# ---- bus_decode_ctrl ----
bus_decode_ctrl/layer_met4.png
Scale: 6 px per um. Supply wires on this layer in gray. Cells faint in the background.
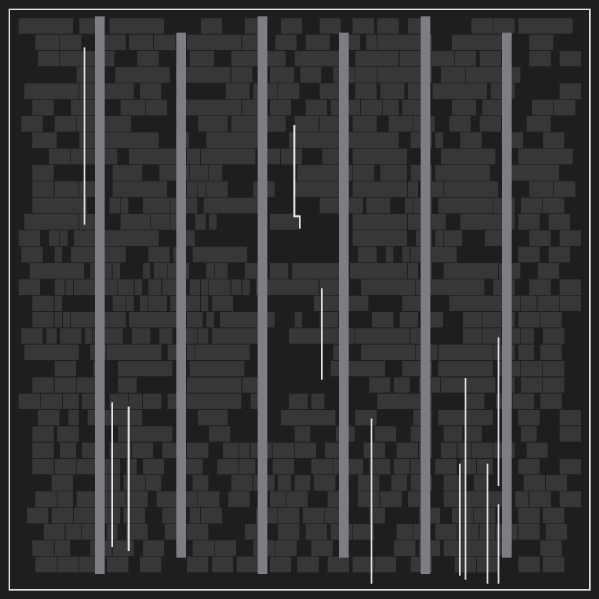

### src/rtl/bus_decode_ctrl.sv
// Memory-map decoder and access sequencer between the CPU data port and NUM_DEV peripherals.
// Decodes the top address bits to a device, strobes it, and waits for its ack or a timeout.
module bus_decode_ctrl #(
    parameter int                ADDR_W    = 16,
    parameter int                DATA_W    = 16,
    parameter int                REGION_W  = 4,
    parameter int                NUM_DEV   = 7,
    parameter int                TIMEOUT   = 15,
    parameter logic [DATA_W-1:0] ERR_DATA  = DATA_W'(16'hDEAD),
    parameter int                ERR_CNT_W = 8,
    localparam int               DID_W     = $clog2(NUM_DEV + 1),
    localparam int               OFFS_W    = ADDR_W - REGION_W
) (
    input  logic                        clk,
    input  logic                        rst,
    input  logic                        rd,
    input  logic                        wr,
    input  logic [ADDR_W-1:0]           addr,
    input  logic [DATA_W-1:0]           wdata,
    output logic                        ready,
    output logic [DATA_W-1:0]           rdata,
    output logic                        err,
    output logic                        hit,
    output logic [DID_W-1:0]            did,
    output logic [ERR_CNT_W-1:0]        err_cnt,
    output logic [NUM_DEV-1:0]          dev_sel,
    output logic                        dev_rd,
    output logic                        dev_wr,
    output logic [OFFS_W-1:0]           dev_addr,
    output logic [DATA_W-1:0]           dev_wdata,
    input  logic [NUM_DEV*DATA_W-1:0]   dev_rdata,
    input  logic [NUM_DEV-1:0]          dev_ack
);

    localparam int TMR_W = (TIMEOUT > 1) ? $clog2(TIMEOUT) : 1;

    typedef enum logic [1:0] {
        IDLE   = 2'd0,
        ACCESS = 2'd1,
        RESP   = 2'd2
    } state_t;

    state_t              state;
    logic                op_wr;
    logic [OFFS_W-1:0]   offs_q;
    logic [DATA_W-1:0]   wdata_q;
    logic [TMR_W-1:0]    timer;

    logic [REGION_W-1:0] region;
    logic                region_hit;
    logic                ack_sel;
    logic [DATA_W-1:0]   rdata_sel;
    logic                timeout_hit;

    assign region      = addr[ADDR_W-1 -: REGION_W];
    assign region_hit  = (region < REGION_W'(NUM_DEV));
    assign timeout_hit = (TIMEOUT != 0) && (timer == TMR_W'(TIMEOUT - 1));
    assign dev_addr    = offs_q;
    assign dev_wdata   = wdata_q;

    // Ack and read data are steered by the registered one-hot select, so
    // acks from devices that are not being accessed never reach the FSM.
    always_comb begin
        // NOTE: every combinational output gets a default first so no path leaves it unassigned (no latch).
        ack_sel   = 1'b0;
        rdata_sel = '0;
        for (int i = 0; i < NUM_DEV; i++) begin
            if (dev_sel[i]) begin
                ack_sel   = ack_sel | dev_ack[i];
                rdata_sel = rdata_sel | dev_rdata[i*DATA_W +: DATA_W];
            end
        end
    end

    function automatic logic [ERR_CNT_W-1:0] sat_inc(input logic [ERR_CNT_W-1:0] v);
        return (v == '1) ? v : v + 1'b1;
    endfunction

    // NOTE: state is updated with non-blocking assignments so every register sees pre-edge values.
    always_ff @(posedge clk or posedge rst) begin
        if (rst) begin
            state   <= IDLE;
            op_wr   <= 1'b0;
            offs_q  <= '0;
            wdata_q <= '0;
            timer   <= '0;
            ready   <= 1'b0;
            rdata   <= '0;
            err     <= 1'b0;
            hit     <= 1'b0;
            did     <= '0;
            err_cnt <= '0;
            dev_sel <= '0;
            dev_rd  <= 1'b0;
            dev_wr  <= 1'b0;
        end else begin
            ready <= 1'b0;
            case (state)
                IDLE: begin
                    if (rd | wr) begin
                        offs_q  <= addr[OFFS_W-1:0];
                        wdata_q <= wdata;
                        op_wr   <= wr;
                        timer   <= '0;
                        if (region_hit) begin
                            hit     <= 1'b1;
                            did     <= DID_W'(region);
                            dev_sel <= NUM_DEV'(1) << region;
                            dev_rd  <= ~wr;
                            dev_wr  <= wr;
                            state   <= ACCESS;
                        end else begin
                            hit     <= 1'b0;
                            did     <= DID_W'(NUM_DEV);
                            ready   <= 1'b1;
                            err     <= 1'b1;
                            rdata   <= ERR_DATA;
                            err_cnt <= sat_inc(err_cnt);
                            state   <= RESP;
                        end
                    end
                end
                ACCESS: begin
                    if (ack_sel) begin
                        dev_sel <= '0;
                        dev_rd  <= 1'b0;
                        dev_wr  <= 1'b0;
                        ready   <= 1'b1;
                        err     <= 1'b0;
                        rdata   <= op_wr ? '0 : rdata_sel;
                        state   <= RESP;
                    end else if (timeout_hit) begin
                        dev_sel <= '0;
                        dev_rd  <= 1'b0;
                        dev_wr  <= 1'b0;
                        ready   <= 1'b1;
                        err     <= 1'b1;
                        rdata   <= ERR_DATA;
                        err_cnt <= sat_inc(err_cnt);
                        state   <= RESP;
                    end else begin
                        timer <= timer + 1'b1;
                    end
                end
                RESP: begin
                    state <= IDLE;
                end
                default: begin
                    state <= IDLE;
                end
            endcase
        end
    end

endmodule

### config.mk
export PLATFORM = sky130hd
export DESIGN_NAME = bus_decode_ctrl
export DESIGN_NICKNAME = d
export VERILOG_FILES = /design/src/rtl/bus_decode_ctrl.sv
export SDC_FILE = /design/constraint.sdc
export NUM_CORES = 1
export LEC_CHECK = 0
export CAP_MARGIN = 10
export CORE_MARGIN = 1
export CORE_UTILIZATION = 40
export CTS_CLUSTER_DIAMETER = 150
export DETAILED_ROUTE_END_ITERATION = 16
export GPL_ROUTABILITY_DRIVEN = 0
export PLACE_DENSITY_LB_ADDON = 0.12
export SETUP_SLACK_MARGIN = 0.05
export SLEW_MARGIN = 25
export SYNTH_ARGS = -nofsm -noshare
export SYNTH_HDL_FRONTEND = slang
export SYNTH_SLANG_ARGS = --single-unit
### constraint.sdc
create_clock -name clk -period 6.1 [get_ports clk]
set_clock_uncertainty 0.1 [all_clocks]
set_input_delay 0.915 -clock clk [delete_from_list [all_inputs] [get_ports clk]]
set_output_delay 0.915 -clock clk [all_outputs]
set_load 0.005 [all_outputs]
# ---- led_mode_sequencer ----
`src/rtl/led_mode_sequencer_pkg.sv`:
```
// Shared constants, types and helpers for the LED mode sequencer front end.
package led_mode_sequencer_pkg;

  localparam int unsigned MODE_W = 2;
  localparam int unsigned MAX_W  = 8;
  localparam int unsigned WIDE_W = MAX_W + 1;

  typedef logic [MODE_W-1:0] mode_t;
  typedef logic [MAX_W-1:0]  max_t;
  typedef logic [WIDE_W-1:0] wide_t;

  // Direction select encoding presented to the LED block as {s1,s0}.
  localparam mode_t MODE_HOLD   = 2'b00;
  localparam mode_t MODE_RIGHT  = 2'b01;
  localparam mode_t MODE_LEFT   = 2'b10;
  localparam mode_t MODE_BOUNCE = 2'b11;

  localparam mode_t MODE_RESET = MODE_LEFT;
  localparam max_t  MAX_LIMIT  = 8'd255;

  // Controller ownership of the mode output.
  typedef enum logic {
    CTRL_MANUAL = 1'b0,
    CTRL_AUTO   = 1'b1
  } ctrl_state_t;

  // One-cycle press pulses from the four push-buttons.
  typedef struct packed {
    logic mode;
    logic pause;
    logic faster;
    logic slower;
  } press_t;

  // Manual sequence: LEFT -> RIGHT -> BOUNCE -> HOLD -> LEFT.
  function automatic mode_t next_manual_mode(input mode_t cur);
    mode_t nxt;
    nxt = MODE_LEFT;
    case (cur)
      MODE_LEFT:   nxt = MODE_RIGHT;
      MODE_RIGHT:  nxt = MODE_BOUNCE;
      MODE_BOUNCE: nxt = MODE_HOLD;
      MODE_HOLD:   nxt = MODE_LEFT;
      default:     nxt = MODE_LEFT;
    endcase
    return nxt;
  endfunction

  // Auto-cycling alternates between LEFT and RIGHT only.
  function automatic mode_t next_auto_mode(input mode_t cur);
    return (cur == MODE_LEFT) ? MODE_RIGHT : MODE_LEFT;
  endfunction

  // Saturating decrement, computed one bit wider so it never wraps.
  function automatic max_t sat_dec(input max_t cur, input wide_t step);
    wide_t cur_w;
    wide_t res_w;
    cur_w = {1'b0, cur};
    res_w = (cur_w < step) ? '0 : (cur_w - step);
    return res_w[MAX_W-1:0];
  endfunction

  // Saturating increment clamped at MAX_LIMIT.
  function automatic max_t sat_inc(input max_t cur, input wide_t step);
    wide_t cur_w;
    wide_t res_w;
    cur_w = {1'b0, cur};
    res_w = cur_w + step;
    if (res_w > {1'b0, MAX_LIMIT}) begin
      res_w = {1'b0, MAX_LIMIT};
    end
    return res_w[MAX_W-1:0];
  endfunction

endpackage

```
`src/rtl/led_mode_sequencer_btn_debounce.sv`:
```
// Two-flop synchronizer followed by a counting debouncer with a rising-edge press pulse.
module btn_debounce #(
  parameter int unsigned DEBOUNCE_CYCLES = 1000000
) (
  input  logic clk,
  input  logic rst,
  input  logic raw_in,
  output logic level,
  output logic press
);

  localparam int unsigned CNT_W = (DEBOUNCE_CYCLES > 1) ? $clog2(DEBOUNCE_CYCLES) : 1;
  localparam logic [CNT_W-1:0] CNT_LAST = CNT_W'(DEBOUNCE_CYCLES - 1);

  logic             sync_q1;
  logic             sync_q2;
  logic [CNT_W-1:0] cnt;

  // Bring the asynchronous input into the clk domain.
  always_ff @(posedge clk) begin
    if (!rst) begin
      sync_q1 <= 1'b0;
      sync_q2 <= 1'b0;
    end else begin
      sync_q1 <= raw_in;
      sync_q2 <= sync_q1;
    end
  end

  // Accept a new level only after it has differed for DEBOUNCE_CYCLES straight cycles.
  always_ff @(posedge clk) begin
    if (!rst) begin
      cnt   <= '0;
      level <= 1'b0;
      press <= 1'b0;
    end else begin
      press <= 1'b0;
      if (sync_q2 != level) begin
        if (cnt == CNT_LAST) begin
          level <= sync_q2;
          press <= sync_q2;
          cnt   <= '0;
        end else begin
          cnt <= cnt + CNT_W'(1);
        end
      end else begin
        cnt <= '0;
      end
    end
  end

endmodule

```
`src/rtl/led_mode_sequencer.sv`:
```
// Board-side controller producing direction, pause and speed limit for the LED block.
module led_mode_sequencer
  import led_mode_sequencer_pkg::*;
#(
  parameter int unsigned DEBOUNCE_CYCLES = 1000000,
  parameter int unsigned AUTO_DWELL      = 50000000,
  parameter int unsigned MAX_STEP        = 16,
  parameter int unsigned MAX_INIT        = 0
) (
  input  logic       clk,
  input  logic       rst,
  input  logic       btn_mode,
  input  logic       btn_pause,
  input  logic       btn_faster,
  input  logic       btn_slower,
  input  logic       auto_en,
  output logic       s1,
  output logic       s0,
  output logic       pause,
  output logic [7:0] max,
  output logic       auto_active
);

  localparam int unsigned DWELL_W    = (AUTO_DWELL > 1) ? $clog2(AUTO_DWELL) : 1;
  localparam logic [DWELL_W-1:0] DWELL_LAST = DWELL_W'(AUTO_DWELL - 1);
  localparam wide_t STEP_W    = WIDE_W'(MAX_STEP);
  localparam max_t  MAX_RESET = MAX_W'(MAX_INIT);

  press_t             presses;
  logic               auto_level;
  logic [3:0]         btn_level_unused;
  logic               auto_press_unused;

  ctrl_state_t        state;
  mode_t              mode;
  logic [DWELL_W-1:0] dwell;
  max_t               max_next;

  btn_debounce #(.DEBOUNCE_CYCLES(DEBOUNCE_CYCLES)) u_db_mode (
    .clk    (clk),
    .rst    (rst),
    .raw_in (btn_mode),
    .level  (btn_level_unused[0]),
    .press  (presses.mode)
  );

  btn_debounce #(.DEBOUNCE_CYCLES(DEBOUNCE_CYCLES)) u_db_pause (
    .clk    (clk),
    .rst    (rst),
    .raw_in (btn_pause),
    .level  (btn_level_unused[1]),
    .press  (presses.pause)
  );

  btn_debounce #(.DEBOUNCE_CYCLES(DEBOUNCE_CYCLES)) u_db_faster (
    .clk    (clk),
    .rst    (rst),
    .raw_in (btn_faster),
    .level  (btn_level_unused[2]),
    .press  (presses.faster)
  );

  btn_debounce #(.DEBOUNCE_CYCLES(DEBOUNCE_CYCLES)) u_db_slower (
    .clk    (clk),
    .rst    (rst),
    .raw_in (btn_slower),
    .level  (btn_level_unused[3]),
    .press  (presses.slower)
  );

  btn_debounce #(.DEBOUNCE_CYCLES(DEBOUNCE_CYCLES)) u_db_auto (
    .clk    (clk),
    .rst    (rst),
    .raw_in (auto_en),
    .level  (auto_level),
    .press  (auto_press_unused)
  );

  // Next speed limit; simultaneous faster and slower cancel out.
  always_comb begin
    max_next = max;
    case ({presses.faster, presses.slower})
      2'b10:   max_next = sat_dec(max, STEP_W);
      2'b01:   max_next = sat_inc(max, STEP_W);
      default: max_next = max;
    endcase
  end

  // Mode FSM with pause toggle, speed register and auto-cycling dwell timer.
  always_ff @(posedge clk) begin
    if (!rst) begin
      state       <= CTRL_MANUAL;
      mode        <= MODE_RESET;
      dwell       <= '0;
      pause       <= 1'b1;
      max         <= MAX_RESET;
      auto_active <= 1'b0;
    end else begin
      if (presses.pause) begin
        pause <= ~pause;
      end
      max <= max_next;

      case (state)
        CTRL_MANUAL: begin
          if (auto_level) begin
            state       <= CTRL_AUTO;
            auto_active <= 1'b1;
            mode        <= MODE_LEFT;
            dwell       <= '0;
          end else if (presses.mode) begin
            mode <= next_manual_mode(mode);
          end
        end
        CTRL_AUTO: begin
          if (!auto_level) begin
            // Leaving auto keeps whatever direction was showing.
            state       <= CTRL_MANUAL;
            auto_active <= 1'b0;
          end else if (!pause) begin
            if (dwell == DWELL_LAST) begin
              mode  <= next_auto_mode(mode);
              dwell <= '0;
            end else begin
              dwell <= dwell + DWELL_W'(1);
            end
          end
        end
        default: begin
          state       <= CTRL_MANUAL;
          auto_active <= 1'b0;
        end
      endcase
    end
  end

  assign s1 = mode[1];
  assign s0 = mode[0];

endmodule

```
`config.mk`:
```
export PLATFORM = sky130hd
export DESIGN_NAME = led_mode_sequencer
export DESIGN_NICKNAME = d
export VERILOG_FILES = /design/src/rtl/led_mode_sequencer_pkg.sv /design/src/rtl/led_mode_sequencer_btn_debounce.sv /design/src/rtl/led_mode_sequencer.sv
export SDC_FILE = /design/constraint.sdc
export NUM_CORES = 1
export LEC_CHECK = 0
export CORE_MARGIN = 5
export CORE_UTILIZATION = 30
export CTS_CLUSTER_DIAMETER = 100
export DETAILED_ROUTE_END_ITERATION = 10
export GPL_TIMING_DRIVEN = 0
export SLEW_MARGIN = 10
export SYNTH_ARGS = -nofsm -noshare
export SYNTH_HDL_FRONTEND = slang
export SYNTH_SLANG_ARGS = --single-unit
```
`constraint.sdc`:
```
create_clock -name clk -period 5.7 [get_ports clk]
set_clock_uncertainty 0.15 [all_clocks]
set_input_delay 0.855 -clock clk [delete_from_list [all_inputs] [get_ports clk]]
set_output_delay 0.855 -clock clk [all_outputs]
set_load 0.05 [all_outputs]
```
# ---- kypd_scanner ----
## config.mk

```make
export PLATFORM = sky130hd
export DESIGN_NAME = kypd_scanner
export DESIGN_NICKNAME = d
export VERILOG_FILES = /design/src/rtl/kypd_pkg.sv /design/src/rtl/kypd_scan_timer.sv /design/src/rtl/kypd_scanner.sv
export SDC_FILE = /design/constraint.sdc
export NUM_CORES = 1
export LEC_CHECK = 0
export ABC_AREA = 1
export CAP_MARGIN = 5
export CORE_ASPECT_RATIO = 0.6
export CORE_UTILIZATION = 32
export CTS_CLUSTER_DIAMETER = 50
export DETAILED_ROUTE_END_ITERATION = 7
export SLEW_MARGIN = 20
export SYNTH_ARGS = -nofsm -noshare
export SYNTH_HDL_FRONTEND = slang
export SYNTH_SLANG_ARGS = --single-unit
export TNS_END_PERCENT = 100
```

## constraint.sdc

```tcl
create_clock -name clk -period 3.4 [get_ports clk]
set_input_delay 1.02 -clock clk [delete_from_list [all_inputs] [get_ports clk]]
set_output_delay 1.02 -clock clk [all_outputs]
set_load 0.03 [all_outputs]
```

## src/rtl/kypd_pkg.sv

```systemverilog
// Shared definitions for the Pmod KYPD 4x4 matrix scanner: FSM states,
// position-to-hex key map, and the frame priority resolver.
package kypd_pkg;

  typedef enum logic [1:0] {
    ST_IDLE    = 2'd0,
    ST_CONFIRM = 2'd1,
    ST_HELD    = 2'd2,
    ST_RELEASE = 2'd3
  } kypd_state_e;

  // Position p = row*4 + col; 16 means no key in the frame.
  localparam logic [4:0] KEY_NONE = 5'd16;

  localparam logic [15:0][3:0] KEY_MAP = {
    4'hD, 4'hE, 4'hF, 4'h0,
    4'hC, 4'h9, 4'h8, 4'h7,
    4'hB, 4'h6, 4'h5, 4'h4,
    4'hA, 4'h3, 4'h2, 4'h1
  };

  function automatic logic [4:0] resolve_key(input logic [15:0] press);
    logic [4:0] pos;
    pos = KEY_NONE;
    for (int p = 15; p >= 0; p--) begin
      if (press[p]) pos = 5'(p);
    end
    return pos;
  endfunction

endpackage

```

## src/rtl/kypd_scan_timer.sv

```systemverilog
// Column dwell timer: walks one active-low column every SCAN_DIV cycles and
// strobes the row sample point and the end of each four-column frame.
module kypd_scan_timer #(
  parameter int SCAN_DIV = 100000
) (
  input  logic       clk,
  input  logic       rst,
  output logic [3:0] o_col,
  output logic [1:0] o_col_idx,
  output logic       o_sample,
  output logic       o_frame_end
);

  localparam int DW = (SCAN_DIV > 1) ? $clog2(SCAN_DIV) : 1;
  localparam logic [DW-1:0] DWELL_LAST = DW'(SCAN_DIV - 1);
  localparam logic [DW-1:0] DWELL_ONE  = DW'(1);

  logic [DW-1:0] r_dwell;
  logic [1:0]    r_idx;
  logic          w_last;

  assign w_last = (r_dwell == DWELL_LAST);

  // NOTE: state registers use non-blocking assignments so every flop samples
  // the pre-edge values of the others, independent of statement order.
  always_ff @(posedge clk) begin
    if (rst) begin
      r_dwell <= '0;
      r_idx   <= '0;
    end else if (w_last) begin
      r_dwell <= '0;
      r_idx   <= r_idx + 2'd1;
    end else begin
      r_dwell <= r_dwell + DWELL_ONE;
    end
  end

  assign o_col       = ~(4'b0001 << r_idx);
  assign o_col_idx   = r_idx;
  assign o_sample    = w_last;
  assign o_frame_end = w_last && (r_idx == 2'd3);

endmodule

```

## src/rtl/kypd_scanner.sv

```systemverilog
// 4x4 keypad scanner with per-frame debounce and one-cycle key_valid pulses.
// Define KYPD_REPEAT_EN to add auto-repeat while a key stays held.
module kypd_scanner
  import kypd_pkg::*;
#(
  parameter int SCAN_DIV       = 100000,
  parameter int DEBOUNCE_SCANS = 8,
  parameter int REPEAT_DELAY   = 500,
  parameter int REPEAT_PERIOD  = 100
) (
  input  logic       clk,
  input  logic       rst,
  input  logic [3:0] row,
  output logic [3:0] col,
  output logic [3:0] key_code,
  output logic       key_valid,
  output logic       key_held
);

  localparam int CW = $clog2(DEBOUNCE_SCANS + 1);
  localparam logic [CW-1:0] CNT_DONE = CW'(DEBOUNCE_SCANS);
  localparam logic [CW-1:0] CNT_ONE  = CW'(1);

  if (SCAN_DIV < 4 || DEBOUNCE_SCANS < 2 || REPEAT_DELAY < 1 || REPEAT_PERIOD < 1) begin : g_bad_param
    $error("kypd_scanner: parameter out of range");
  end

  logic [1:0]  w_col_idx;
  logic        w_sample;
  logic        w_frame_end;
  logic [3:0]  r_row_meta;
  logic [3:0]  r_row_sync;
  logic [15:0] r_press;
  logic [15:0] w_frame;
  logic [4:0]  w_key;
  kypd_state_e r_state, w_state_nx;
  logic [4:0]  r_cand, w_cand_nx;
  logic [CW-1:0] r_cnt, w_cnt_nx, w_cnt_inc;
  logic        w_accept;
  logic        w_rep_pulse;
  logic [3:0]  r_key_code;
  logic        r_key_valid;

  kypd_scan_timer #(.SCAN_DIV(SCAN_DIV)) u_timer (
    .clk         (clk),
    .rst         (rst),
    .o_col       (col),
    .o_col_idx   (w_col_idx),
    .o_sample    (w_sample),
    .o_frame_end (w_frame_end)
  );

  always_ff @(posedge clk) begin
    if (rst) begin
      r_row_meta <= '1;
      r_row_sync <= '1;
      r_press    <= '0;
    end else begin
      r_row_meta <= row;
      r_row_sync <= r_row_meta;
      if (w_sample) begin
        for (int r = 0; r < 4; r++) r_press[{2'(r), w_col_idx}] <= ~r_row_sync[r];
      end
    end
  end

  // Column 3 is resolved in the same cycle it is sampled, so splice it in live.
  always_comb begin
    w_frame = r_press;
    for (int r = 0; r < 4; r++) w_frame[{2'(r), 2'd3}] = ~r_row_sync[r];
  end

  assign w_key     = resolve_key(w_frame);
  assign w_cnt_inc = (r_cnt == CNT_DONE) ? r_cnt : r_cnt + CNT_ONE;

  // NOTE: every always_comb output gets a default first so no path leaves it
  // unassigned, which would otherwise infer a latch.
  always_comb begin
    w_state_nx = r_state;
    w_cand_nx  = r_cand;
    w_cnt_nx   = r_cnt;
    w_accept   = 1'b0;
    if (w_frame_end) begin
      case (r_state)
        ST_IDLE: begin
          if (w_key != KEY_NONE) begin
            w_state_nx = ST_CONFIRM;
            w_cand_nx  = w_key;
            w_cnt_nx   = CNT_ONE;
          end
        end
        ST_CONFIRM: begin
          if (w_key == KEY_NONE) begin
            w_state_nx = ST_IDLE;
          end else if (w_key == r_cand) begin
            w_cnt_nx = w_cnt_inc;
            if (w_cnt_inc == CNT_DONE) begin
              w_accept   = 1'b1;
              w_state_nx = ST_HELD;
            end
          end else begin
            w_cand_nx = w_key;
            w_cnt_nx  = CNT_ONE;
          end
        end
        ST_HELD: begin
          if (w_key == KEY_NONE) begin
            w_state_nx = ST_RELEASE;
            w_cnt_nx   = CNT_ONE;
          end
        end
        ST_RELEASE: begin
          if (w_key == KEY_NONE) begin
            w_cnt_nx = w_cnt_inc;
            if (w_cnt_inc == CNT_DONE) w_state_nx = ST_IDLE;
          end else begin
            w_state_nx = ST_HELD;
          end
        end
        default: w_state_nx = ST_IDLE;
      endcase
    end
  end

  always_ff @(posedge clk) begin
    if (rst) begin
      r_state     <= ST_IDLE;
      r_cand      <= KEY_NONE;
      r_cnt       <= '0;
      r_key_code  <= '0;
      r_key_valid <= 1'b0;
    end else begin
      r_state     <= w_state_nx;
      r_cand      <= w_cand_nx;
      r_cnt       <= w_cnt_nx;
      r_key_valid <= w_accept | w_rep_pulse;
      if (w_accept) r_key_code <= KEY_MAP[r_cand[3:0]];
    end
  end

`ifdef KYPD_REPEAT_EN
  localparam int REP_MAX = (REPEAT_DELAY > REPEAT_PERIOD) ? REPEAT_DELAY : REPEAT_PERIOD;
  localparam int RW      = $clog2(REP_MAX + 1);
  localparam logic [RW-1:0] REP_FIRST = RW'(REPEAT_DELAY);
  localparam logic [RW-1:0] REP_NEXT  = RW'(REPEAT_PERIOD);
  localparam logic [RW-1:0] REP_ONE   = RW'(1);

  logic [RW-1:0] r_rep_cnt;
  logic [RW-1:0] w_rep_inc;
  logic          r_rep_armed;

  assign w_rep_inc   = r_rep_cnt + REP_ONE;
  assign w_rep_pulse = w_frame_end && (r_state == ST_HELD) && (w_key != KEY_NONE) &&
                       (w_rep_inc == (r_rep_armed ? REP_NEXT : REP_FIRST));

  // Counts held frames since the accept (or last repeat); frozen during RELEASE.
  always_ff @(posedge clk) begin
    if (rst) begin
      r_rep_cnt   <= '0;
      r_rep_armed <= 1'b0;
    end else if (w_frame_end) begin
      if (w_accept || w_state_nx == ST_IDLE) begin
        r_rep_cnt   <= '0;
        r_rep_armed <= 1'b0;
      end else if (r_state == ST_HELD && w_key != KEY_NONE) begin
        if (w_rep_pulse) begin
          r_rep_cnt   <= '0;
          r_rep_armed <= 1'b1;
        end else begin
          r_rep_cnt <= w_rep_inc;
        end
      end
    end
  end
`else
  assign w_rep_pulse = 1'b0;
`endif

  assign key_code  = r_key_code;
  assign key_valid = r_key_valid;
  assign key_held  = (r_state == ST_HELD) || (r_state == ST_RELEASE);

endmodule

```

# ---- dmem_arbiter ----
## src/rtl/dmem_pkg.sv

```systemverilog
`default_nettype none
// ============================================================================
//  Module      : dmem_pkg
//  Description : Shared types and constants for the data-memory arbiter.
//  Revision    : 1.0 - initial release
// ============================================================================
package dmem_pkg;

    // Sequencer states: waiting for a request, driving memory, acknowledging
    typedef enum logic [1:0] {
        IDLE   = 2'd0,
        ACCESS = 2'd1,
        DONE   = 2'd2
    } state_t;

    // Low address bits that must be zero for a word access
    localparam logic [1:0] ALIGN_MASK = 2'b11;

    // Default memory geometry and access latency
    localparam int DEF_MEM_BYTES = 256;
    localparam int DEF_MEM_LAT   = 2;

    // Requester indices within the request/grant vectors
    localparam int REQ_CORE   = 0;
    localparam int REQ_LOADER = 1;

endpackage
`default_nettype wire

```

## src/rtl/rr_arbiter_2.sv

```systemverilog
`default_nettype none
// ============================================================================
//  Module      : rr_arbiter_2
//  Description : Two-way round-robin arbiter. Produces a one-hot grant from
//                the current requests; the pointer flips only when both
//                requesters contend and the grant is taken.
//  Revision    : 1.0 - initial release
// ============================================================================
module rr_arbiter_2
    import dmem_pkg::*;
(
    input  logic       clk,
    input  logic       rst,
    input  logic [1:0] i_req,
    input  logic       i_update,
    output logic [1:0] o_gnt
);

    // 0 favours the core, 1 favours the loader
    logic r_ptr;

    // One-hot grant: a lone requester always wins, a tie goes to the pointer
    always_comb begin
        o_gnt = 2'b00;
        if (i_req == 2'b11) begin
            o_gnt[REQ_CORE]   = ~r_ptr;
            o_gnt[REQ_LOADER] = r_ptr;
        end else begin
            o_gnt = i_req;
        end
    end

    // After a contended grant, hand priority to the requester that lost
    always_ff @(posedge clk or posedge rst) begin
        if (rst) begin
            r_ptr <= 1'b0;
        end else if (i_update && (i_req == 2'b11)) begin
            r_ptr <= ~r_ptr;
        end
    end

endmodule
`default_nettype wire

```

## src/rtl/dmem_arbiter.sv

```systemverilog
`default_nettype none
// ============================================================================
//  Module      : dmem_arbiter
//  Description : Arbitrates the core and the loader onto the single-port data
//                memory, sequences a fixed-latency access and returns a
//                one-cycle ack with read data or an error for illegal
//                addresses.
//  Revision    : 1.0 - initial release
// ============================================================================
module dmem_arbiter
    import dmem_pkg::*;
#(
    parameter int ADDR_W    = 32,
    parameter int DATA_W    = 32,
    parameter int MEM_BYTES = DEF_MEM_BYTES,
    parameter int MEM_LAT   = DEF_MEM_LAT
) (
    input  logic              clk,
    input  logic              reset,
    input  logic              r0_req,
    input  logic              r0_we,
    input  logic [ADDR_W-1:0] r0_addr,
    input  logic [DATA_W-1:0] r0_wdata,
    output logic [DATA_W-1:0] r0_rdata,
    output logic              r0_ack,
    output logic              r0_err,
    input  logic              r1_req,
    input  logic              r1_we,
    input  logic [ADDR_W-1:0] r1_addr,
    input  logic [DATA_W-1:0] r1_wdata,
    output logic [DATA_W-1:0] r1_rdata,
    output logic              r1_ack,
    output logic              r1_err,
    output logic [ADDR_W-1:0] mem_address,
    output logic [DATA_W-1:0] mem_data_in,
    input  logic [DATA_W-1:0] mem_data_out,
    output logic              mem_read,
    output logic              mem_write
);

    localparam int                  C_CNT_W    = $clog2(MEM_LAT) + 1;
    localparam logic [ADDR_W-1:0]   C_MAX_ADDR = ADDR_W'(MEM_BYTES - 4);
    localparam logic [C_CNT_W-1:0]  C_CNT_INIT = C_CNT_W'(MEM_LAT - 1);
    localparam logic [C_CNT_W-1:0]  C_CNT_ONE  = C_CNT_W'(1);

    state_t              r_state;
    logic [C_CNT_W-1:0]  r_cnt;
    logic                r_gnt;      // 0 = core, 1 = loader
    logic                r_we;

    logic [1:0]          w_req;
    logic [1:0]          w_gnt;
    logic                w_update;
    logic                w_sel_we;
    logic [ADDR_W-1:0]   w_sel_addr;
    logic [DATA_W-1:0]   w_sel_wdata;
    logic                w_legal;

    assign w_req[REQ_CORE]   = r0_req;
    assign w_req[REQ_LOADER] = r1_req;
    assign w_update          = (r_state == IDLE);

    rr_arbiter_2 u_rr (
        .clk      (clk),
        .rst      (reset),
        .i_req    (w_req),
        .i_update (w_update),
        .o_gnt    (w_gnt)
    );

    // Fields of whichever requester the arbiter picked this cycle
    assign w_sel_we    = w_gnt[REQ_LOADER] ? r1_we    : r0_we;
    assign w_sel_addr  = w_gnt[REQ_LOADER] ? r1_addr  : r0_addr;
    assign w_sel_wdata = w_gnt[REQ_LOADER] ? r1_wdata : r0_wdata;

    // Word aligned and the whole word inside memory, compared at full width
    assign w_legal = ((w_sel_addr[1:0] & ALIGN_MASK) == 2'b00) &&
                     (w_sel_addr <= C_MAX_ADDR);

    // Sequencer: grant, hold the memory strobes for the access, then ack
    always_ff @(posedge clk or posedge reset) begin
        if (reset) begin
            r_state     <= IDLE;
            r_cnt       <= '0;
            r_gnt       <= 1'b0;
            r_we        <= 1'b0;
            r0_rdata    <= '0;
            r0_ack      <= 1'b0;
            r0_err      <= 1'b0;
            r1_rdata    <= '0;
            r1_ack      <= 1'b0;
            r1_err      <= 1'b0;
            mem_address <= '0;
            mem_data_in <= '0;
            mem_read    <= 1'b0;
            mem_write   <= 1'b0;
        end else begin
            case (r_state)
                IDLE: begin
                    if (|w_gnt) begin
                        r_gnt <= w_gnt[REQ_LOADER];
                        r_we  <= w_sel_we;
                        if (w_legal) begin
                            mem_address <= w_sel_addr;
                            mem_data_in <= w_sel_wdata;
                            mem_read    <= ~w_sel_we;
                            mem_write   <= w_sel_we;
                            r_cnt       <= C_CNT_INIT;
                            r_state     <= ACCESS;
                        end else begin
                            // Rejected without touching memory
                            if (w_gnt[REQ_LOADER]) begin
                                r1_ack <= 1'b1;
                                r1_err <= 1'b1;
                            end else begin
                                r0_ack <= 1'b1;
                                r0_err <= 1'b1;
                            end
                            r_state <= DONE;
                        end
                    end
                end
                ACCESS: begin
                    // Write strobe is a single-cycle pulse
                    mem_write <= 1'b0;
                    if (r_cnt == '0) begin
                        mem_read <= 1'b0;
                        if (r_gnt) begin
                            r1_ack <= 1'b1;
                            if (!r_we) begin
                                r1_rdata <= mem_data_out;
                            end
                        end else begin
                            r0_ack <= 1'b1;
                            if (!r_we) begin
                                r0_rdata <= mem_data_out;
                            end
                        end
                        r_state <= DONE;
                    end else begin
                        r_cnt <= r_cnt - C_CNT_ONE;
                    end
                end
                DONE: begin
                    r0_ack  <= 1'b0;
                    r0_err  <= 1'b0;
                    r1_ack  <= 1'b0;
                    r1_err  <= 1'b0;
                    r_state <= IDLE;
                end
                default: begin
                    r_state <= IDLE;
                end
            endcase
        end
    end

endmodule
`default_nettype wire

```

## config.mk

```make
export PLATFORM = sky130hd
export DESIGN_NAME = dmem_arbiter
export DESIGN_NICKNAME = d
export VERILOG_FILES = /design/src/rtl/dmem_pkg.sv /design/src/rtl/rr_arbiter_2.sv /design/src/rtl/dmem_arbiter.sv
export SDC_FILE = /design/constraint.sdc
export NUM_CORES = 1
export LEC_CHECK = 0
export CAP_MARGIN = 25
export CORE_UTILIZATION = 36
export CTS_CLUSTER_DIAMETER = 200
export CTS_CLUSTER_SIZE = 14
export DETAILED_ROUTE_END_ITERATION = 8
export PLACE_DENSITY = 0.84
export SETUP_SLACK_MARGIN = 0.05
export SYNTH_ARGS = -nofsm -noshare
export SYNTH_HDL_FRONTEND = slang
export SYNTH_HIERARCHICAL = 1
export SYNTH_SLANG_ARGS = --single-unit
```

## constraint.sdc

```tcl
create_clock -name clk -period 4.9 [get_ports clk]
set_input_delay 0.98 -clock clk [delete_from_list [all_inputs] [get_ports clk]]
set_output_delay 0.98 -clock clk [all_outputs]
set_load 0.01 [all_outputs]
```

bus_decode_ctrl/flops_by_reg.png
Scale: 4 px per um. Other sequential cells in the stronger gray, the rest of the logic in the fainter gray.
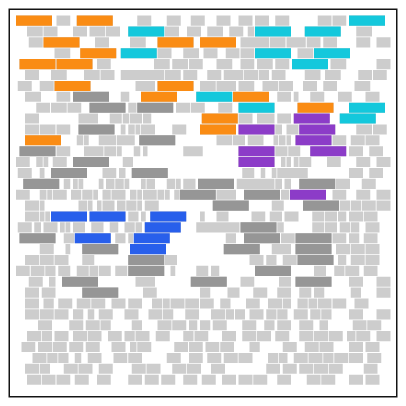
dev_sel -> blue  # flops 7
dev_addr -> cyan  # flops 12
dev_wdata -> orange  # flops 16
err_cnt -> purple  # flops 8
not colored = 31
flop share of the area: 30.5%
power attributed to sequential cells: 0.922 mW
final design utilization: 69.9%
flip-flop and latch area: 0.00185 mm^2

Notes on bus_decode_ctrl/layer_met4.png above:
wire length on this layer = 246 um
main direction = vertical
nets with wire on the layer = 10
share of all routed wire = 2.2%
sum of routed wire length over all layers: 11400 um
routed via count: 3494

==> summary.txt, bus_decode_ctrl <==
The layout was made with Yosys and OpenROAD.

The total area inside the core boundary comes to 0.00868 mm^2. The number of cells on the worst hold path is listed as 2. The startpoint type of the worst setup path is a register. In this run, the number of DRC markers left after iteration 0 of detailed routing was 206. The top logic cell family in the synthesized netlist is AND-OR/OR-AND gates.

The flow ran to the end, and the final reports show no timing, DRC or antenna violations. The total of fill cells in the finished design is 703. The remaining number of nets flagged by the antenna check after routing is 0. OpenSTA, run right after detailed placement, puts the worst setup slack at 2.96 ns.

The main area contributors are sky130_fd_sc_hd__dfrtp_1 (52%), sky130_fd_sc_hd__mux2_2 (9.1%), sky130_fd_sc_hd__a22oi_1 (7.1%). The row count is 34. By instance count after routing, the leading logic cell type is sky130_fd_sc_hd__clkdlybuf4s50_1. The cell-mix breakdown from Yosys lists the compound-gate area share as 23.7%. The fraction of the mapped netlist area in adder cells is 1.05%. The worst hold margin is 0.392 ns. The number of flip-flops and latches in the synthesized netlist is 74. In this run the full chip footprint comes out at 0.00931 mm^2. The quantity of hold-fixing buffers added after cts is 0. The horizontal die dimension is 96.5 um. The total congestion overflow after global routing is 0. Setup repair after global routing left no endpoint under its margin. Entering global routing, the biggest net connects 75 pins.

From bottom edge to top edge, the die measures 96.5 um. In this design, the largest share of critical-path delay is due to flip-flops. In the hold report, the worst path ends at did[0]. The classification of the worst setup path is reg -> out. The final tally of max-slew violations is 0.
bus_decode_ctrl: final cells by class:
class                      count  area share (%)
timing repair buffer         224            37.1
clock inverter                 5            1.28
inverter                       6           0.392
sequential                    74            30.5
multi-input combinational    205            26.2
tap                          108            2.23
clock buffer                  11            2.33
bus_decode_ctrl: power breakdown:
group          internal [mW]  switching [mW]
clock                  0.240           0.172
sequential             0.682           0.240
combinational          0.702           0.434
total                   1.62           0.847
bus_decode_ctrl: registers in the layout, summed over array words and instances, names as in the netlist, 2 cells and up:
signal and flops:
dev_wdata 16, rdata 16, dev_addr 12, err_cnt 8, dev_sel 7, timer 4
did 3, state 2
bus_decode_ctrl: worst max path at each step:
stage               slack, ns       start           to  cells after the start
global placement         2.97  dev_ack[2]   err_cnt[7]                      6
floorplan                3.20         rst  dev_addr[0]                      1
CTS                      3.23  dev_sel[5]   dev_sel[5]                      1
detailed placement       2.96  dev_ack[2]   err_cnt[7]                      6
finish                   3.25  dev_sel[4]   dev_sel[4]                      1
global route             3.13  dev_ack[2]   err_cnt[5]                      6
bus_decode_ctrl: layer usage:
metal  vias up  global-route usage, %
met5         -                      0
met4         0                   8.95
met3        22                   7.82
met2       152                   41.1
met1      1693                   29.0
li1       1627                      -
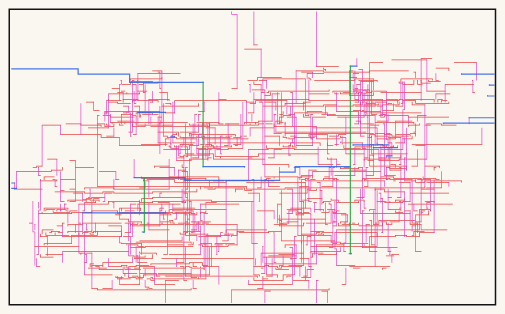
kypd_scanner/wires.png
Scale: 4 px per um.
metal 4 -> green  # wire length 81.6 um
metal 3 -> blue  # wire length 196 um
metal 2 -> magenta  # wire length 2050 um
metal 1 -> red  # wire length 3310 um
routed via count: 2276
sum of routed wire length over all layers: 5640 um

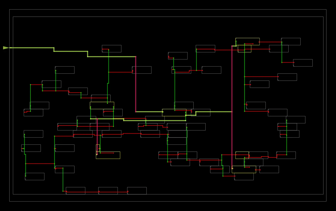
kypd_scanner/clocks.png
Layout clock buffers: 8
clock tree sinks: 55
number of flip-flops and latches: 55

==> summary.txt, kypd_scanner <==
The layout was made with Yosys and OpenROAD.

The number of flip-flops and latches in the synthesized netlist is 55. TritonRoute output was used to compute an average wire per cell of 11.1 um. The run finished with clean final reports. The number of buffers and inverters on the critical path is 3. The placed standard-cell area is 0.00300 mm^2. The quantity of hold-fixing buffers added after cts is 0. The number of buffers added for setup after CTS is 0. The max-cap check violation count is 0. The signal on the critical path passes through inv_1, ha_1, inv_1, clkdlybuf4s50_1. The fraction of the core area covered by cells at the end of the flow is 39.1%. The share of synthesized cell area in and-or and or-and compound cells is 11.6%. The launch point of the critical path was reported as u_timer.o_col_idx[0]. The post-synth tally of flip-flops with integrated enable is 0. The time the worst path needs with I/O delays and setup is 2.71 ns. The critical path endpoint category is an output port. The top-level port count is 16. The cell type of the slowest stage on the worst timing path is sky130_fd_sc_hd__clkdlybuf4s50_1.
-- kypd_scanner: final cells by class --
cell class	count	area share [%]
timing repair buffer	17	5.23
multi-input combinational	262	43.7
clock buffer	8	4.95
tap	108	4.28
inverter	59	7.01
sequential	55	34.9
-- kypd_scanner: worst register-to-register path: stages, from the launching register on --
cell and delay, ns:
sky130_fd_sc_hd__dfxtp_1 0.36, sky130_fd_sc_hd__ha_1 0.18, sky130_fd_sc_hd__nand2_1 0.08, sky130_fd_sc_hd__nor2_2 0.21, sky130_fd_sc_hd__nand2_1 0.08, sky130_fd_sc_hd__nor2_1 0.17
sky130_fd_sc_hd__inv_1 0.06, sky130_fd_sc_hd__nor3_1 0.21, sky130_fd_sc_hd__inv_1 0.10, sky130_fd_sc_hd__nor3_2 0.18, sky130_fd_sc_hd__inv_1 0.08, sky130_fd_sc_hd__nor3_1 0.19
sky130_fd_sc_hd__or2_2 0.15, sky130_fd_sc_hd__a21oi_1 0.05
-- kypd_scanner: flip-flops by register name (all words and copies together), names as in the netlist, named ones only --
name and cells:
u_timer.r_dwell 17, r_press 12, r_cand 5, key_code 4, r_cnt 4, r_row_meta 4, r_row_sync 4, u_timer.o_col_idx 2
key_valid 1, r_state 1
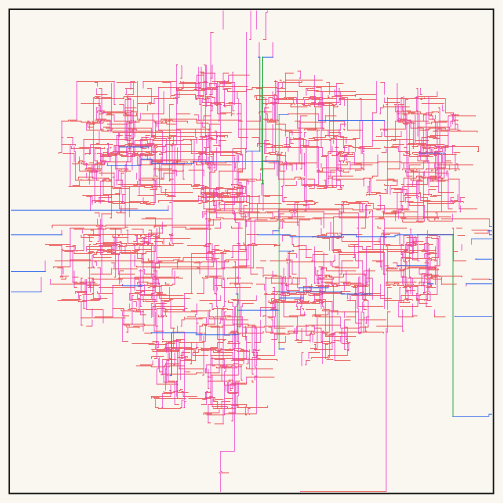
led_mode_sequencer/wires.png
Scale: 3 px per um.
metal 4 -> green  # wire length 240 um
metal 3 -> blue  # wire length 441 um
metal 2 -> magenta  # wire length 5570 um
metal 1 -> red  # wire length 6510 um
routed via count: 5159
sum of routed wire length over all layers: 12800 um
total routing usage reported by global routing: 10.3%

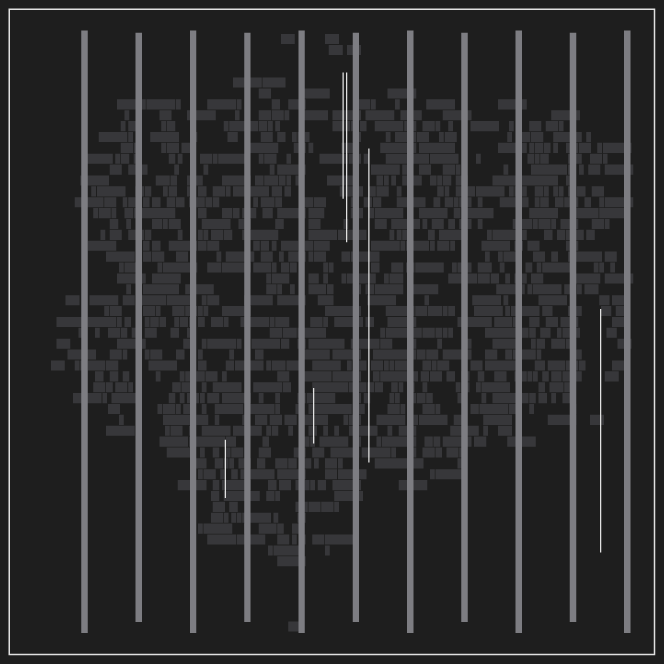
led_mode_sequencer/layer_met4.png
Scale: 4 px per um. Supply wires on this layer in gray. Cells faint in the background.
longest straight run = 78.2 um
share of all routed wire = 1.9%
wire length on this layer = 240 um
nets with wire on the layer = 4
main direction = vertical

==> summary.txt, led_mode_sequencer <==
The layout was made with Yosys and OpenROAD.

The run finished with clean final reports. The maximum number of pins on one net before global-route repair is 17. The multi-input combinational gate total is 573. The main flop type after synthesis is sky130_fd_sc_hd__dfxtp_1. The power per unit of standard cell area is 287 mW/mm^2. The number of buffers and inverters on the critical path is 1. The quantity of hold-fixing buffers added after cts is 0.

The path depth of the worst reg2reg path is 9. The number of buffers added for setup after CTS is 0. Counting the fill cells in the layout gives 2326. The cell chosen for the clock root is sky130_fd_sc_hd__clkbuf_16. By area the synthesized netlist is led by sky130_fd_sc_hd__dfxtp_1 (45%), sky130_fd_sc_hd__nor2_1 (8.7%), sky130_fd_sc_hd__xor2_1 (8.2%).

Setup repair after global routing left no endpoint under its margin. Multi-input gates account for 43.8% of the area. The ratio of cells with drive above 1 in the final layout is 5.17%.

The xor/xnor share of the synthesized area is 15.2%. On met1, the global router reports a usage of 13.4%. The clock tree synthesis step divided the H-tree into 4 levels. The number of well taps is 285.

The commonest cells after synthesis are sky130_fd_sc_hd__nor2_1 (158), sky130_fd_sc_hd__dfxtp_1 (155), sky130_fd_sc_hd__xor2_1 (64), sky130_fd_sc_hd__xnor2_1 (55), sky130_fd_sc_hd__nand3_1 (51). The number of antenna diodes is 0. The number of antenna violations at the first check in global routing came to 0. The part of the total power dissipated in sequential elements is 47.6%.

The number of endpoints failing setup at the final stage is 0. In the detailed route, the total length drawn on met2 is 5570 um. In the synthesized netlist, the number of instances is 782. Per the cell usage report, the commonest logic cell in the layout is sky130_fd_sc_hd__nor2_1.
## led_mode_sequencer: worst min path at each step
stage | startpoint | to | slack [ns] | cells after the start
3_5_place_dp | u_db_auto.sync_q1 | u_db_auto.sync_q2 | 0.27 | 1
2_1_floorplan | u_db_auto.sync_q1 | u_db_auto.sync_q2 | 0.26 | 1
6_report | u_db_pause.sync_q1 | u_db_pause.sync_q2 | 0.29 | 1
5_1_grt | u_db_faster.cnt[0] | u_db_faster.cnt[0] | 0.32 | 1
4_1_cts | u_db_pause.sync_q1 | u_db_pause.sync_q2 | 0.29 | 1
3_3_place_gp | u_db_auto.sync_q1 | u_db_auto.sync_q2 | 0.27 | 1
## led_mode_sequencer: registers in the layout, summed over array words and instances, names as in the netlist, 2 cells and up
register and cells:
u_db_faster.cnt 20, u_db_mode.cnt 20, max 5, u_db_auto.cnt 20
u_db_slower.cnt 20, u_db_pause.cnt 20, dwell 26, mode 2
## led_mode_sequencer: power by group through the flow
stage	Combinational, mW	Sequential (mW)	Clock [mW]
after CTS	0.0271	1.09	1.21
after floorplan	0.0149	1.11	0
after global placement	0.0267	1.11	0
after detailed placement	0.0269	1.11	0
final	0.0262	1.09	1.17
after global routing	0.0296	1.09	1.26
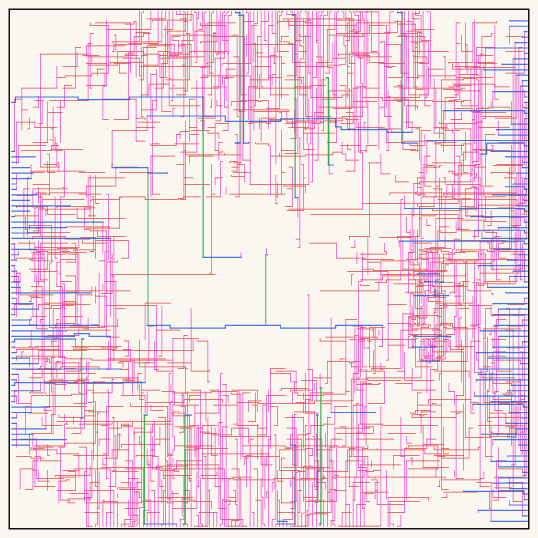
dmem_arbiter/wires.png
Scale: 4 px per um.
metal 4 -> green  # wire length 412 um
metal 1 -> red  # wire length 5710 um
metal 3 -> blue  # wire length 1320 um
metal 2 -> magenta  # wire length 9150 um
routed via count: 4507
drt wl/cell: 17.6 um
sum of routed wire length over all layers: 16600 um
total routing usage reported by global routing: 20.0%

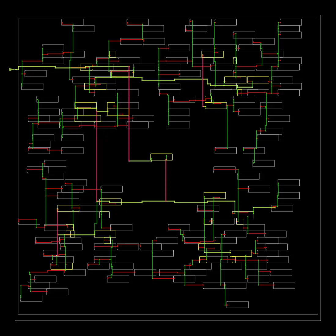
dmem_arbiter/clocks.png
clock tree sinks: 141
number of flip-flops and latches: 141
setup skew after layout: 0.0117 ns
CTS buffer count: 17
Layout clock buffers: 20

==> summary.txt, dmem_arbiter <==
The layout was made with Yosys and OpenROAD.

Of all cell types, the one taking the most synthesized area is sky130_fd_sc_hd__dfrtp_1. Grouping stages by cell kind, the critical path spends the most delay in buffers and inverters. Looking at the post-CTS report, the setup buffer insertion count equals 0. The run finished with clean final reports. The number of antenna violations at the first check in global routing is 1.

The wire length of the first global-routing pass is 25100 um. The static power due to leakage is 4.23 nW. The startpoint type of the worst setup path is a primary input. The xor/xnor share of the synthesized area is 0.299%.

By instance count after routing, the leading logic cell type is sky130_fd_sc_hd__clkdlybuf4s50_1. The mapped netlist covers 0.00585 mm^2. The number of hold violations in the final report is 0. After synthesis, the largest area contributor takes up 60.3% of total cell area. The time the worst path needs with I/O delays and setup is 3.55 ns. The total length of routed met3 wires is 1320 um.
-- dmem_arbiter: power breakdown --
group          switching, mW  total, mW  leakage, nW  internal, mW
registers             0.0410       1.25         1.87          1.21
logic                  0.154      0.408         2.11         0.255
clock network          0.495       1.21        0.261         0.715
-- dmem_arbiter: per-layer routing --
| metal | vias to the layer above | global-route usage [%] |
|---|---|---|
| li1 | 2061 | - |
| met1 | 2215 | 19.9 |
| met2 | 199 | 37.5 |
| met3 | 32 | 6.73 |
| met4 | 0 | 9.23 |
| met5 | - | 0 |
-- dmem_arbiter: worst paths after layout --
path                                  from              end  slack [ns]  depth (start not counted)
hold reg to reg            mem_address[28]  mem_address[28]        0.48                          1
setup / recovery                    r1_req  mem_data_in[14]        1.35                          7
min in group asynchronous            reset       u_rr/r_ptr        0.82                          2
max in group asynchronous            reset      r0_rdata[1]        2.83                          3
hold / removal             mem_address[28]  mem_address[28]        0.48                          1
setup reg to reg                u_rr/r_ptr  mem_data_in[14]        2.01                          7
-- dmem_arbiter: logic make-up after synthesis --
family / count (synthesis)
xor gates and xnor gates: 2
buffers and inverters: 30
adders and majority gates: 1
muxes: 143
AOI/OAI and AO/OA: 22
and+or+nand+nor: 70
DFF: 141

# ---- match_tracker_flat ----
### config.mk
export PLATFORM = sky130hd
export DESIGN_NAME = match_tracker_flat
export DESIGN_NICKNAME = d
export VERILOG_FILES = /design/src/rtl/match_tracker_pkg.sv /design/src/rtl/match_tracker_if.sv /design/src/rtl/match_tracker_pair_eq.sv /design/src/rtl/match_tracker.sv /design/src/flat_wrapper.sv
export SDC_FILE = /design/constraint.sdc
export NUM_CORES = 1
export LEC_CHECK = 0
export ABC_AREA = 1
export CAP_MARGIN = 20
export CORE_UTILIZATION = 45
export DETAILED_ROUTE_END_ITERATION = 10
export PLACE_DENSITY = 0.71
export SLEW_MARGIN = 20
export SYNTH_ARGS = -nofsm -noshare
export SYNTH_HDL_FRONTEND = slang
export SYNTH_SLANG_ARGS = --single-unit
### constraint.sdc
create_clock -name clk -period 2.85 [get_ports clk]
set_clock_uncertainty 0.2 [all_clocks]
set_input_delay 0.4275 -clock clk [delete_from_list [all_inputs] [get_ports clk]]
set_output_delay 0.4275 -clock clk [all_outputs]
set_load 0.01 [all_outputs]
### src/rtl/match_tracker_pkg.sv
// Shared types and default constants for the match tracker.
package match_pkg;

  localparam int unsigned DEF_W       = 2;
  localparam int unsigned DEF_RUN_LEN = 3;
  localparam int unsigned DEF_CNT_W   = 8;
  // Run counter only ever reaches RUN_LEN-1 (max 14), so 4 bits suffice.
  localparam int unsigned RUN_W       = 4;

  typedef enum logic {
    EMPTY = 1'b0,
    FULL  = 1'b1
  } state_t;

endpackage

### src/rtl/match_tracker_if.sv
// Operand-pair input stream, result output stream and statistics.
interface match_tracker_if
  import match_pkg::*;
#(
  parameter int unsigned W     = DEF_W,
  parameter int unsigned CNT_W = DEF_CNT_W
);

  logic             in_valid;
  logic             in_ready;
  logic [W-1:0]     a;
  logic [W-1:0]     b;
  logic             out_valid;
  logic             out_ready;
  logic [W-1:0]     out_a;
  logic [W-1:0]     out_b;
  logic             out_eq;
  logic             run_hit;
  logic [CNT_W-1:0] match_cnt;
  logic [CNT_W-1:0] mismatch_cnt;

  // Upstream producer / downstream consumer side
  modport master (
    output in_valid, a, b, out_ready,
    input  in_ready, out_valid, out_a, out_b, out_eq, run_hit,
           match_cnt, mismatch_cnt
  );

  // Tracker side
  modport slave (
    input  in_valid, a, b, out_ready,
    output in_ready, out_valid, out_a, out_b, out_eq, run_hit,
           match_cnt, mismatch_cnt
  );

endinterface

### src/rtl/match_tracker_pair_eq.sv
// Full-width operand equality compare.
module pair_eq
  import match_pkg::*;
#(
  parameter int unsigned W = DEF_W
) (
  input  logic [W-1:0] a,
  input  logic [W-1:0] b,
  output logic         eq
);

  assign eq = (a == b);

endmodule

### src/rtl/match_tracker.sv
// Compares operand pairs through a single-entry result register and keeps
// saturating match/mismatch counts plus a non-overlapping match-run detector.
module match_tracker
  import match_pkg::*;
#(
  parameter int unsigned W       = DEF_W,
  parameter int unsigned RUN_LEN = DEF_RUN_LEN,
  parameter int unsigned CNT_W   = DEF_CNT_W
) (
  input  logic            clk,
  input  logic            rst_n,
  input  logic            clear,
  match_tracker_if.slave  bus
);

  state_t           state_q;
  logic [W-1:0]     out_a_q;
  logic [W-1:0]     out_b_q;
  logic             out_eq_q;
  logic             run_hit_q;
  logic [CNT_W-1:0] match_q;
  logic [CNT_W-1:0] mismatch_q;
  logic [RUN_W-1:0] run_q;

  logic             eq_c;
  logic             accept_c;
  logic             consume_c;
  logic [CNT_W-1:0] match_base_c;
  logic [CNT_W-1:0] mismatch_base_c;
  logic [RUN_W-1:0] run_base_c;
  logic [RUN_W-1:0] run_inc_c;
  logic             run_done_c;

  pair_eq #(.W(W)) u_pair_eq (
    .a  (bus.a),
    .b  (bus.b),
    .eq (eq_c)
  );

  // Single-entry output register: ready whenever it is empty or draining.
  assign bus.in_ready = (state_q == EMPTY) || bus.out_ready;
  assign accept_c     = bus.in_valid && bus.in_ready;
  assign consume_c    = (state_q == FULL) && bus.out_ready;

  // Clear takes effect before the coincident pair is counted.
  assign match_base_c    = clear ? '0 : match_q;
  assign mismatch_base_c = clear ? '0 : mismatch_q;
  assign run_base_c      = clear ? '0 : run_q;
  assign run_inc_c       = run_base_c + RUN_W'(1);
  assign run_done_c      = (run_inc_c == RUN_W'(RUN_LEN));

  // Handshake FSM and held result; result only changes on accept.
  always_ff @(posedge clk or negedge rst_n) begin
    if (!rst_n) begin
      state_q   <= EMPTY;
      out_a_q   <= '0;
      out_b_q   <= '0;
      out_eq_q  <= 1'b0;
      run_hit_q <= 1'b0;
    end else begin
      unique case (state_q)
        EMPTY:   if (accept_c) state_q <= FULL;
        FULL:    if (!accept_c && consume_c) state_q <= EMPTY;
        default: state_q <= EMPTY;
      endcase
      if (accept_c) begin
        out_a_q   <= bus.a;
        out_b_q   <= bus.b;
        out_eq_q  <= eq_c;
        run_hit_q <= eq_c && run_done_c;
      end
    end
  end

  // Saturating statistics and run counter, stepped once per accepted pair.
  always_ff @(posedge clk or negedge rst_n) begin
    if (!rst_n) begin
      match_q    <= '0;
      mismatch_q <= '0;
      run_q      <= '0;
    end else begin
      match_q    <= match_base_c;
      mismatch_q <= mismatch_base_c;
      run_q      <= run_base_c;
      if (accept_c) begin
        if (eq_c) begin
          match_q <= (match_base_c == '1) ? match_base_c
                                          : match_base_c + CNT_W'(1);
          run_q   <= run_done_c ? '0 : run_inc_c;
        end else begin
          mismatch_q <= (mismatch_base_c == '1) ? mismatch_base_c
                                                : mismatch_base_c + CNT_W'(1);
          run_q      <= '0;
        end
      end
    end
  end

  assign bus.out_valid    = (state_q == FULL);
  assign bus.out_a        = out_a_q;
  assign bus.out_b        = out_b_q;
  assign bus.out_eq       = out_eq_q;
  assign bus.run_hit      = run_hit_q;
  assign bus.match_cnt    = match_q;
  assign bus.mismatch_cnt = mismatch_q;

endmodule

### src/flat_wrapper.sv
// flat-port wrapper written by rule: the top's interface ports become plain ports
module match_tracker_flat import match_pkg::*;
#(
  parameter int unsigned W       = DEF_W,
  parameter int unsigned RUN_LEN = DEF_RUN_LEN,
  parameter int unsigned CNT_W   = DEF_CNT_W
)
  (clk, rst_n, clear, bus_in_valid, bus_a, bus_b, bus_out_ready, bus_in_ready, bus_out_valid, bus_out_a, bus_out_b, bus_out_eq, bus_run_hit, bus_match_cnt, bus_mismatch_cnt);
  match_tracker_if #(.W(W), .CNT_W(CNT_W)) bus_i ();
  input  logic clk;
  input  logic rst_n;
  input  logic clear;
  input wire logic [$bits(bus_i.in_valid)-1:0] bus_in_valid;
  input wire logic [$bits(bus_i.a)-1:0] bus_a;
  input wire logic [$bits(bus_i.b)-1:0] bus_b;
  input wire logic [$bits(bus_i.out_ready)-1:0] bus_out_ready;
  output wire logic [$bits(bus_i.in_ready)-1:0] bus_in_ready;
  output wire logic [$bits(bus_i.out_valid)-1:0] bus_out_valid;
  output wire logic [$bits(bus_i.out_a)-1:0] bus_out_a;
  output wire logic [$bits(bus_i.out_b)-1:0] bus_out_b;
  output wire logic [$bits(bus_i.out_eq)-1:0] bus_out_eq;
  output wire logic [$bits(bus_i.run_hit)-1:0] bus_run_hit;
  output wire logic [$bits(bus_i.match_cnt)-1:0] bus_match_cnt;
  output wire logic [$bits(bus_i.mismatch_cnt)-1:0] bus_mismatch_cnt;
  assign bus_i.in_valid = bus_in_valid;
  assign bus_i.a = bus_a;
  assign bus_i.b = bus_b;
  assign bus_i.out_ready = bus_out_ready;
  assign bus_in_ready = bus_i.in_ready;
  assign bus_out_valid = bus_i.out_valid;
  assign bus_out_a = bus_i.out_a;
  assign bus_out_b = bus_i.out_b;
  assign bus_out_eq = bus_i.out_eq;
  assign bus_run_hit = bus_i.run_hit;
  assign bus_match_cnt = bus_i.match_cnt;
  assign bus_mismatch_cnt = bus_i.mismatch_cnt;
  match_tracker #(.W(W), .RUN_LEN(RUN_LEN), .CNT_W(CNT_W)) u_core (.clk(clk), .rst_n(rst_n), .clear(clear), .bus(bus_i));
endmodule
# ---- microwave_controller ----
<file path="config.mk">
export PLATFORM = sky130hd
export DESIGN_NAME = microwave_controller
export DESIGN_NICKNAME = d
export VERILOG_FILES = /design/src/rtl/microwave_controller_pkg.sv /design/src/rtl/microwave_controller_tick_gen.sv /design/src/rtl/microwave_controller.sv
export SDC_FILE = /design/constraint.sdc
export NUM_CORES = 1
export LEC_CHECK = 0
export CAP_MARGIN = 20
export CORE_MARGIN = 3
export CORE_UTILIZATION = 47
export DETAILED_ROUTE_END_ITERATION = 7
export GPL_ROUTABILITY_DRIVEN = 0
export MAX_ROUTING_LAYER = met4
export PLACE_DENSITY = 0.78
export RECOVER_POWER = 25
export SYNTH_ARGS = -nofsm -noshare
export SYNTH_HDL_FRONTEND = slang
export SYNTH_SLANG_ARGS = --single-unit
</file>
<file path="constraint.sdc">
create_clock -name clk -period 1.6 [get_ports clk]
set_input_delay 0.24 -clock clk [delete_from_list [all_inputs] [get_ports clk]]
set_output_delay 0.24 -clock clk [all_outputs]
set_load 0.05 [all_outputs]
</file>
<file path="src/rtl/microwave_controller_pkg.sv">
// -----------------------------------------------------------------------------
// microwave_controller_pkg
// Shared definitions for the microwave cook-timer sequencer:
//   - state_t   : 3-bit FSM state encoding (IDLE, LOAD, COOK, PAUSE, DONE)
//   - MAX_DEZ   : largest legal tens-of-seconds digit
//   - MAX_DIGIT : largest legal BCD digit
//   - key_accept: decides whether a keypad digit may be shifted into the entry
// -----------------------------------------------------------------------------
package microwave_controller_pkg;

  typedef enum logic [2:0] {
    ST_IDLE  = 3'd0,
    ST_LOAD  = 3'd1,
    ST_COOK  = 3'd2,
    ST_PAUSE = 3'd3,
    ST_DONE  = 3'd4
  } state_t;

  localparam logic [3:0] MAX_DEZ   = 4'd5;
  localparam logic [3:0] MAX_DIGIT = 4'd9;

  // A key is taken only if it is a real BCD digit and the current unit digit,
  // which moves into the tens-of-seconds slot, is still a legal tens value.
  function automatic logic key_accept(input logic [3:0] digit,
                                      input logic [3:0] cur_uni);
    return (digit <= MAX_DIGIT) && (cur_uni <= MAX_DEZ);
  endfunction

endpackage

</file>
<file path="src/rtl/microwave_controller_tick_gen.sv">
// -----------------------------------------------------------------------------
// microwave_controller_tick_gen
// Once-per-second prescaler. Counts 0..CLK_DIV-1 while i_run is high, holds
// its value while i_run is low, and returns to 0 on i_clr.
// Ports:
//   clk     in   system clock
//   clear   in   synchronous active-high reset
//   i_run   in   advance the prescaler this cycle
//   i_clr   in   force the prescaler to 0 (wins over i_run)
//   o_tick  out  high while the prescaler sits at CLK_DIV-1 (registered decode)
// -----------------------------------------------------------------------------
module microwave_controller_tick_gen #(
  parameter int CLK_DIV = 100
) (
  input  logic clk,
  input  logic clear,
  input  logic i_run,
  input  logic i_clr,
  output logic o_tick
);

  localparam int CNT_W = (CLK_DIV > 2) ? $clog2(CLK_DIV) : 1;
  localparam logic [CNT_W-1:0] LAST = CNT_W'(CLK_DIV - 1);

  logic [CNT_W-1:0] r_cnt;

  always_ff @(posedge clk) begin
    if (clear || i_clr) begin
      r_cnt <= '0;
    end else if (i_run) begin
      r_cnt <= (r_cnt == LAST) ? '0 : r_cnt + CNT_W'(1);
    end
  end

  assign o_tick = (r_cnt == LAST);

endmodule

</file>
<file path="src/rtl/microwave_controller.sv">
// -----------------------------------------------------------------------------
// microwave_controller
// Top-level sequencer for the microwave cook timer. Collects keypad digits into
// an M:SS preset, pulses load into the external down-counter, issues the
// once-per-second decrement enable, and drives the magnetron / done outputs.
// Every output is a register or a decode of registered state/prescaler.
// Ports:
//   clk          in      system clock
//   clear        in      synchronous active-high reset
//   key_valid    in      one-cycle strobe, key_digit valid
//   key_digit    in [4]  BCD digit pressed
//   start        in      start / resume request
//   stop         in      pause request
//   cancel       in      abort and clear the entry
//   door_closed  in      1 = door closed
//   zero         in      external counter at 0:00
//   uni_sec      out[4]  preset unit seconds
//   dez_sec      out[4]  preset tens of seconds
//   min          out[4]  preset minutes
//   load         out     one-cycle counter load pulse
//   enable       out     one-cycle counter decrement enable
//   mag_on       out     magnetron drive
//   done         out     cook-complete indicator
//   cooking      out     1 in LOAD or COOK
// -----------------------------------------------------------------------------
module microwave_controller
  import microwave_controller_pkg::*;
#(
  parameter int CLK_DIV = 100
) (
  input  logic       clk,
  input  logic       clear,
  input  logic       key_valid,
  input  logic [3:0] key_digit,
  input  logic       start,
  input  logic       stop,
  input  logic       cancel,
  input  logic       door_closed,
  input  logic       zero,
  output logic [3:0] uni_sec,
  output logic [3:0] dez_sec,
  output logic [3:0] min,
  output logic       load,
  output logic       enable,
  output logic       mag_on,
  output logic       done,
  output logic       cooking
);

  state_t     r_state;
  state_t     w_next;
  logic [3:0] r_uni;
  logic [3:0] r_dez;
  logic [3:0] r_min;
  logic       w_tick;
  logic       w_pre_run;
  logic       w_pre_clr;
  logic       w_entry_nz;

  assign w_entry_nz = (r_min != 4'd0) || (r_dez != 4'd0) || (r_uni != 4'd0);

  always_ff @(posedge clk) begin
    if (clear) begin
      r_state <= ST_IDLE;
    end else begin
      r_state <= w_next;
    end
  end

  always_comb begin
    w_next = r_state;
    case (r_state)
      ST_IDLE: begin
        if (start && door_closed && w_entry_nz) w_next = ST_LOAD;
      end
      ST_LOAD: begin
        w_next = ST_COOK;
      end
      ST_COOK: begin
        if (zero)                     w_next = ST_DONE;
        else if (!door_closed || stop) w_next = ST_PAUSE;
      end
      ST_PAUSE: begin
        // stop wins over a simultaneous start
        if (start && door_closed && !stop) w_next = ST_COOK;
      end
      ST_DONE: begin
        if (!door_closed) w_next = ST_IDLE;
      end
      default: w_next = ST_IDLE;
    endcase
    if (cancel) w_next = ST_IDLE;
  end

  // The prescaler only advances on cycles that stay in COOK, so a pause taken
  // mid-second resumes exactly where it stopped. If the pause coincides with
  // an enable, that second has been consumed, so restart from 0 instead of
  // holding at the terminal count (which would re-issue the enable on resume).
  assign w_pre_run = (r_state == ST_COOK) && (w_next == ST_COOK);
  assign w_pre_clr = cancel || (r_state == ST_LOAD) ||
                     ((r_state == ST_COOK) && w_tick && (w_next != ST_COOK));

  microwave_controller_tick_gen #(
    .CLK_DIV (CLK_DIV)
  ) u_tick_gen (
    .clk    (clk),
    .clear  (clear),
    .i_run  (w_pre_run),
    .i_clr  (w_pre_clr),
    .o_tick (w_tick)
  );

  // Entry register: shifts left in IDLE, cleared on cancel and on DONE entry.
  always_ff @(posedge clk) begin
    if (clear) begin
      r_min <= 4'd0;
      r_dez <= 4'd0;
      r_uni <= 4'd0;
    end else if (cancel || ((r_state == ST_COOK) && (w_next == ST_DONE))) begin
      r_min <= 4'd0;
      r_dez <= 4'd0;
      r_uni <= 4'd0;
    end else if ((r_state == ST_IDLE) && key_valid && key_accept(key_digit, r_uni)) begin
      r_min <= r_dez;
      r_dez <= r_uni;
      r_uni <= key_digit;
    end
  end

  assign uni_sec = r_uni;
  assign dez_sec = r_dez;
  assign min     = r_min;
  assign load    = (r_state == ST_LOAD);
  assign enable  = (r_state == ST_COOK) && w_tick;
  assign mag_on  = (r_state == ST_COOK);
  assign done    = (r_state == ST_DONE);
  assign cooking = (r_state == ST_LOAD) || (r_state == ST_COOK);

endmodule

</file>
# ---- elevador_escalonador ----
### config.mk
export PLATFORM = sky130hd
export DESIGN_NAME = elevador_escalonador
export DESIGN_NICKNAME = d
export VERILOG_FILES = /design/src/rtl/elevador_pkg.sv /design/src/rtl/elevador_busca_andar.sv /design/src/rtl/elevador_escalonador.sv
export SDC_FILE = /design/constraint.sdc
export NUM_CORES = 1
export LEC_CHECK = 0
export ABC_AREA = 1
export CAP_MARGIN = 20
export CORE_MARGIN = 10
export CORE_UTILIZATION = 54
export DETAILED_ROUTE_END_ITERATION = 7
export GPL_ROUTABILITY_DRIVEN = 1
export PLACE_DENSITY = 0.8
export SYNTH_ARGS = -nofsm -noshare
export SYNTH_HDL_FRONTEND = slang
export SYNTH_SLANG_ARGS = --single-unit
### constraint.sdc
create_clock -name clk -period 2.9 [get_ports clk]
set_clock_uncertainty 0.2 [all_clocks]
set_input_delay 0.58 -clock clk [delete_from_list [all_inputs] [get_ports clk]]
set_output_delay 0.58 -clock clk [all_outputs]
set_load 0.01 [all_outputs]
### src/rtl/elevador_pkg.sv
// elevador_pkg: shared types and defaults for the elevador request scheduler.
package elevador_pkg;

  // Floor indices are always carried on this many bits (up to 8 floors).
  localparam int FLOOR_W = 3;

  // Default build-time configuration.
  localparam int N_ANDARES_DEF   = 5;
  localparam int DOOR_CYCLES_DEF = 8;

  // Scheduler states: idle, travelling up, travelling down, door open.
  typedef enum logic [1:0] {
    IDLE  = 2'd0,
    SOBE  = 2'd1,
    DESCE = 2'd2,
    PORTA = 2'd3
  } estado_t;

endpackage

### src/rtl/elevador_busca_andar.sv
// elevador_busca_andar: combinational search for the closest pending call
// strictly above and strictly below the car's current floor.
module elevador_busca_andar
  import elevador_pkg::*;
#(
  parameter int N_ANDARES = N_ANDARES_DEF
) (
  input  logic [N_ANDARES-1:0] pendentes,
  input  logic [FLOOR_W-1:0]   andar_atual,
  output logic [FLOOR_W-1:0]   nearest_up,
  output logic                 has_up,
  output logic [FLOOR_W-1:0]   nearest_down,
  output logic                 has_down
);

  // Scan down for "up" so the lowest floor above wins; scan up for "down" so the highest floor below wins.
  always_comb begin
    has_up       = 1'b0;
    nearest_up   = {FLOOR_W{1'b0}};
    has_down     = 1'b0;
    nearest_down = {FLOOR_W{1'b0}};
    for (int i = N_ANDARES - 1; i >= 0; i--) begin
      nearest_up = (pendentes[i] && (i > int'(andar_atual))) ? FLOOR_W'(i) : nearest_up;
      has_up     = has_up | (pendentes[i] && (i > int'(andar_atual)));
    end
    for (int i = 0; i < N_ANDARES; i++) begin
      nearest_down = (pendentes[i] && (i < int'(andar_atual))) ? FLOOR_W'(i) : nearest_down;
      has_down     = has_down | (pendentes[i] && (i < int'(andar_atual)));
    end
  end

endmodule

### src/rtl/elevador_escalonador.sv
// elevador_escalonador: LOOK-policy request scheduler for the elevador car.
// Latches floor calls, picks the next target floor, tracks the direction of
// travel and times the door-open dwell at each served floor.
// Optional feature macro: ELEV_DOOR_HOLD_EN (door_hold keeps the door open).
module elevador_escalonador
  import elevador_pkg::*;
#(
  parameter int N_ANDARES   = N_ANDARES_DEF,
  parameter int DOOR_CYCLES = DOOR_CYCLES_DEF
) (
  input  logic                 clk,
  input  logic                 reset,
  input  logic [N_ANDARES-1:0] req,
  input  logic [FLOOR_W-1:0]   andar_atual,
  input  logic                 parado,
  input  logic                 door_hold,
  output logic [FLOOR_W-1:0]   andar_requisitado,
  output logic                 alvo_valido,
  output logic                 porta_aberta,
  output logic                 direcao,
  output logic [N_ANDARES-1:0] pendentes
);

  localparam int                   TW         = $clog2(DOOR_CYCLES);
  localparam logic [TW-1:0]        TIMER_LOAD = TW'(DOOR_CYCLES - 1);
  localparam logic [N_ANDARES-1:0] ONE_HOT0   = N_ANDARES'(1);

  estado_t              state_r;
  estado_t              state_nx;
  logic [TW-1:0]        timer_r;
  logic [TW-1:0]        timer_nx;
  logic [N_ANDARES-1:0] pend_nx;
  logic [N_ANDARES-1:0] floor_mask;
  logic [FLOOR_W-1:0]   nearest_up;
  logic [FLOOR_W-1:0]   nearest_down;
  logic [FLOOR_W-1:0]   alvo_nx;
  logic                 has_up;
  logic                 has_down;
  logic                 dir_nx;
  logic                 floor_ok;
  logic                 at_pend;
  logic                 door_req;
  logic                 hold;
  logic                 reload;
  logic                 arrived;

  elevador_busca_andar #(
    .N_ANDARES(N_ANDARES)
  ) u_busca (
    .pendentes   (pendentes),
    .andar_atual (andar_atual),
    .nearest_up  (nearest_up),
    .has_up      (has_up),
    .nearest_down(nearest_down),
    .has_down    (has_down)
  );

  // A floor report outside the building is treated as "no usable position".
  assign floor_ok   = (int'(andar_atual) < N_ANDARES);
  assign floor_mask = floor_ok ? (ONE_HOT0 << andar_atual) : {N_ANDARES{1'b0}};
  assign at_pend    = |(pendentes & floor_mask);
  assign door_req   = |(req & floor_mask);
  assign arrived    = parado && (andar_atual == andar_requisitado);

`ifdef ELEV_DOOR_HOLD_EN
  assign hold = door_hold;
`else
  logic unused_door_hold;
  assign unused_door_hold = door_hold;
  assign hold             = 1'b0;
`endif

  // A call at the open floor, or a held door, restarts the dwell.
  assign reload = (state_r == PORTA) && (door_req || hold);

  // Next-state, target, direction and door timer selection.
  always_comb begin
    state_nx = state_r;
    timer_nx = timer_r;
    dir_nx   = direcao;
    alvo_nx  = andar_requisitado;
    if (!floor_ok) begin
      state_nx = IDLE;
    end else begin
      case (state_r)
        IDLE: begin
          if (at_pend) begin
            state_nx = PORTA;
            timer_nx = TIMER_LOAD;
          end else if (has_up) begin
            state_nx = SOBE;
            dir_nx   = 1'b1;
            alvo_nx  = nearest_up;
          end else if (has_down) begin
            state_nx = DESCE;
            dir_nx   = 1'b0;
            alvo_nx  = nearest_down;
          end else begin
            state_nx = IDLE;
          end
        end
        SOBE: begin
          if (arrived) begin
            state_nx = PORTA;
            timer_nx = TIMER_LOAD;
          end else if (has_up) begin
            alvo_nx = nearest_up;
          end else begin
            state_nx = IDLE;
          end
        end
        DESCE: begin
          if (arrived) begin
            state_nx = PORTA;
            timer_nx = TIMER_LOAD;
          end else if (has_down) begin
            alvo_nx = nearest_down;
          end else begin
            state_nx = IDLE;
          end
        end
        PORTA: begin
          if (reload) begin
            timer_nx = TIMER_LOAD;
          end else if (timer_r != {TW{1'b0}}) begin
            timer_nx = timer_r - TW'(1);
          end else if (direcao && has_up) begin
            state_nx = SOBE;
            alvo_nx  = nearest_up;
          end else if (!direcao && has_down) begin
            state_nx = DESCE;
            alvo_nx  = nearest_down;
          end else if (has_up) begin
            state_nx = SOBE;
            dir_nx   = 1'b1;
            alvo_nx  = nearest_up;
          end else if (has_down) begin
            state_nx = DESCE;
            dir_nx   = 1'b0;
            alvo_nx  = nearest_down;
          end else begin
            state_nx = IDLE;
          end
        end
        default: begin
          state_nx = IDLE;
        end
      endcase
    end
  end

  // Latch new calls; the served floor is cleared on entry and kept clear while the door is open.
  always_comb begin
    pend_nx = pendentes | req;
    if ((state_r == PORTA) || (state_nx == PORTA)) begin
      pend_nx = (pendentes | req) & ~floor_mask;
    end else begin
      pend_nx = pendentes | req;
    end
  end

  // State, timer, pending calls and all outputs are registered together.
  always_ff @(posedge clk or posedge reset) begin
    if (reset) begin
      state_r           <= IDLE;
      timer_r           <= {TW{1'b0}};
      pendentes         <= {N_ANDARES{1'b0}};
      andar_requisitado <= {FLOOR_W{1'b0}};
      alvo_valido       <= 1'b0;
      porta_aberta      <= 1'b0;
      direcao           <= 1'b0;
    end else begin
      state_r           <= state_nx;
      timer_r           <= timer_nx;
      pendentes         <= pend_nx;
      andar_requisitado <= alvo_nx;
      alvo_valido       <= (state_nx == SOBE) || (state_nx == DESCE);
      porta_aberta      <= (state_nx == PORTA);
      direcao           <= dir_nx;
    end
  end

endmodule

# ---- floor_display_driver ----
--- config.mk ---
export PLATFORM = sky130hd
export DESIGN_NAME = floor_display_driver
export DESIGN_NICKNAME = d
export VERILOG_FILES = /design/src/rtl/floor_display_driver.sv
export SDC_FILE = /design/constraint.sdc
export NUM_CORES = 1
export LEC_CHECK = 0
export CORE_ASPECT_RATIO = 2
export CORE_MARGIN = 2
export CORE_UTILIZATION = 50
export CTS_CLUSTER_DIAMETER = 30
export DETAILED_ROUTE_END_ITERATION = 8
export GPL_TIMING_DRIVEN = 0
export PLACE_DENSITY = 0.69
export SYNTH_ARGS = -nofsm -noshare
export SYNTH_HDL_FRONTEND = slang
export SYNTH_SLANG_ARGS = --single-unit
export TNS_END_PERCENT = 50
--- constraint.sdc ---
create_clock -name clk -period 2.8 [get_ports clk]
set_input_delay 0.56 -clock clk [delete_from_list [all_inputs] [get_ports clk]]
set_output_delay 0.56 -clock clk [all_outputs]
set_load 0.02 [all_outputs]
--- src/rtl/floor_display_driver.sv ---
// floor_display_driver: time-multiplexed 4-digit common-anode seven-segment driver.
// Shows the two floor digits from the elevator FSM, an 'E' on the leftmost digit
// during emergency, and blinks the whole display while emergency is active.
// Digit codes are snapshotted once per frame so a frame never mixes old and new values.
// Optional build macro: LEADING_ZERO_BLANK_EN (blank the second digit when it is 0).
module floor_display_driver #(
    parameter int unsigned REFRESH_DIV    = 100000,
    parameter int unsigned BLINK_DIV      = 25000000,
    parameter bit          SEG_ACTIVE_LOW = 1'b1
) (
    input  logic       clk,
    input  logic       reset,
    input  logic [3:0] Disp_1,
    input  logic [3:0] Disp_2,
    input  logic       emerg,
    output logic [3:0] an,
    output logic [6:0] seg,
    output logic       dp,
    output logic       frame_tick
);

    localparam int unsigned RW = $clog2(REFRESH_DIV);
    localparam int unsigned BW = $clog2(BLINK_DIV);
    localparam logic [RW-1:0] R_LAST  = RW'(REFRESH_DIV - 1);
    localparam logic [BW-1:0] B_LAST  = BW'(BLINK_DIV - 1);
    localparam logic [6:0]    SEG_OFF = SEG_ACTIVE_LOW ? 7'h7F : 7'h00;
    localparam logic [6:0]    GLYPH_E = 7'h79;

    typedef enum logic [1:0] {DIG0, DIG1, DIG2, DIG3} slot_t;
    typedef enum logic {PH_ON, PH_OFF} phase_t;

    slot_t         slot_q, slot_d;
    phase_t        phase_q, phase_d;
    logic [RW-1:0] rcnt_q, rcnt_d;
    logic [BW-1:0] bcnt_q, bcnt_d;
    logic [3:0]    snap1_q, snap1_d, snap2_q, snap2_d;
    logic          sync1_q, sync1_d, sync_q, sync_d;
    logic [3:0]    an_q, an_d;
    logic [6:0]    seg_q, seg_d;
    logic          ftick_q, ftick_d;
    logic [3:0]    an_n;
    logic [6:0]    glyph_n;

    // Active-high gfedcba pattern for a hex digit code
    function automatic logic [6:0] glyph(input logic [3:0] code);
        case (code)
            4'h0: glyph = 7'h3F;
            4'h1: glyph = 7'h06;
            4'h2: glyph = 7'h5B;
            4'h3: glyph = 7'h4F;
            4'h4: glyph = 7'h66;
            4'h5: glyph = 7'h6D;
            4'h6: glyph = 7'h7D;
            4'h7: glyph = 7'h07;
            4'h8: glyph = 7'h7F;
            4'h9: glyph = 7'h6F;
            4'hA: glyph = 7'h77;
            4'hB: glyph = 7'h7C;
            4'hC: glyph = 7'h39;
            4'hD: glyph = 7'h5E;
            4'hE: glyph = 7'h79;
            default: glyph = 7'h71;
        endcase
    endfunction

    // Next-state logic: scan timing, frame snapshot, emergency sync, blink, output decode
    always_comb begin
        rcnt_d  = rcnt_q + 1'b1;
        slot_d  = slot_q;
        snap1_d = snap1_q;
        snap2_d = snap2_q;
        ftick_d = 1'b0;
        if (rcnt_q == R_LAST) begin
            rcnt_d = '0;
            case (slot_q)
                DIG0: slot_d = DIG1;
                DIG1: slot_d = DIG2;
                DIG2: slot_d = DIG3;
                default: begin
                    slot_d  = DIG0;
                    snap1_d = Disp_1;
                    snap2_d = Disp_2;
                    ftick_d = 1'b1;
                end
            endcase
        end

        sync1_d = emerg;
        sync_d  = sync1_q;

        if (sync_q) begin
            if (bcnt_q == B_LAST) begin
                bcnt_d  = '0;
                phase_d = (phase_q == PH_ON) ? PH_OFF : PH_ON;
            end else begin
                bcnt_d  = bcnt_q + 1'b1;
                phase_d = phase_q;
            end
        end else begin
            bcnt_d  = '0;
            phase_d = PH_ON;
        end

        an_n    = 4'b1111;
        glyph_n = 7'h00;
        case (slot_q)
            DIG0: begin
                an_n    = 4'b1110;
                glyph_n = glyph(snap1_q);
            end
            DIG1: begin
`ifdef LEADING_ZERO_BLANK_EN
                if (snap2_q != 4'd0) begin
                    an_n    = 4'b1101;
                    glyph_n = glyph(snap2_q);
                end
`else
                an_n    = 4'b1101;
                glyph_n = glyph(snap2_q);
`endif
            end
            DIG2: ;
            default: begin
                if (sync_q) begin
                    an_n    = 4'b0111;
                    glyph_n = GLYPH_E;
                end
            end
        endcase
        // Gating on sync_q (not just phase) lets the display return as soon as
        // emergency clears, without waiting for the phase register to reset
        if (sync_q && (phase_q == PH_OFF)) begin
            an_n    = 4'b1111;
            glyph_n = 7'h00;
        end
        an_d  = an_n;
        seg_d = SEG_ACTIVE_LOW ? ~glyph_n : glyph_n;
    end

    // State and registered outputs, asynchronously cleared
    always_ff @(posedge clk or negedge reset) begin
        if (!reset) begin
            slot_q  <= DIG0;
            phase_q <= PH_ON;
            rcnt_q  <= '0;
            bcnt_q  <= '0;
            snap1_q <= '0;
            snap2_q <= '0;
            sync1_q <= 1'b0;
            sync_q  <= 1'b0;
            an_q    <= 4'b1111;
            seg_q   <= SEG_OFF;
            ftick_q <= 1'b0;
        end else begin
            slot_q  <= slot_d;
            phase_q <= phase_d;
            rcnt_q  <= rcnt_d;
            bcnt_q  <= bcnt_d;
            snap1_q <= snap1_d;
            snap2_q <= snap2_d;
            sync1_q <= sync1_d;
            sync_q  <= sync_d;
            an_q    <= an_d;
            seg_q   <= seg_d;
            ftick_q <= ftick_d;
        end
    end

    assign an         = an_q;
    assign seg        = seg_q;
    assign dp         = SEG_ACTIVE_LOW ? 1'b1 : 1'b0;
    assign frame_tick = ftick_q;

endmodule


==> gallery <==
Local utilization.
shot_01.png
Scale: 4 px per um. The die is cut into 7 by 7 equal tiles; white is low, dark blue is high, 0 to 100% covered.
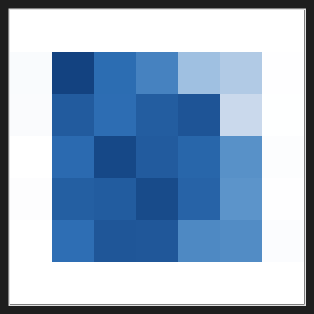
shot_02.png
Scale: 4 px per um. The die is cut into 6 by 12 equal tiles; white is low, dark blue is high, 0 to 100% covered.
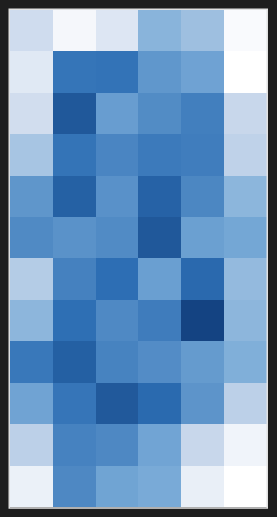
shot_03.png
Scale: 6 px per um. The die is cut into 6 by 6 equal tiles; white is low, dark blue is high, 0 to 100% covered.
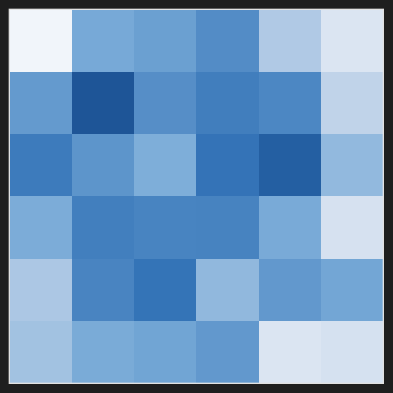
shot_04.png
Scale: 6 px per um. The die is cut into 11 by 11 equal tiles; white is low, dark blue is high, 0 to 100% covered.
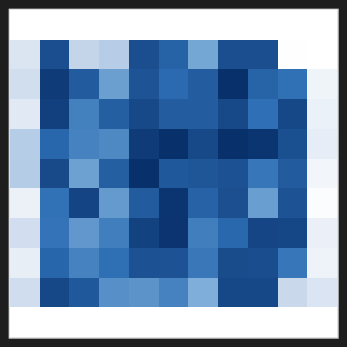
shot_01.png: elevador_escalonador
shot_02.png: floor_display_driver
shot_04.png: microwave_controller
shot_03.png: match_tracker_flat
The one with the largest die is shot_02.png.

elevador_escalonador/power_grid.png
Scale: 4 px per um. Pins as bars on the die edge. Tap cells in gray.
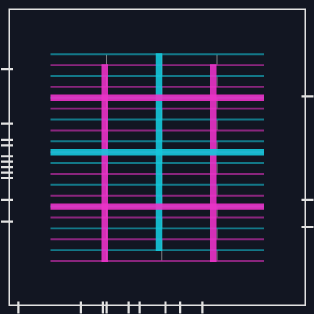
VSS -> magenta
VDD -> cyan
met5 straps = 3
signal pins = 23
met1 rails = 20
Floorplan Core Area: 0.00276 mm^2
die boundary height: 73.6 um
Max IR drop VDD: 596 uV

==> summary.txt, elevador_escalonador <==
The layout was made with Yosys and OpenROAD.

Per the post-route antenna check, the number of violating nets is 0. The placed standard-cell area is 0.00200 mm^2. After the last flow step, the layout net total stands at 298.

After detailed routing, the met2 layer carries 1930 um of wire. The final tally of max-slew violations is 0. The number of gates resized after cts is 0.

Warnings reported by Yosys during synthesis add up to 0. The mux contribution to synthesized area is 0%. The netlist area before placement is 0.00155 mm^2. The slew at the pin closest to its max-slew limit is 0.684 ns. The mean area per synthesized cell is 6.84 um^2. Ranked by instance count, the synthesized netlist is headed by sky130_fd_sc_hd__nand2_1 (71), sky130_fd_sc_hd__inv_1 (24), sky130_fd_sc_hd__nand3_1 (18), sky130_fd_sc_hd__dfrtp_1 (16), sky130_fd_sc_hd__nor2_1 (16). In the per-layer summary, the met1 wirelength comes to 1740 um. The class of the tightest hold or removal check is reg -> reg. The number of buffers added for setup after CTS is 0. The synthesized chip area reported by yosys is 0.00155 mm^2.

The fraction of the yosys area taken by sequential cells is 25.8%. On the critical path, the stage with the largest delay is an instance of sky130_fd_sc_hd__clkdlybuf4s50_1. The tool warning count is 31. The total length of routed met3 wires is 251 um. The area fraction of the largest cell type after synthesis is 25.8%. STA classifies the critical path endpoint as a register. For reference, the most critical setup path is categorized as in -> reg. Looking at the clock tree report, the root buffer type is sky130_fd_sc_hd__clkbuf_4. The startpoint type of the worst setup path is a primary input. The flow ran to the end, and the final reports show no timing, DRC or antenna violations. The number of global-route vias before repair is 1533.

For this design, the sink count on the clock tree is 16. The floorplan step defined a die boundary enclosing 0.00542 mm^2. The synthesized instance count is 227. Signal nets in the final route climb as high as met4. The path depth of the worst reg2reg path is 15.
==> elevador_escalonador: worst max-delay path, delay by kind of cell <==
| kind | cells | cell delay (ns) |
|---|---|---|
| adders and majority gates | 1 | 0.21 |
| buffers and inverters | 3 | 0.72 |
| and+or+nand+nor | 11 | 1.00 |
| AOI/OAI and AO/OA | 2 | 0.27 |
==> elevador_escalonador: final timing paths <==
path | to | from
max in group asynchronous | timer_r[2] | reset
setup / recovery | pendentes[1] | andar_atual[1]
setup reg to reg | pendentes[1] | pendentes[4]
hold reg to reg | direcao | direcao
hold / removal | direcao | direcao
min in group asynchronous | pendentes[1] | reset
==> elevador_escalonador: power breakdown <==
| part | internal, mW | switching, mW | total [mW] |
|---|---|---|---|
| clock network | 0.0766 | 0.0843 | 0.161 |
| registers | 0.304 | 0.0736 | 0.377 |
| logic | 0.396 | 0.517 | 0.914 |
==> elevador_escalonador: area by class of cell <==
| cell class | instances | area share (%) |
|---|---|---|
| clock buffers | 4 | 1.77 |
| inverters | 31 | 6.06 |
| multi-input cells | 178 | 50.2 |
| flip-flops and latches | 16 | 19.6 |
| well taps | 31 | 1.90 |
| repair buffers | 49 | 20.6 |
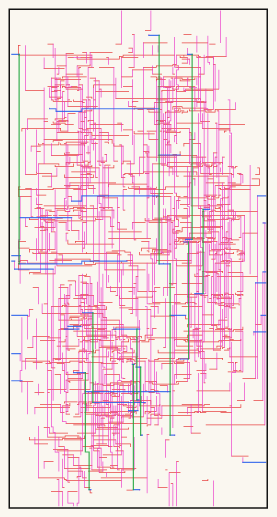
floor_display_driver/wires.png
Scale: 4 px per um.
metal 2 -> magenta  # wire length 4130 um
metal 1 -> red  # wire length 2850 um
metal 3 -> blue  # wire length 215 um
metal 4 -> green  # wire length 367 um
routed via count: 2698
sum of routed wire length over all layers: 7560 um
total routing usage reported by global routing: 21.2%
drt wl/cell: 15.9 um

==> summary.txt, floor_display_driver <==
The layout was made with Yosys and OpenROAD.

Per STA, the endpoint of the critical path is bcnt_q[5]. The flow ran to the end, and the final reports show no timing, DRC or antenna violations. The global routing usage on met3 is 4.70%. The final worst slack is 0.652 ns. Synthesis inferred 66 register bits. The synthesized design devotes to its leading area cell type 38.7% of total area.

The fraction of the cycle the final worst path needs is 76.7%. In the synthesized netlist, the cells that appear most often are sky130_fd_sc_hd__dfrtp_1 (56), sky130_fd_sc_hd__nor2_1 (29), sky130_fd_sc_hd__ha_1 (19), sky130_fd_sc_hd__nand2_1 (18), sky130_fd_sc_hd__inv_1 (17). The path depth of the worst reg2reg path is 5.

The first global-routing pass estimated 13000 um of wire. The top logic cell by instance count in the layout is sky130_fd_sc_hd__dfrtp_1. After synthesis, the design contains 349 cells according to Yosys.

Summing all placed instances gives a cell area of 0.00394 mm^2. For the final routed database, the setup TNS stands at 0 ns. For this run, the detailed router reports a per-instance via density of 5.66. Summed over all layers, the global routing overflow is 0. The routing layer with the top usage in global route is met2.

Entering global routing, the biggest net connects 67 pins. The top cell types in the final layout, fill and taps aside, are sky130_fd_sc_hd__dfrtp_1 (56), sky130_fd_sc_hd__nor2_1 (29), sky130_fd_sc_hd__clkdlybuf4s50_1 (20). In the synthesized netlist, mux cells make up 7.99% of the area. The area of the placeable core is 0.00699 mm^2. STA reports the tightest min-delay check as being of type in -> async.

For the pin with the worst max-slew slack, the measured transition is 0.801 ns.
==> floor_display_driver: per-layer routing <==
metal  wire [um]  share of wire [%]
met3         215                2.8
met1        2850                 38
met4         367                4.9
met2        4130                 55
met5           0                  0
==> floor_display_driver: state kept, by name (all words and copies together), names as in the netlist <==
| register | cells |
|---|---|
| bcnt_q | 25 |
| phase_q | 1 |
| an | 3 |
| snap1_q | 4 |
| slot_q | 2 |
| rcnt_q | 17 |
| sync1_q | 1 |
| frame_tick | 1 |
| seg | 7 |
| sync_q | 1 |
| snap2_q | 4 |
==> floor_display_driver: report_power, final <==
part	switching (mW)	internal, mW
clock network	0.430	0.718
logic	0.0855	0.0673
registers	0.0169	0.980
==> floor_display_driver: through the flow <==
stage | hold WS (ns) | std cells
floorplan | 0.264 | 350
global placement | 0.332 | 461
detailed placement | 0.336 | 461
CTS | 0.343 | 477
global route | 0.355 | 477
finish | 0.310 | 477
==> floor_display_driver: area by class of cell <==
class                           instances  area [um^2]
Timing Repair Buffer                   21          208
Inverter                               17         63.8
Clock inverter                          5         63.8
Buffer                                 16         77.6
Tap cell                               90          113
Sequential cell                        66         1660
Clock buffer                           11          243
Fill cell                             594         2750
Multi-Input combinational cell        251         1820
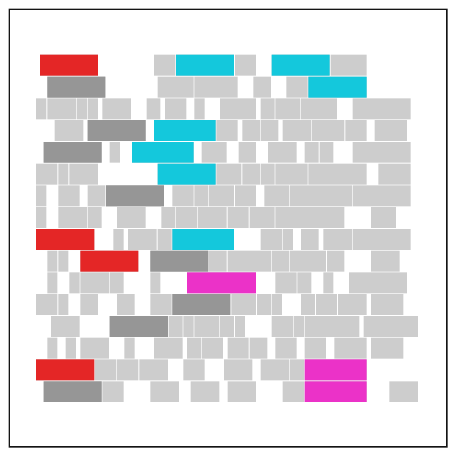
microwave_controller/flops_by_reg.png
Scale: 8 px per um. Other sequential cells in the stronger gray, the rest of the logic in the fainter gray.
r_state -> magenta  # flops 3
min -> red  # flops 4
u_tick_gen.r_cnt -> cyan  # flops 7
flop share of the area: 27.5%
flip-flop and latch area: 450 um^2
final design utilization: 78.6%
power attributed to sequential cells: 0.554 mW

==> summary.txt, microwave_controller <==
The layout was made with Yosys and OpenROAD.

Looking at the reg2reg group, the worst path ends at u_tick_gen.r_cnt[6]. Summed over all nets, the switching power comes to 0.219 mW. The count of port buffers added during placement is 28. Using the TritonRoute via totals, the vias-per-cell ratio works out to 5.67. Once detail routing completed, the nets flagged for antenna violations numbered 0. Logic depth along the worst register-to-register path is recorded as 7. The checks that failed: setup timing. The power per unit of standard cell area is 563 mW/mm^2. The area added between synthesis and finish is 48.0%.

The TritonCTS buffer count is 3. The worst setup path is captured at an output port. The average detailed-routed wire length per instance is 14.6 um. The area taken by multi-input combinational cells is reported as 681 um^2. Among all stages on the critical path, the largest delay is contributed by sky130_fd_sc_hd__dfxtp_2. The top logic cell by instance count in the layout is sky130_fd_sc_hd__buf_4. Per the synthesis report, the adder-cell share of the synthesized area is 1.13%. The dominant power group in this design is sequential cells. The run finished, with violations left.

The final worst slack is -0.0118 ns. The startpoint type of the worst setup path is a register. The endpoint required time on the critical path is 1.36 ns. Along the critical path, the tally of buffer and inverter instances is 1.

The routed wire length is 2740 um. The max-cap check violation count is 0. Setup violations remaining at the end of the flow were counted as 1.
microwave_controller: timing repair:
action,CTS,global route
buffers inserted,5,1
setup endpoints to repair,2,8
hold buffers,0,0
pin swaps,2,6
gates resized,8,8
microwave_controller: layout make-up:
type,count,share of cell area [%]
multi-input cells,87,41.6
flip-flops and latches,22,27.5
repair buffers,46,27.0
well taps,27,2.06
clock buffers,3,1.38
inverters,2,0.459
microwave_controller: worst max-delay path by stage:
stage / end / cells after the start
6_report: enable / 4
3_5_place_dp: u_tick_gen.r_cnt[1] / 7
4_1_cts: enable / 4
3_3_place_gp: u_tick_gen.r_cnt[6] / 6
5_1_grt: enable / 4
2_1_floorplan: u_tick_gen.r_cnt[5] / 5
microwave_controller: through the flow:
stage                     setup WS (ns)  TNS [ns]  total power, mW  utilization [%]  hold WS (ns)
after floorplan                  -0.167     -1.97            0.634                -         0.384
after global placement          -0.0791    -0.359            0.692             74.3         0.463
after CTS                       -0.0134   -0.0134            0.934             78.2         0.490
after detailed placement         -0.121    -0.619            0.694             74.3         0.466
after global routing            -0.0620   -0.0671            0.964             78.6         0.532
final                           -0.0118   -0.0118            0.921             78.6         0.486
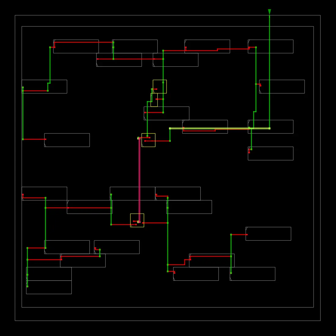
match_tracker_flat/clocks.png
power of the clock network: 0.167 mW
CTS buffer count: 3

==> summary.txt, match_tracker_flat <==
The layout was made with Yosys and OpenROAD.

The number of cell instances after yosys synthesis is 207. The gate-level netlist out of Yosys references 29 unique cell types. The cell type with the highest aggregate area in the netlist is sky130_fd_sc_hd__dfrtp_1. The CTS tree is done.

The synthesis stat section lists a flop and latch total of 27. Sequential cells were found to cover 41.6% of the synthesized design area. The global routing usage on met3 is 2.76%.

After synthesis, the most frequently instantiated cells are sky130_fd_sc_hd__nand2_1 (50), sky130_fd_sc_hd__inv_1 (32), sky130_fd_sc_hd__dfrtp_1 (27), sky130_fd_sc_hd__nand3_1 (19), sky130_fd_sc_hd__nor2_1 (11). The endpoint required time on the critical path is 2.92 ns. The final net count is 255. The routed wire length is 3190 um.

The highest clock rate is 436 MHz. The ratio of cells with drive above 1 in the final layout is 13.2%. The fraction of registers with async set/reset is 100%. In this run the VDD rail shows a maximum IR drop of 194 uV. The number of sinks handled by clock tree synthesis is 27. Recorded from the global router log, the overflow total was 0.

The number of hold buffers added after CTS was 0. The number of antenna violations at the first check in global routing is 0. The final worst slack is 0.555 ns. Entering global routing, the biggest net connects 28 pins. By area the synthesized netlist is led by sky130_fd_sc_hd__dfrtp_1 (42%), sky130_fd_sc_hd__nand2_1 (12%), sky130_fd_sc_hd__inv_1 (7.4%).

The average detailed-routed wire length per instance is 11.1 um. The worst path arrival time is 2.36 ns. The most used standard cell by instance count after synthesis is sky130_fd_sc_hd__nand2_1. The share of the core filled by cells before placement is 48.0%. The final timing report lists a hold violation count of 0. The run finished with clean final reports. The routed design uses 1530 um of met2 wire.

Total global-route track usage over all layers is 18.2%. The number of cells after detailed placement is 284. Setup repair after global routing left no endpoint under its margin. The time the worst path needs with I/O delays and setup is 2.30 ns. The mean area per synthesized cell is 7.85 um^2.
-- match_tracker_flat: area by class of cell --
cell class	instances	area [um^2]
fillers	306	1370
well taps	46	57.6
multi-input cells	142	787
repair buffers	35	343
flip-flops and latches	27	676
clock buffers	4	26.3
inverters	34	129
-- match_tracker_flat: power by group --
group	switching, mW	internal, mW	total (mW)
logic	0.0784	0.0680	0.146
clock network	0.112	0.0548	0.167
registers	0.0138	0.403	0.417
total	0.204	0.526	0.730
-- match_tracker_flat: critical path, delay by kind of cell --
kind | cells | cell delay (ns)
AND-OR/OR-AND | 1 | 0.11
adder cells (fa/ha/maj) | 1 | 0.20
buffers and inverters | 3 | 0.96
AND/OR/NAND/NOR | 5 | 0.68
-- match_tracker_flat: cell families (layout without fill, tap and decap cells) --
family / count (synthesis) / count (layout) / synth area share [%]
AND-OR/OR-AND: 21 / 21 / 6.93
adder cells (fa/ha/maj): 3 / 3 / 2.31
buffers and inverters: 38 / 73 / 10.0
AND/OR/NAND/NOR: 114 / 114 / 37.0
XOR/XNOR: 4 / 4 / 2.16
flip-flops: 27 / 27 / 41.6

# ---- uart_cmd_assembler_flat ----
## config.mk

```make
export PLATFORM = sky130hd
export DESIGN_NAME = uart_cmd_assembler_flat
export DESIGN_NICKNAME = d
export VERILOG_FILES = /design/src/rtl/uart_cmd_assembler_pkg.sv /design/src/rtl/uart_cmd_assembler_if.sv /design/src/rtl/uart_cmd_assembler.sv /design/src/flat_wrapper.sv
export SDC_FILE = /design/constraint.sdc
export NUM_CORES = 1
export LEC_CHECK = 0
export CORE_MARGIN = 1.5
export CORE_UTILIZATION = 50
export CTS_BUF_LIST = sky130_fd_sc_hd__clkbuf_4 sky130_fd_sc_hd__clkbuf_8 sky130_fd_sc_hd__clkbuf_16
export DETAILED_ROUTE_END_ITERATION = 8
export PLACE_DENSITY = 0.78
export SYNTH_ARGS = -nofsm -noshare
export SYNTH_HDL_FRONTEND = slang
export SYNTH_SLANG_ARGS = --single-unit
```

## constraint.sdc

```tcl
create_clock -name clk -period 2.05 [get_ports clk]
set_clock_uncertainty 0.1 [all_clocks]
set_input_delay 0.41 -clock clk [delete_from_list [all_inputs] [get_ports clk]]
set_output_delay 0.41 -clock clk [all_outputs]
set_load 0.02 [all_outputs]
```

## src/rtl/uart_cmd_assembler_pkg.sv

```systemverilog
// Shared types and constants for the UART command assembler.
package uart_cmd_assembler_pkg;

    localparam int unsigned BYTE_W = 8;
    localparam int unsigned CMD_W  = 16;

    localparam logic [BYTE_W-1:0] POS_ACK = 8'hA5;

    typedef enum logic {
        WAIT_HI = 1'b0,
        WAIT_LO = 1'b1
    } rx_state_t;

endpackage

```

## src/rtl/uart_cmd_assembler_if.sv

```systemverilog
// Bundle between UART RX/TX, cmd_proc and the command assembler.
interface uart_cmd_assembler_if;
    import uart_cmd_assembler_pkg::*;

    logic [BYTE_W-1:0] rx_byte;
    logic              rx_rdy;
    logic              clr_rx_rdy;
    logic [CMD_W-1:0]  cmd;
    logic              cmd_rdy;
    logic              clr_cmd_rdy;
    logic [BYTE_W-1:0] resp;
    logic              send_resp;
    logic [BYTE_W-1:0] tx_data;
    logic              trmt;
    logic              tx_done;
    logic              frame_err;
    logic              overrun;
    logic              resp_drop;

    // Assembler side
    modport slave (
        input  rx_byte, rx_rdy, clr_cmd_rdy, resp, send_resp, tx_done,
        output clr_rx_rdy, cmd, cmd_rdy, tx_data, trmt, frame_err, overrun, resp_drop
    );

    // UART / cmd_proc side
    modport master (
        output rx_byte, rx_rdy, clr_cmd_rdy, resp, send_resp, tx_done,
        input  clr_rx_rdy, cmd, cmd_rdy, tx_data, trmt, frame_err, overrun, resp_drop
    );

endinterface

```

## src/rtl/uart_cmd_assembler.sv

```systemverilog
// Packs two UART bytes into a 16-bit command with gap timeout, and forwards
// cmd_proc responses to UART TX through a one-entry pending buffer.
module uart_cmd_assembler
    import uart_cmd_assembler_pkg::*;
#(
    parameter int unsigned GAP_TIMEOUT = 100000
) (
    input  logic                 clk,
    input  logic                 rst_n,
    uart_cmd_assembler_if.slave  bus
);

    localparam int unsigned      TMR_W    = $clog2(GAP_TIMEOUT) + 1;
    localparam logic [TMR_W-1:0] TMR_LAST = TMR_W'(GAP_TIMEOUT - 1);

    rx_state_t         state_q, state_d;
    logic [CMD_W-1:0]  cmd_q, cmd_d;
    logic              cmd_rdy_q, cmd_rdy_d;
    logic [TMR_W-1:0]  timer_q, timer_d;
    logic              frame_err_q, frame_err_d;
    logic              overrun_q, overrun_d;
    logic [BYTE_W-1:0] tx_data_q, tx_data_d;
    logic              trmt_q, trmt_d;
    logic              tx_busy_q, tx_busy_d;
    logic [BYTE_W-1:0] pend_q, pend_d;
    logic              pend_v_q, pend_v_d;
    logic              resp_drop_q, resp_drop_d;
    logic              busy_eff;

    always_ff @(posedge clk) begin
        if (!rst_n) begin
            state_q     <= WAIT_HI;
            cmd_q       <= '0;
            cmd_rdy_q   <= 1'b0;
            timer_q     <= '0;
            frame_err_q <= 1'b0;
            overrun_q   <= 1'b0;
            tx_data_q   <= '0;
            trmt_q      <= 1'b0;
            tx_busy_q   <= 1'b0;
            pend_q      <= '0;
            pend_v_q    <= 1'b0;
            resp_drop_q <= 1'b0;
        end else begin
            state_q     <= state_d;
            cmd_q       <= cmd_d;
            cmd_rdy_q   <= cmd_rdy_d;
            timer_q     <= timer_d;
            frame_err_q <= frame_err_d;
            overrun_q   <= overrun_d;
            tx_data_q   <= tx_data_d;
            trmt_q      <= trmt_d;
            tx_busy_q   <= tx_busy_d;
            pend_q      <= pend_d;
            pend_v_q    <= pend_v_d;
            resp_drop_q <= resp_drop_d;
        end
    end

    // RX byte pairing; a completed command overrides a same-cycle clear
    always_comb begin
        state_d     = state_q;
        cmd_d       = cmd_q;
        cmd_rdy_d   = cmd_rdy_q & ~bus.clr_cmd_rdy;
        timer_d     = timer_q;
        frame_err_d = 1'b0;
        overrun_d   = 1'b0;
        case (state_q)
            WAIT_HI: begin
                if (bus.rx_rdy) begin
                    cmd_d[CMD_W-1:BYTE_W] = bus.rx_byte;
                    timer_d               = '0;
                    cmd_rdy_d             = 1'b0;
                    overrun_d             = cmd_rdy_q;
                    state_d               = WAIT_LO;
                end
            end
            WAIT_LO: begin
                if (bus.rx_rdy) begin
                    cmd_d[BYTE_W-1:0] = bus.rx_byte;
                    cmd_rdy_d         = 1'b1;
                    state_d           = WAIT_HI;
                end else if (timer_q == TMR_LAST) begin
                    frame_err_d = 1'b1;
                    state_d     = WAIT_HI;
                end else begin
                    timer_d = timer_q + TMR_W'(1);
                end
            end
            default: state_d = WAIT_HI;
        endcase
    end

    // TX forwarding; a tx_done frees both the transmitter and the pending slot
    always_comb begin
        tx_data_d   = tx_data_q;
        trmt_d      = 1'b0;
        pend_d      = pend_q;
        pend_v_d    = pend_v_q;
        resp_drop_d = 1'b0;
        busy_eff    = tx_busy_q & ~bus.tx_done;
        if (bus.tx_done && pend_v_q) begin
            tx_data_d = pend_q;
            trmt_d    = 1'b1;
            pend_v_d  = 1'b0;
        end
        if (bus.send_resp) begin
            if (!busy_eff && !pend_v_q) begin
                tx_data_d = bus.resp;
                trmt_d    = 1'b1;
            end else if (!pend_v_q || bus.tx_done) begin
                pend_d   = bus.resp;
                pend_v_d = 1'b1;
            end else begin
                resp_drop_d = 1'b1;
            end
        end
        tx_busy_d = trmt_d | busy_eff;
    end

    assign bus.clr_rx_rdy = bus.rx_rdy;
    assign bus.cmd        = cmd_q;
    assign bus.cmd_rdy    = cmd_rdy_q;
    assign bus.tx_data    = tx_data_q;
    assign bus.trmt       = trmt_q;
    assign bus.frame_err  = frame_err_q;
    assign bus.overrun    = overrun_q;
    assign bus.resp_drop  = resp_drop_q;

endmodule
```

## src/flat_wrapper.sv

```systemverilog
// flat-port wrapper written by rule: the top's interface ports become plain ports
module uart_cmd_assembler_flat import uart_cmd_assembler_pkg::*;
#(
    parameter int unsigned GAP_TIMEOUT = 100000
)
  (clk, rst_n, bus_rx_byte, bus_rx_rdy, bus_clr_cmd_rdy, bus_resp, bus_send_resp, bus_tx_done, bus_clr_rx_rdy, bus_cmd, bus_cmd_rdy, bus_tx_data, bus_trmt, bus_frame_err, bus_overrun, bus_resp_drop);
  uart_cmd_assembler_if bus_i ();
  input  logic clk;
  input  logic rst_n;
  input wire logic [$bits(bus_i.rx_byte)-1:0] bus_rx_byte;
  input wire logic [$bits(bus_i.rx_rdy)-1:0] bus_rx_rdy;
  input wire logic [$bits(bus_i.clr_cmd_rdy)-1:0] bus_clr_cmd_rdy;
  input wire logic [$bits(bus_i.resp)-1:0] bus_resp;
  input wire logic [$bits(bus_i.send_resp)-1:0] bus_send_resp;
  input wire logic [$bits(bus_i.tx_done)-1:0] bus_tx_done;
  output wire logic [$bits(bus_i.clr_rx_rdy)-1:0] bus_clr_rx_rdy;
  output wire logic [$bits(bus_i.cmd)-1:0] bus_cmd;
  output wire logic [$bits(bus_i.cmd_rdy)-1:0] bus_cmd_rdy;
  output wire logic [$bits(bus_i.tx_data)-1:0] bus_tx_data;
  output wire logic [$bits(bus_i.trmt)-1:0] bus_trmt;
  output wire logic [$bits(bus_i.frame_err)-1:0] bus_frame_err;
  output wire logic [$bits(bus_i.overrun)-1:0] bus_overrun;
  output wire logic [$bits(bus_i.resp_drop)-1:0] bus_resp_drop;
  assign bus_i.rx_byte = bus_rx_byte;
  assign bus_i.rx_rdy = bus_rx_rdy;
  assign bus_i.clr_cmd_rdy = bus_clr_cmd_rdy;
  assign bus_i.resp = bus_resp;
  assign bus_i.send_resp = bus_send_resp;
  assign bus_i.tx_done = bus_tx_done;
  assign bus_clr_rx_rdy = bus_i.clr_rx_rdy;
  assign bus_cmd = bus_i.cmd;
  assign bus_cmd_rdy = bus_i.cmd_rdy;
  assign bus_tx_data = bus_i.tx_data;
  assign bus_trmt = bus_i.trmt;
  assign bus_frame_err = bus_i.frame_err;
  assign bus_overrun = bus_i.overrun;
  assign bus_resp_drop = bus_i.resp_drop;
  uart_cmd_assembler #(.GAP_TIMEOUT(GAP_TIMEOUT)) u_core (.clk(clk), .rst_n(rst_n), .bus(bus_i));
endmodule
```

# ---- instruction_fetch ----
==> src/rtl/riscv_pkg.sv <==
// rtl/riscv_pkg.sv - shared fetch-stage types and constants
package riscv_pkg;

    localparam int XLEN = 32;
    localparam logic [XLEN-1:0] NOP_INSTR = 32'h0000_0013;

    typedef enum logic {
        RUN   = 1'b0,
        FAULT = 1'b1
    } fetch_state_t;

    typedef enum logic [1:0] {
        PC_HOLD     = 2'd0,
        PC_INC      = 2'd1,
        PC_REDIRECT = 2'd2
    } pc_sel_t;

    typedef struct packed {
        logic            valid;
        logic [XLEN-1:0] pc;
        logic [XLEN-1:0] instr;
        logic [XLEN-1:0] pc_plus4;
    } if_id_t;

endpackage

==> src/rtl/program_counter.sv <==
// rtl/program_counter.sv - PC register with hold / +4 / redirect next-PC mux
module program_counter
    import riscv_pkg::*;
#(
    parameter int                   BIT_WIDTH = 32,
    parameter logic [BIT_WIDTH-1:0] RESET_PC  = '0
) (
    input  logic                 clk,
    input  logic                 rst,
    input  pc_sel_t              pc_sel,
    input  logic [BIT_WIDTH-1:0] redirect_target,
    output logic [BIT_WIDTH-1:0] pc,
    output logic [BIT_WIDTH-1:0] pc_plus4
);

    logic [BIT_WIDTH-1:0] pc_next;

    // Wraps modulo 2^BIT_WIDTH; the fetch stage's legality check catches the wrap.
    assign pc_plus4 = pc + BIT_WIDTH'(4);

    always_comb begin
        pc_next = pc;
        case (pc_sel)
            PC_INC:      pc_next = pc_plus4;
            PC_REDIRECT: pc_next = redirect_target;
            default:     pc_next = pc;
        endcase
    end

    always_ff @(posedge clk or posedge rst) begin
        if (rst) begin
            pc <= RESET_PC;
        end else begin
            pc <= pc_next;
        end
    end

endmodule

==> src/rtl/instruction_fetch.sv <==
// rtl/instruction_fetch.sv - fetch stage: PC, legality check, RUN/FAULT FSM, IF/ID register
module instruction_fetch
    import riscv_pkg::*;
#(
    parameter int                   BIT_WIDTH   = 32,
    parameter int                   ENTRY_COUNT = 32,
    parameter logic [BIT_WIDTH-1:0] RESET_PC    = '0
) (
    input  logic                 clk,
    input  logic                 rst,
    output logic [BIT_WIDTH-1:0] imem_addr,
    input  logic [BIT_WIDTH-1:0] imem_data,
    input  logic                 stall,
    input  logic                 redirect_valid,
    input  logic [BIT_WIDTH-1:0] redirect_target,
    output logic                 if_id_valid,
    output logic [BIT_WIDTH-1:0] if_id_pc,
    output logic [BIT_WIDTH-1:0] if_id_instr,
    output logic [BIT_WIDTH-1:0] if_id_pc_plus4,
    output logic                 fetch_fault
);

    localparam logic [BIT_WIDTH-1:0] LAST_ADDR = BIT_WIDTH'(4 * ENTRY_COUNT - 4);
    localparam if_id_t IF_ID_RESET = '{valid: 1'b0, pc: '0, instr: NOP_INSTR, pc_plus4: '0};

    fetch_state_t         state, state_n;
    pc_sel_t              pc_sel;
    if_id_t               if_id_q, if_id_n;
    logic [BIT_WIDTH-1:0] pc, pc_plus4;
    logic                 pc_legal;

    program_counter #(
        .BIT_WIDTH (BIT_WIDTH),
        .RESET_PC  (RESET_PC)
    ) u_pc (
        .clk             (clk),
        .rst             (rst),
        .pc_sel          (pc_sel),
        .redirect_target (redirect_target),
        .pc              (pc),
        .pc_plus4        (pc_plus4)
    );

    assign imem_addr = pc;
    assign pc_legal  = (pc[1:0] == 2'b00) && (pc <= LAST_ADDR);

    always_comb begin
        state_n = state;
        pc_sel  = PC_HOLD;
        if_id_n = if_id_q;
        case (state)
            RUN: begin
                if (redirect_valid) begin
                    pc_sel        = PC_REDIRECT;
                    if_id_n.valid = 1'b0;
                    if_id_n.instr = NOP_INSTR;
                end else if (!pc_legal) begin
                    state_n       = FAULT;
                    if_id_n.valid = 1'b0;
                    if_id_n.instr = NOP_INSTR;
                end else if (!stall) begin
                    pc_sel  = PC_INC;
                    if_id_n = '{valid: 1'b1, pc: pc, instr: imem_data, pc_plus4: pc_plus4};
                end
            end
            FAULT: begin
                // Bubble is already in IF/ID; only a redirect leaves FAULT.
                if (redirect_valid) begin
                    pc_sel  = PC_REDIRECT;
                    state_n = RUN;
                end
            end
            default: state_n = RUN;
        endcase
    end

    always_ff @(posedge clk or posedge rst) begin
        if (rst) begin
            state   <= RUN;
            if_id_q <= IF_ID_RESET;
        end else begin
            state   <= state_n;
            if_id_q <= if_id_n;
        end
    end

    assign if_id_valid    = if_id_q.valid;
    assign if_id_pc       = if_id_q.pc;
    assign if_id_instr    = if_id_q.instr;
    assign if_id_pc_plus4 = if_id_q.pc_plus4;
    assign fetch_fault    = (state == FAULT);

endmodule

==> config.mk <==
export PLATFORM = sky130hd
export DESIGN_NAME = instruction_fetch
export DESIGN_NICKNAME = d
export VERILOG_FILES = /design/src/rtl/riscv_pkg.sv /design/src/rtl/program_counter.sv /design/src/rtl/instruction_fetch.sv
export SDC_FILE = /design/constraint.sdc
export NUM_CORES = 1
export LEC_CHECK = 0
export ABC_AREA = 1
export ABC_CLOCK_PERIOD_IN_PS = 5600
export CELL_PAD_IN_SITES_DETAIL_PLACEMENT = 1
export CELL_PAD_IN_SITES_GLOBAL_PLACEMENT = 1
export CORE_MARGIN = 2
export CORE_UTILIZATION = 33
export CTS_CLUSTER_SIZE = 20
export DETAILED_ROUTE_END_ITERATION = 10
export PLACE_DENSITY = 0.9
export RECOVER_POWER = 100
export SLEW_MARGIN = 5
export SYNTH_ARGS = -nofsm -noshare
export SYNTH_HDL_FRONTEND = slang
export SYNTH_SLANG_ARGS = --single-unit
==> constraint.sdc <==
create_clock -name clk -period 5.6 [get_ports clk]
set_input_delay 1.4 -clock clk [delete_from_list [all_inputs] [get_ports clk]]
set_output_delay 1.4 -clock clk [all_outputs]
set_load 0.05 [all_outputs]
instruction_fetch/clocks.png
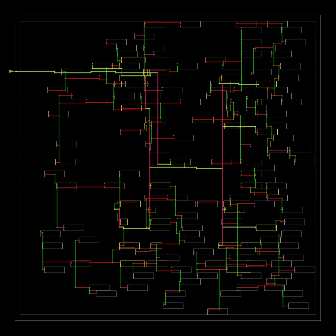
setup skew after layout: 0.0100 ns
power of the clock network: 1.18 mW
Layout clock buffers: 18

==> summary.txt, instruction_fetch <==
The layout was made with Yosys and OpenROAD.

The report lists the number of standard-cell rows as 49. The most used standard cell by instance count after synthesis is sky130_fd_sc_hd__nand2_1. The fraction of the core area covered by cells at the end of the flow is 48.8%. Routing resource usage on met3 recorded by global route was 3.83%. The final antenna diode tally reported by the flow is 0.

The number of sinks handled by clock tree synthesis is 128. The flow ran to the end, but the final reports show violations. The pre-CTS worst setup slack is 1.69 ns. The flow measured a signed area growth from synthesis to layout of 45.7%. The final reports fail on capacitance limit, slew limit.

On the reported timing paths, the clock transition at the registers reads 0.06 ns. The tool flagged a number of max-cap violations equal to 2. The final tally of max-slew violations is 128. The pin closest to its max-slew limit shows a slew of 2.90 ns. The final timing report gives a worst setup slack of 1.46 ns. In the routed layout, each cell is associated on average with a via count of 4.89.

For reference, the critical path is launched at redirect_valid. The fraction of registers with async set/reset is 100%. The number of different library cells in the post-synthesis netlist is 26. The number of buffers added for setup after CTS is 0.

The number of gates resized after cts is 0. Per the GRT congestion report, total overflow comes to 0. By count the netlist is led by sky130_fd_sc_hd__nand2_1 (292), sky130_fd_sc_hd__dfrtp_1 (125), sky130_fd_sc_hd__nor2_1 (111), sky130_fd_sc_hd__inv_2 (54), sky130_fd_sc_hd__nand3_1 (42). The beginning of the worst register-to-register path is u_pc.pc[16].
[instruction_fetch: critical path, delay by kind of cell]
family | cells | cell delay (ns)
buffers and inverters | 2 | 1.84
adder cells (fa/ha/maj) | 1 | 0.44
AND/OR/NAND/NOR | 6 | 0.77
[instruction_fetch: state kept, by name (all words and copies together), names as in the netlist]
name and cells:
if_id_pc_plus4 30, if_id_instr 32, u_pc.pc 32, fetch_fault 1
if_id_pc 32, if_id_valid 1
[instruction_fetch: kinds of logic (layout without fill, tap and decap cells)]
group                    after synthesis  after routing  synth area share (%)
flip-flops                           128            128                  53.5
AND-OR/OR-AND                         47             47                  4.07
XOR/XNOR                               4              4                 0.584
buffers and inverters                129            326                  8.79
AND/OR/NAND/NOR                      481            481                  32.7
adder cells (fa/ha/maj)                2              2                 0.417
[instruction_fetch: layout make-up]
cell class / instances / share of cell area [%]
Sequential cell: 128 / 36.7
Clock inverter: 13 / 2.15
Multi-Input combinational cell: 534 / 25.8
Timing Repair Buffer: 202 / 23.0
Tap cell: 229 / 3.28
Clock buffer: 18 / 5.03
Inverter: 93 / 4.00
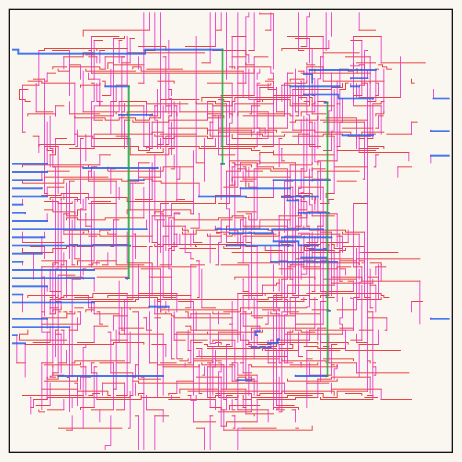
uart_cmd_assembler_flat/wires.png
Scale: 6 px per um.
metal 4 -> green  # wire length 96.6 um
metal 2 -> magenta  # wire length 2850 um
metal 1 -> red  # wire length 2820 um
metal 3 -> blue  # wire length 417 um
sum of routed wire length over all layers: 6180 um
total routing usage reported by global routing: 23.9%
routed via count: 2474
drt wl/cell: 14.2 um

==> summary.txt, uart_cmd_assembler_flat <==
The layout was made with Yosys and OpenROAD.

The wire-length estimate of the detail-placed layout is 4220 um. The met1 layer usage reported by global route is 32.6%. Per the detail_route report, DRC violations left total 0. TritonCTS built the clock tree. Among all stages on the critical path, the maximum delay recorded is 0.61 ns.

The mean area per synthesized cell is 8.47 um^2. The max-cap check violation count is 0. For the worst-skew pair, the clock arrives at the later sink with an insertion delay of 0.33 ns. For reference, the critical path cell chain is clkdlybuf4s50_1, clkdlybuf4s50_1. Looking at the max-slew report, the worst-margin pin has a slew of 0.455 ns. The H-tree generated during clock tree synthesis spans 3 levels.

The tally of yosys warning messages is 0. Entering global routing, the biggest net connects 41 pins. The flow reported a cell area power density of 724 mW/mm^2.

Recorded from the global router log, the overflow total was 0. Pin placement for this block handled 52 I/O pins. The post-route netlist has 13.6% of its cells at a drive strength greater than 1. The most used standard cell by instance count after synthesis is sky130_fd_sc_hd__dfxtp_1. Among the non-sequential cells, simple AND/OR/NAND/NOR gates take the most area. The TritonCTS buffer count is 9. The number of antenna diodes is 0. According to the floorplan report, the placeable core area is 0.00475 mm^2.

The run finished with clean final reports. Yosys mapped a number of flops with a built-in enable equal to 0. Counting every net in the synthesized netlist gives 317.
==> uart_cmd_assembler_flat: cell type report <==
type | instances | area (um^2) | area share [%]
repair buffers | 76 | 723 | 21.3
flip-flops and latches | 58 | 1160 | 34.2
clock buffers | 10 | 138 | 4.04
clock inverters | 6 | 41.3 | 1.21
well taps | 67 | 83.8 | 2.46
multi-input cells | 215 | 1240 | 36.5
inverters | 3 | 11.3 | 0.331
==> uart_cmd_assembler_flat: through the flow <==
| stage | total power [mW] | setup TNS, ns | utilization [%] | cells | hold slack (ns) |
|---|---|---|---|---|---|
| 2_1_floorplan | 1.37 | 0 | - | 294 | 0.359 |
| 3_3_place_gp | 1.54 | 0 | 67.7 | 419 | 0.341 |
| 3_5_place_dp | 1.55 | -0.0190 | 67.7 | 419 | 0.347 |
| 4_1_cts | 2.48 | 0 | 71.4 | 435 | 0.355 |
| 5_1_grt | 2.54 | -0.000713 | 71.6 | 435 | 0.378 |
| 6_report | 2.46 | 0 | 71.6 | 435 | 0.352 |

==> layout pictures side by side <==
Register map, names as in the netlist.
picture 1
Scale: 6 px per um. Other sequential cells in the stronger gray, the rest of the logic in the fainter gray.
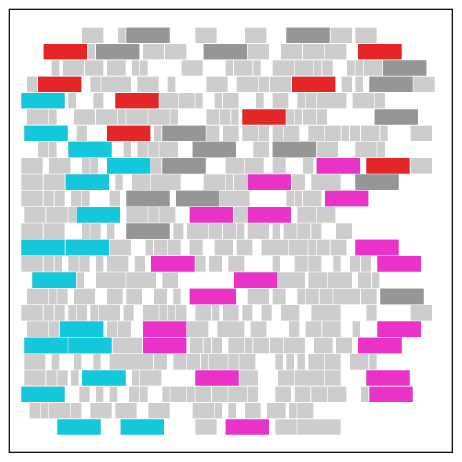
picture 2
Scale: 3 px per um. Other sequential cells in the stronger gray, the rest of the logic in the fainter gray.
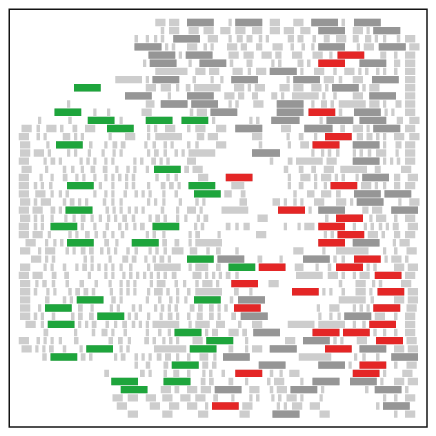
picture 2 -> instruction_fetch
picture 1 -> uart_cmd_assembler_flat


# ---- regfile_wb_arbiter ----
regfile_wb_arbiter/layer_met4.png
Scale: 6 px per um. Supply wires on this layer in gray. Cells faint in the background.
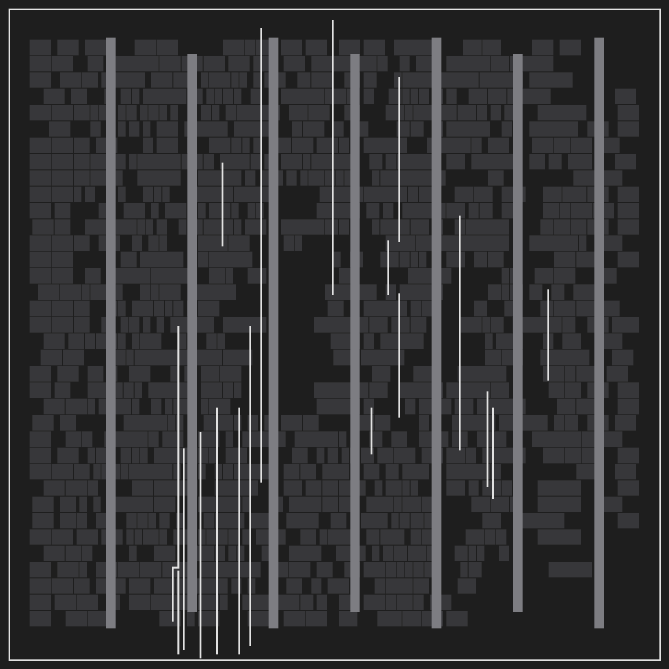
regfile_wb_arbiter/cell_density.png
Scale: 3 px per um. The die is cut into 11 by 11 equal tiles; white is low, dark blue is high, 0 to 100% covered.
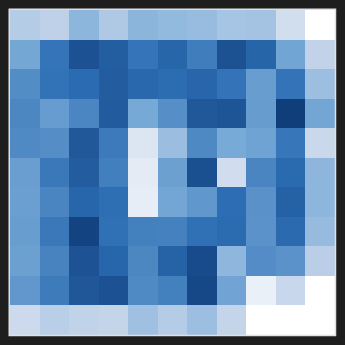
## config.mk

```make
export PLATFORM = sky130hd
export DESIGN_NAME = regfile_wb_arbiter
export DESIGN_NICKNAME = d
export VERILOG_FILES = /design/src/rtl/regfile_wb_arbiter.sv
export SDC_FILE = /design/constraint.sdc
export NUM_CORES = 1
export LEC_CHECK = 0
export CORE_MARGIN = 3
export CORE_UTILIZATION = 41
export DETAILED_ROUTE_END_ITERATION = 10
export HOLD_SLACK_MARGIN = 0.12
export PLACE_DENSITY = 0.8
export SLEW_MARGIN = 20
export SYNTH_ARGS = -nofsm -noshare
export SYNTH_HDL_FRONTEND = slang
export SYNTH_SLANG_ARGS = --single-unit
```

## constraint.sdc

```tcl
create_clock -name clock -period 5.4 [get_ports clock]
set_input_delay 1.62 -clock clock [delete_from_list [all_inputs] [get_ports clock]]
set_output_delay 1.62 -clock clock [all_outputs]
set_load 0.005 [all_outputs]
```

## src/rtl/regfile_wb_arbiter.sv

```systemverilog
// Round-robin arbiter sharing the register file's single write port among N
// writeback requesters, with a 32-entry scoreboard of outstanding destinations.
module regfile_wb_arbiter #(
  parameter int W = 32,
  parameter int N = 3
) (
  input  logic           clock,
  input  logic           reset_n,
  input  logic [N-1:0]   req_valid,
  input  logic [5*N-1:0] req_rd,
  input  logic [W*N-1:0] req_data,
  output logic [N-1:0]   req_ready,
  input  logic           issue_valid,
  input  logic [4:0]     issue_rd,
  input  logic [4:0]     chk_rs1,
  input  logic [4:0]     chk_rs2,
  output logic           hazard,
  output logic           rf_regwrite,
  output logic [4:0]     rf_wr,
  output logic [W-1:0]   rf_wdata,
  output logic [31:0]    pending
);

  localparam int PW = $clog2(N);

  logic [PW-1:0] r_ptr;
  logic [31:0]   r_pending;
  logic          r_regwrite;
  logic [4:0]    r_wr;
  logic [W-1:0]  r_wdata;

  logic          w_gnt_vld;
  logic [PW-1:0] w_gnt_idx;
  logic [N-1:0]  w_gnt;
  logic [4:0]    w_rd;
  logic [W-1:0]  w_data;
  logic [31:0]   w_pending_nxt;

  function automatic logic [PW-1:0] wrap_add(input logic [PW-1:0] p, input int k);
    int s;
    s = int'(p) + k;
    if (s >= N) s = s - N;
    return PW'(s);
  endfunction

  // Search from ptr upward, wrapping; nothing is granted while in reset.
  always_comb begin
    w_gnt_vld = 1'b0;
    w_gnt_idx = '0;
    if (reset_n) begin
      for (int k = 0; k < N; k++) begin
        if (!w_gnt_vld && req_valid[wrap_add(r_ptr, k)]) begin
          w_gnt_vld = 1'b1;
          w_gnt_idx = wrap_add(r_ptr, k);
        end
      end
    end
  end

  always_comb begin
    w_gnt  = '0;
    w_rd   = '0;
    w_data = '0;
    for (int i = 0; i < N; i++) begin
      if (w_gnt_vld && (w_gnt_idx == PW'(i))) begin
        w_gnt[i] = 1'b1;
        w_rd     = req_rd[5*i +: 5];
        w_data   = req_data[W*i +: W];
      end
    end
  end

  // Issue set is applied after the writeback clear so a same-edge reissue stays pending.
  always_comb begin
    w_pending_nxt = r_pending;
    if (w_gnt_vld)
      w_pending_nxt[w_rd] = 1'b0;
    if (issue_valid)
      w_pending_nxt[issue_rd] = 1'b1;
    w_pending_nxt[0] = 1'b0;
  end

  always_ff @(posedge clock) begin
    if (!reset_n) begin
      r_ptr      <= '0;
      r_pending  <= '0;
      r_regwrite <= 1'b0;
      r_wr       <= '0;
      r_wdata    <= '0;
    end else begin
      r_regwrite <= w_gnt_vld && (w_rd != 5'd0);
      r_pending  <= w_pending_nxt;
      if (w_gnt_vld) begin
        r_wr    <= w_rd;
        r_wdata <= w_data;
        r_ptr   <= wrap_add(w_gnt_idx, 1);
      end
    end
  end

  assign req_ready   = w_gnt;
  assign hazard      = ((chk_rs1 != 5'd0) && r_pending[chk_rs1]) ||
                       ((chk_rs2 != 5'd0) && r_pending[chk_rs2]);
  assign rf_regwrite = r_regwrite;
  assign rf_wr       = r_wr;
  assign rf_wdata    = r_wdata;
  assign pending     = r_pending;

endmodule
```

==> summary.txt <==
The layout was made with Yosys and OpenROAD.

In this run, CTS created clock tree buffers numbering 9. The quantity of hold-fixing buffers added after cts is 0. The top-level port count is 206.

For the final database, setup skew stands at 0.0164 ns. The tally of yosys warning messages is 0. The placed standard-cell area is 0.00652 mm^2. The netlist area before placement is 0.00429 mm^2.

STA lists the maximum fanout along the critical path as 5. In the final routing, the length of wire on met1 measures 5960 um. The total negative slack is 0 ns.

The first global-routing pass estimated 24500 um of wire. At floorplan, the net count of the design was reported as 687. The number of endpoints failing setup at the final stage is 0.

The flow ran to the end, and the final reports show no timing, DRC or antenna violations. Per the OpenROAD floorplan log, the height of the die is 108 um. The tool warning count is 31.

The tightest hold path in the finished design has a slack of 0.454 ns. The number of buffers added for setup after CTS is 0.
About regfile_wb_arbiter/layer_met4.png:
wire length on this layer = 552 um
nets with wire on the layer = 15
share of all routed wire = 3.6%
routed via count: 5044
sum of routed wire length over all layers: 15400 um

About regfile_wb_arbiter/cell_density.png:
mean over tiles = 56%
nearly empty tiles = 4.1%
emptiest ninth of the die = bottom right
fullest tile = 95%
final design utilization: 68.0%
Floorplan Core Area: 0.00995 mm^2
fp_density: 43.0%

==> power by group <==
group	internal (mW)	switching, mW	total [mW]
Clock	0.228	0.205	0.433
Combinational	0.518	0.619	1.14
Sequential	0.620	0.0529	0.673
==> area by class of cell <==
type / instances / area, um^2 / share of cell area [%]
Tap cell: 133 / 166 / 2.46
Clock buffer: 10 / 138 / 2.03
Clock inverter: 6 / 66.3 / 0.979
Inverter: 8 / 30.0 / 0.443
Sequential cell: 71 / 1420 / 21.0
Multi-Input combinational cell: 422 / 2660 / 39.3
Timing Repair Buffer: 236 / 2290 / 33.8
==> critical path, cell delays in order <==
cell and delay, ns:
sky130_fd_sc_hd__clkdlybuf4s50_1 0.41, sky130_fd_sc_hd__buf_4 0.16, sky130_fd_sc_hd__nand2_1 0.09, sky130_fd_sc_hd__o31ai_2 0.07, sky130_fd_sc_hd__a32o_2 0.23, sky130_fd_sc_hd__and2_1 0.17, sky130_fd_sc_hd__nor3b_1 0.21, sky130_fd_sc_hd__ha_2 0.22
sky130_fd_sc_hd__and3_1 0.14, sky130_fd_sc_hd__dlygate4sd2_1 0.31


==> gallery <==
Register map, names as in the netlist.
panel A
Scale: 4 px per um. Other sequential cells in the stronger gray, the rest of the logic in the fainter gray.
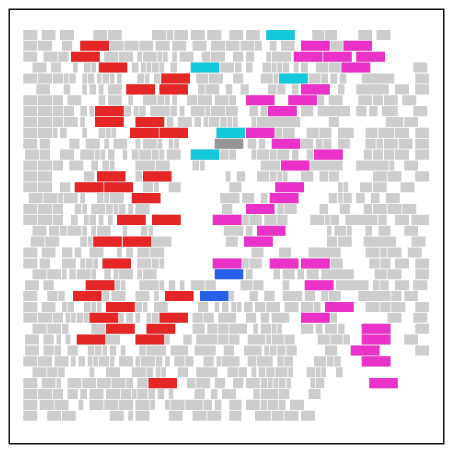
panel B
Scale: 6 px per um. Other sequential cells in the stronger gray, the rest of the logic in the fainter gray.
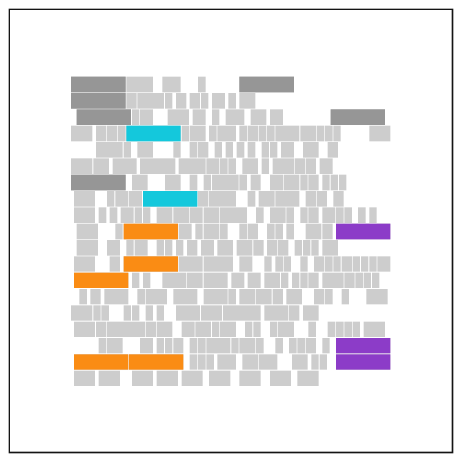
panel C
Scale: 3 px per um. Other sequential cells in the stronger gray, the rest of the logic in the fainter gray.
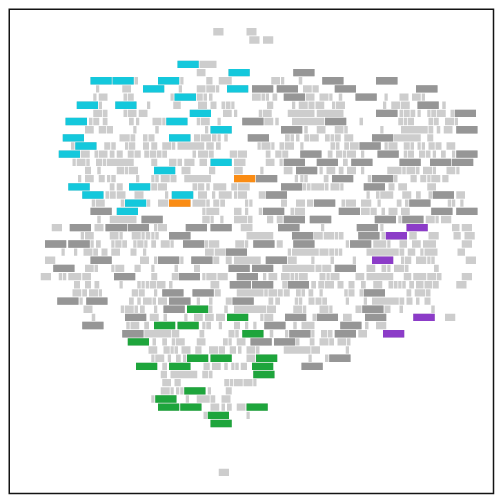
panel D
Scale: 8 px per um. Other sequential cells in the stronger gray, the rest of the logic in the fainter gray.
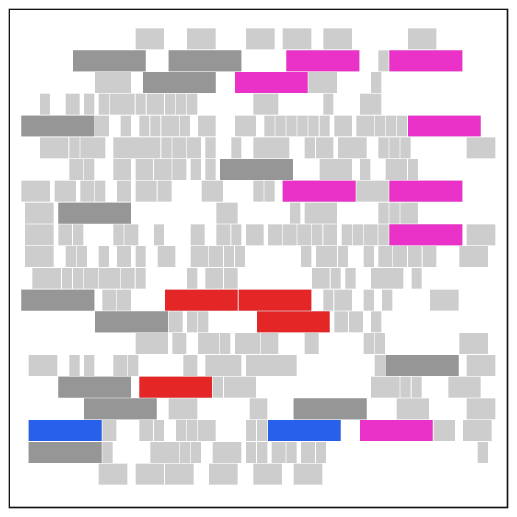
panel E
Scale: 4 px per um. Other sequential cells in the stronger gray, the rest of the logic in the fainter gray.
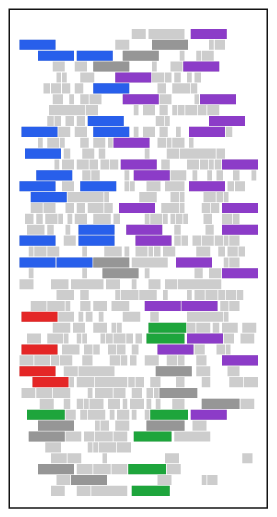
panel F
Scale: 4 px per um. Other sequential cells in the stronger gray, the rest of the logic in the fainter gray.
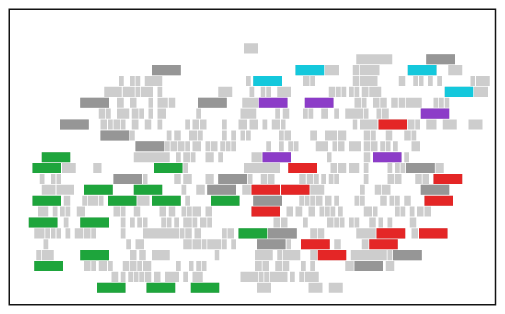
The one with the most sequential cells is panel C.
The one with the fewest sequential cells is panel B.
- panel E = floor_display_driver
- panel A = regfile_wb_arbiter
- panel B = elevador_escalonador
- panel C = led_mode_sequencer
- panel F = kypd_scanner
- panel D = match_tracker_flat

Key to panel E:
seg -> green  # flops 7, where bottom middle
bcnt_q -> purple  # flops 25
snap2_q -> red  # flops 4
rcnt_q -> blue  # flops 17


==> screenshots <==
M4 wires.
image #1
Scale: 4 px per um. Supply wires on this layer in gray. Cells faint in the background.
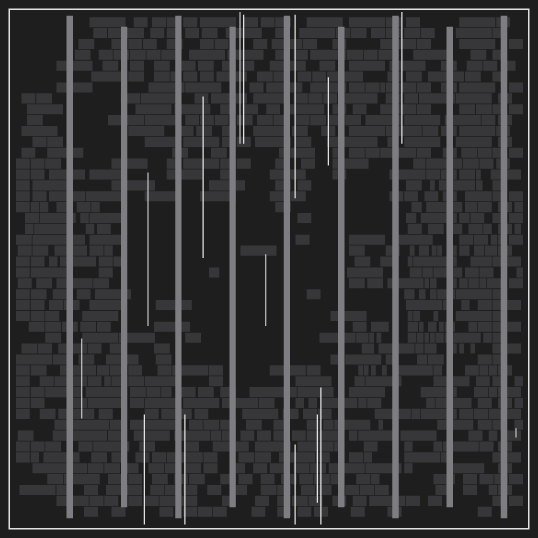
image #2
Scale: 4 px per um. Supply wires on this layer in gray. Cells faint in the background.
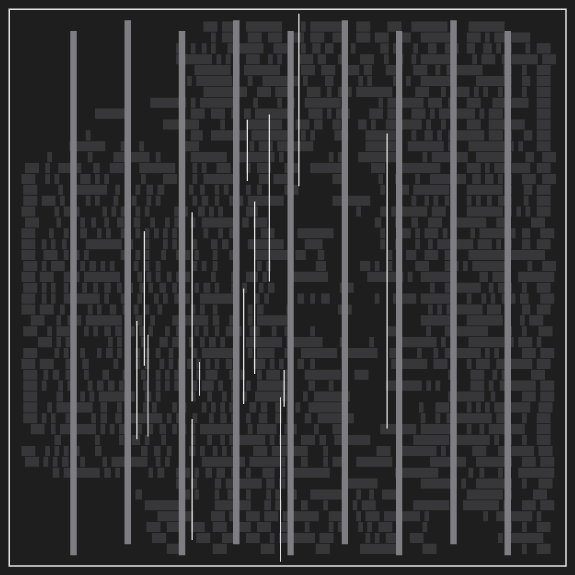
image #3
Scale: 6 px per um. Supply wires on this layer in gray. Cells faint in the background.
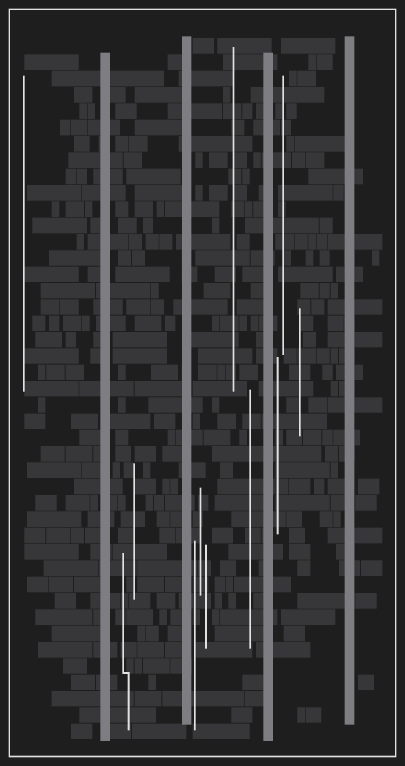
Image #1 comes from dmem_arbiter.
Image #3 comes from floor_display_driver.
Image #2 comes from instruction_fetch.

Key to image #1:
nets with wire on the layer = 12
wire length on this layer = 412 um
longest straight run = 45.6 um

No activity file was given, so power comes from the tool's default toggle rates.
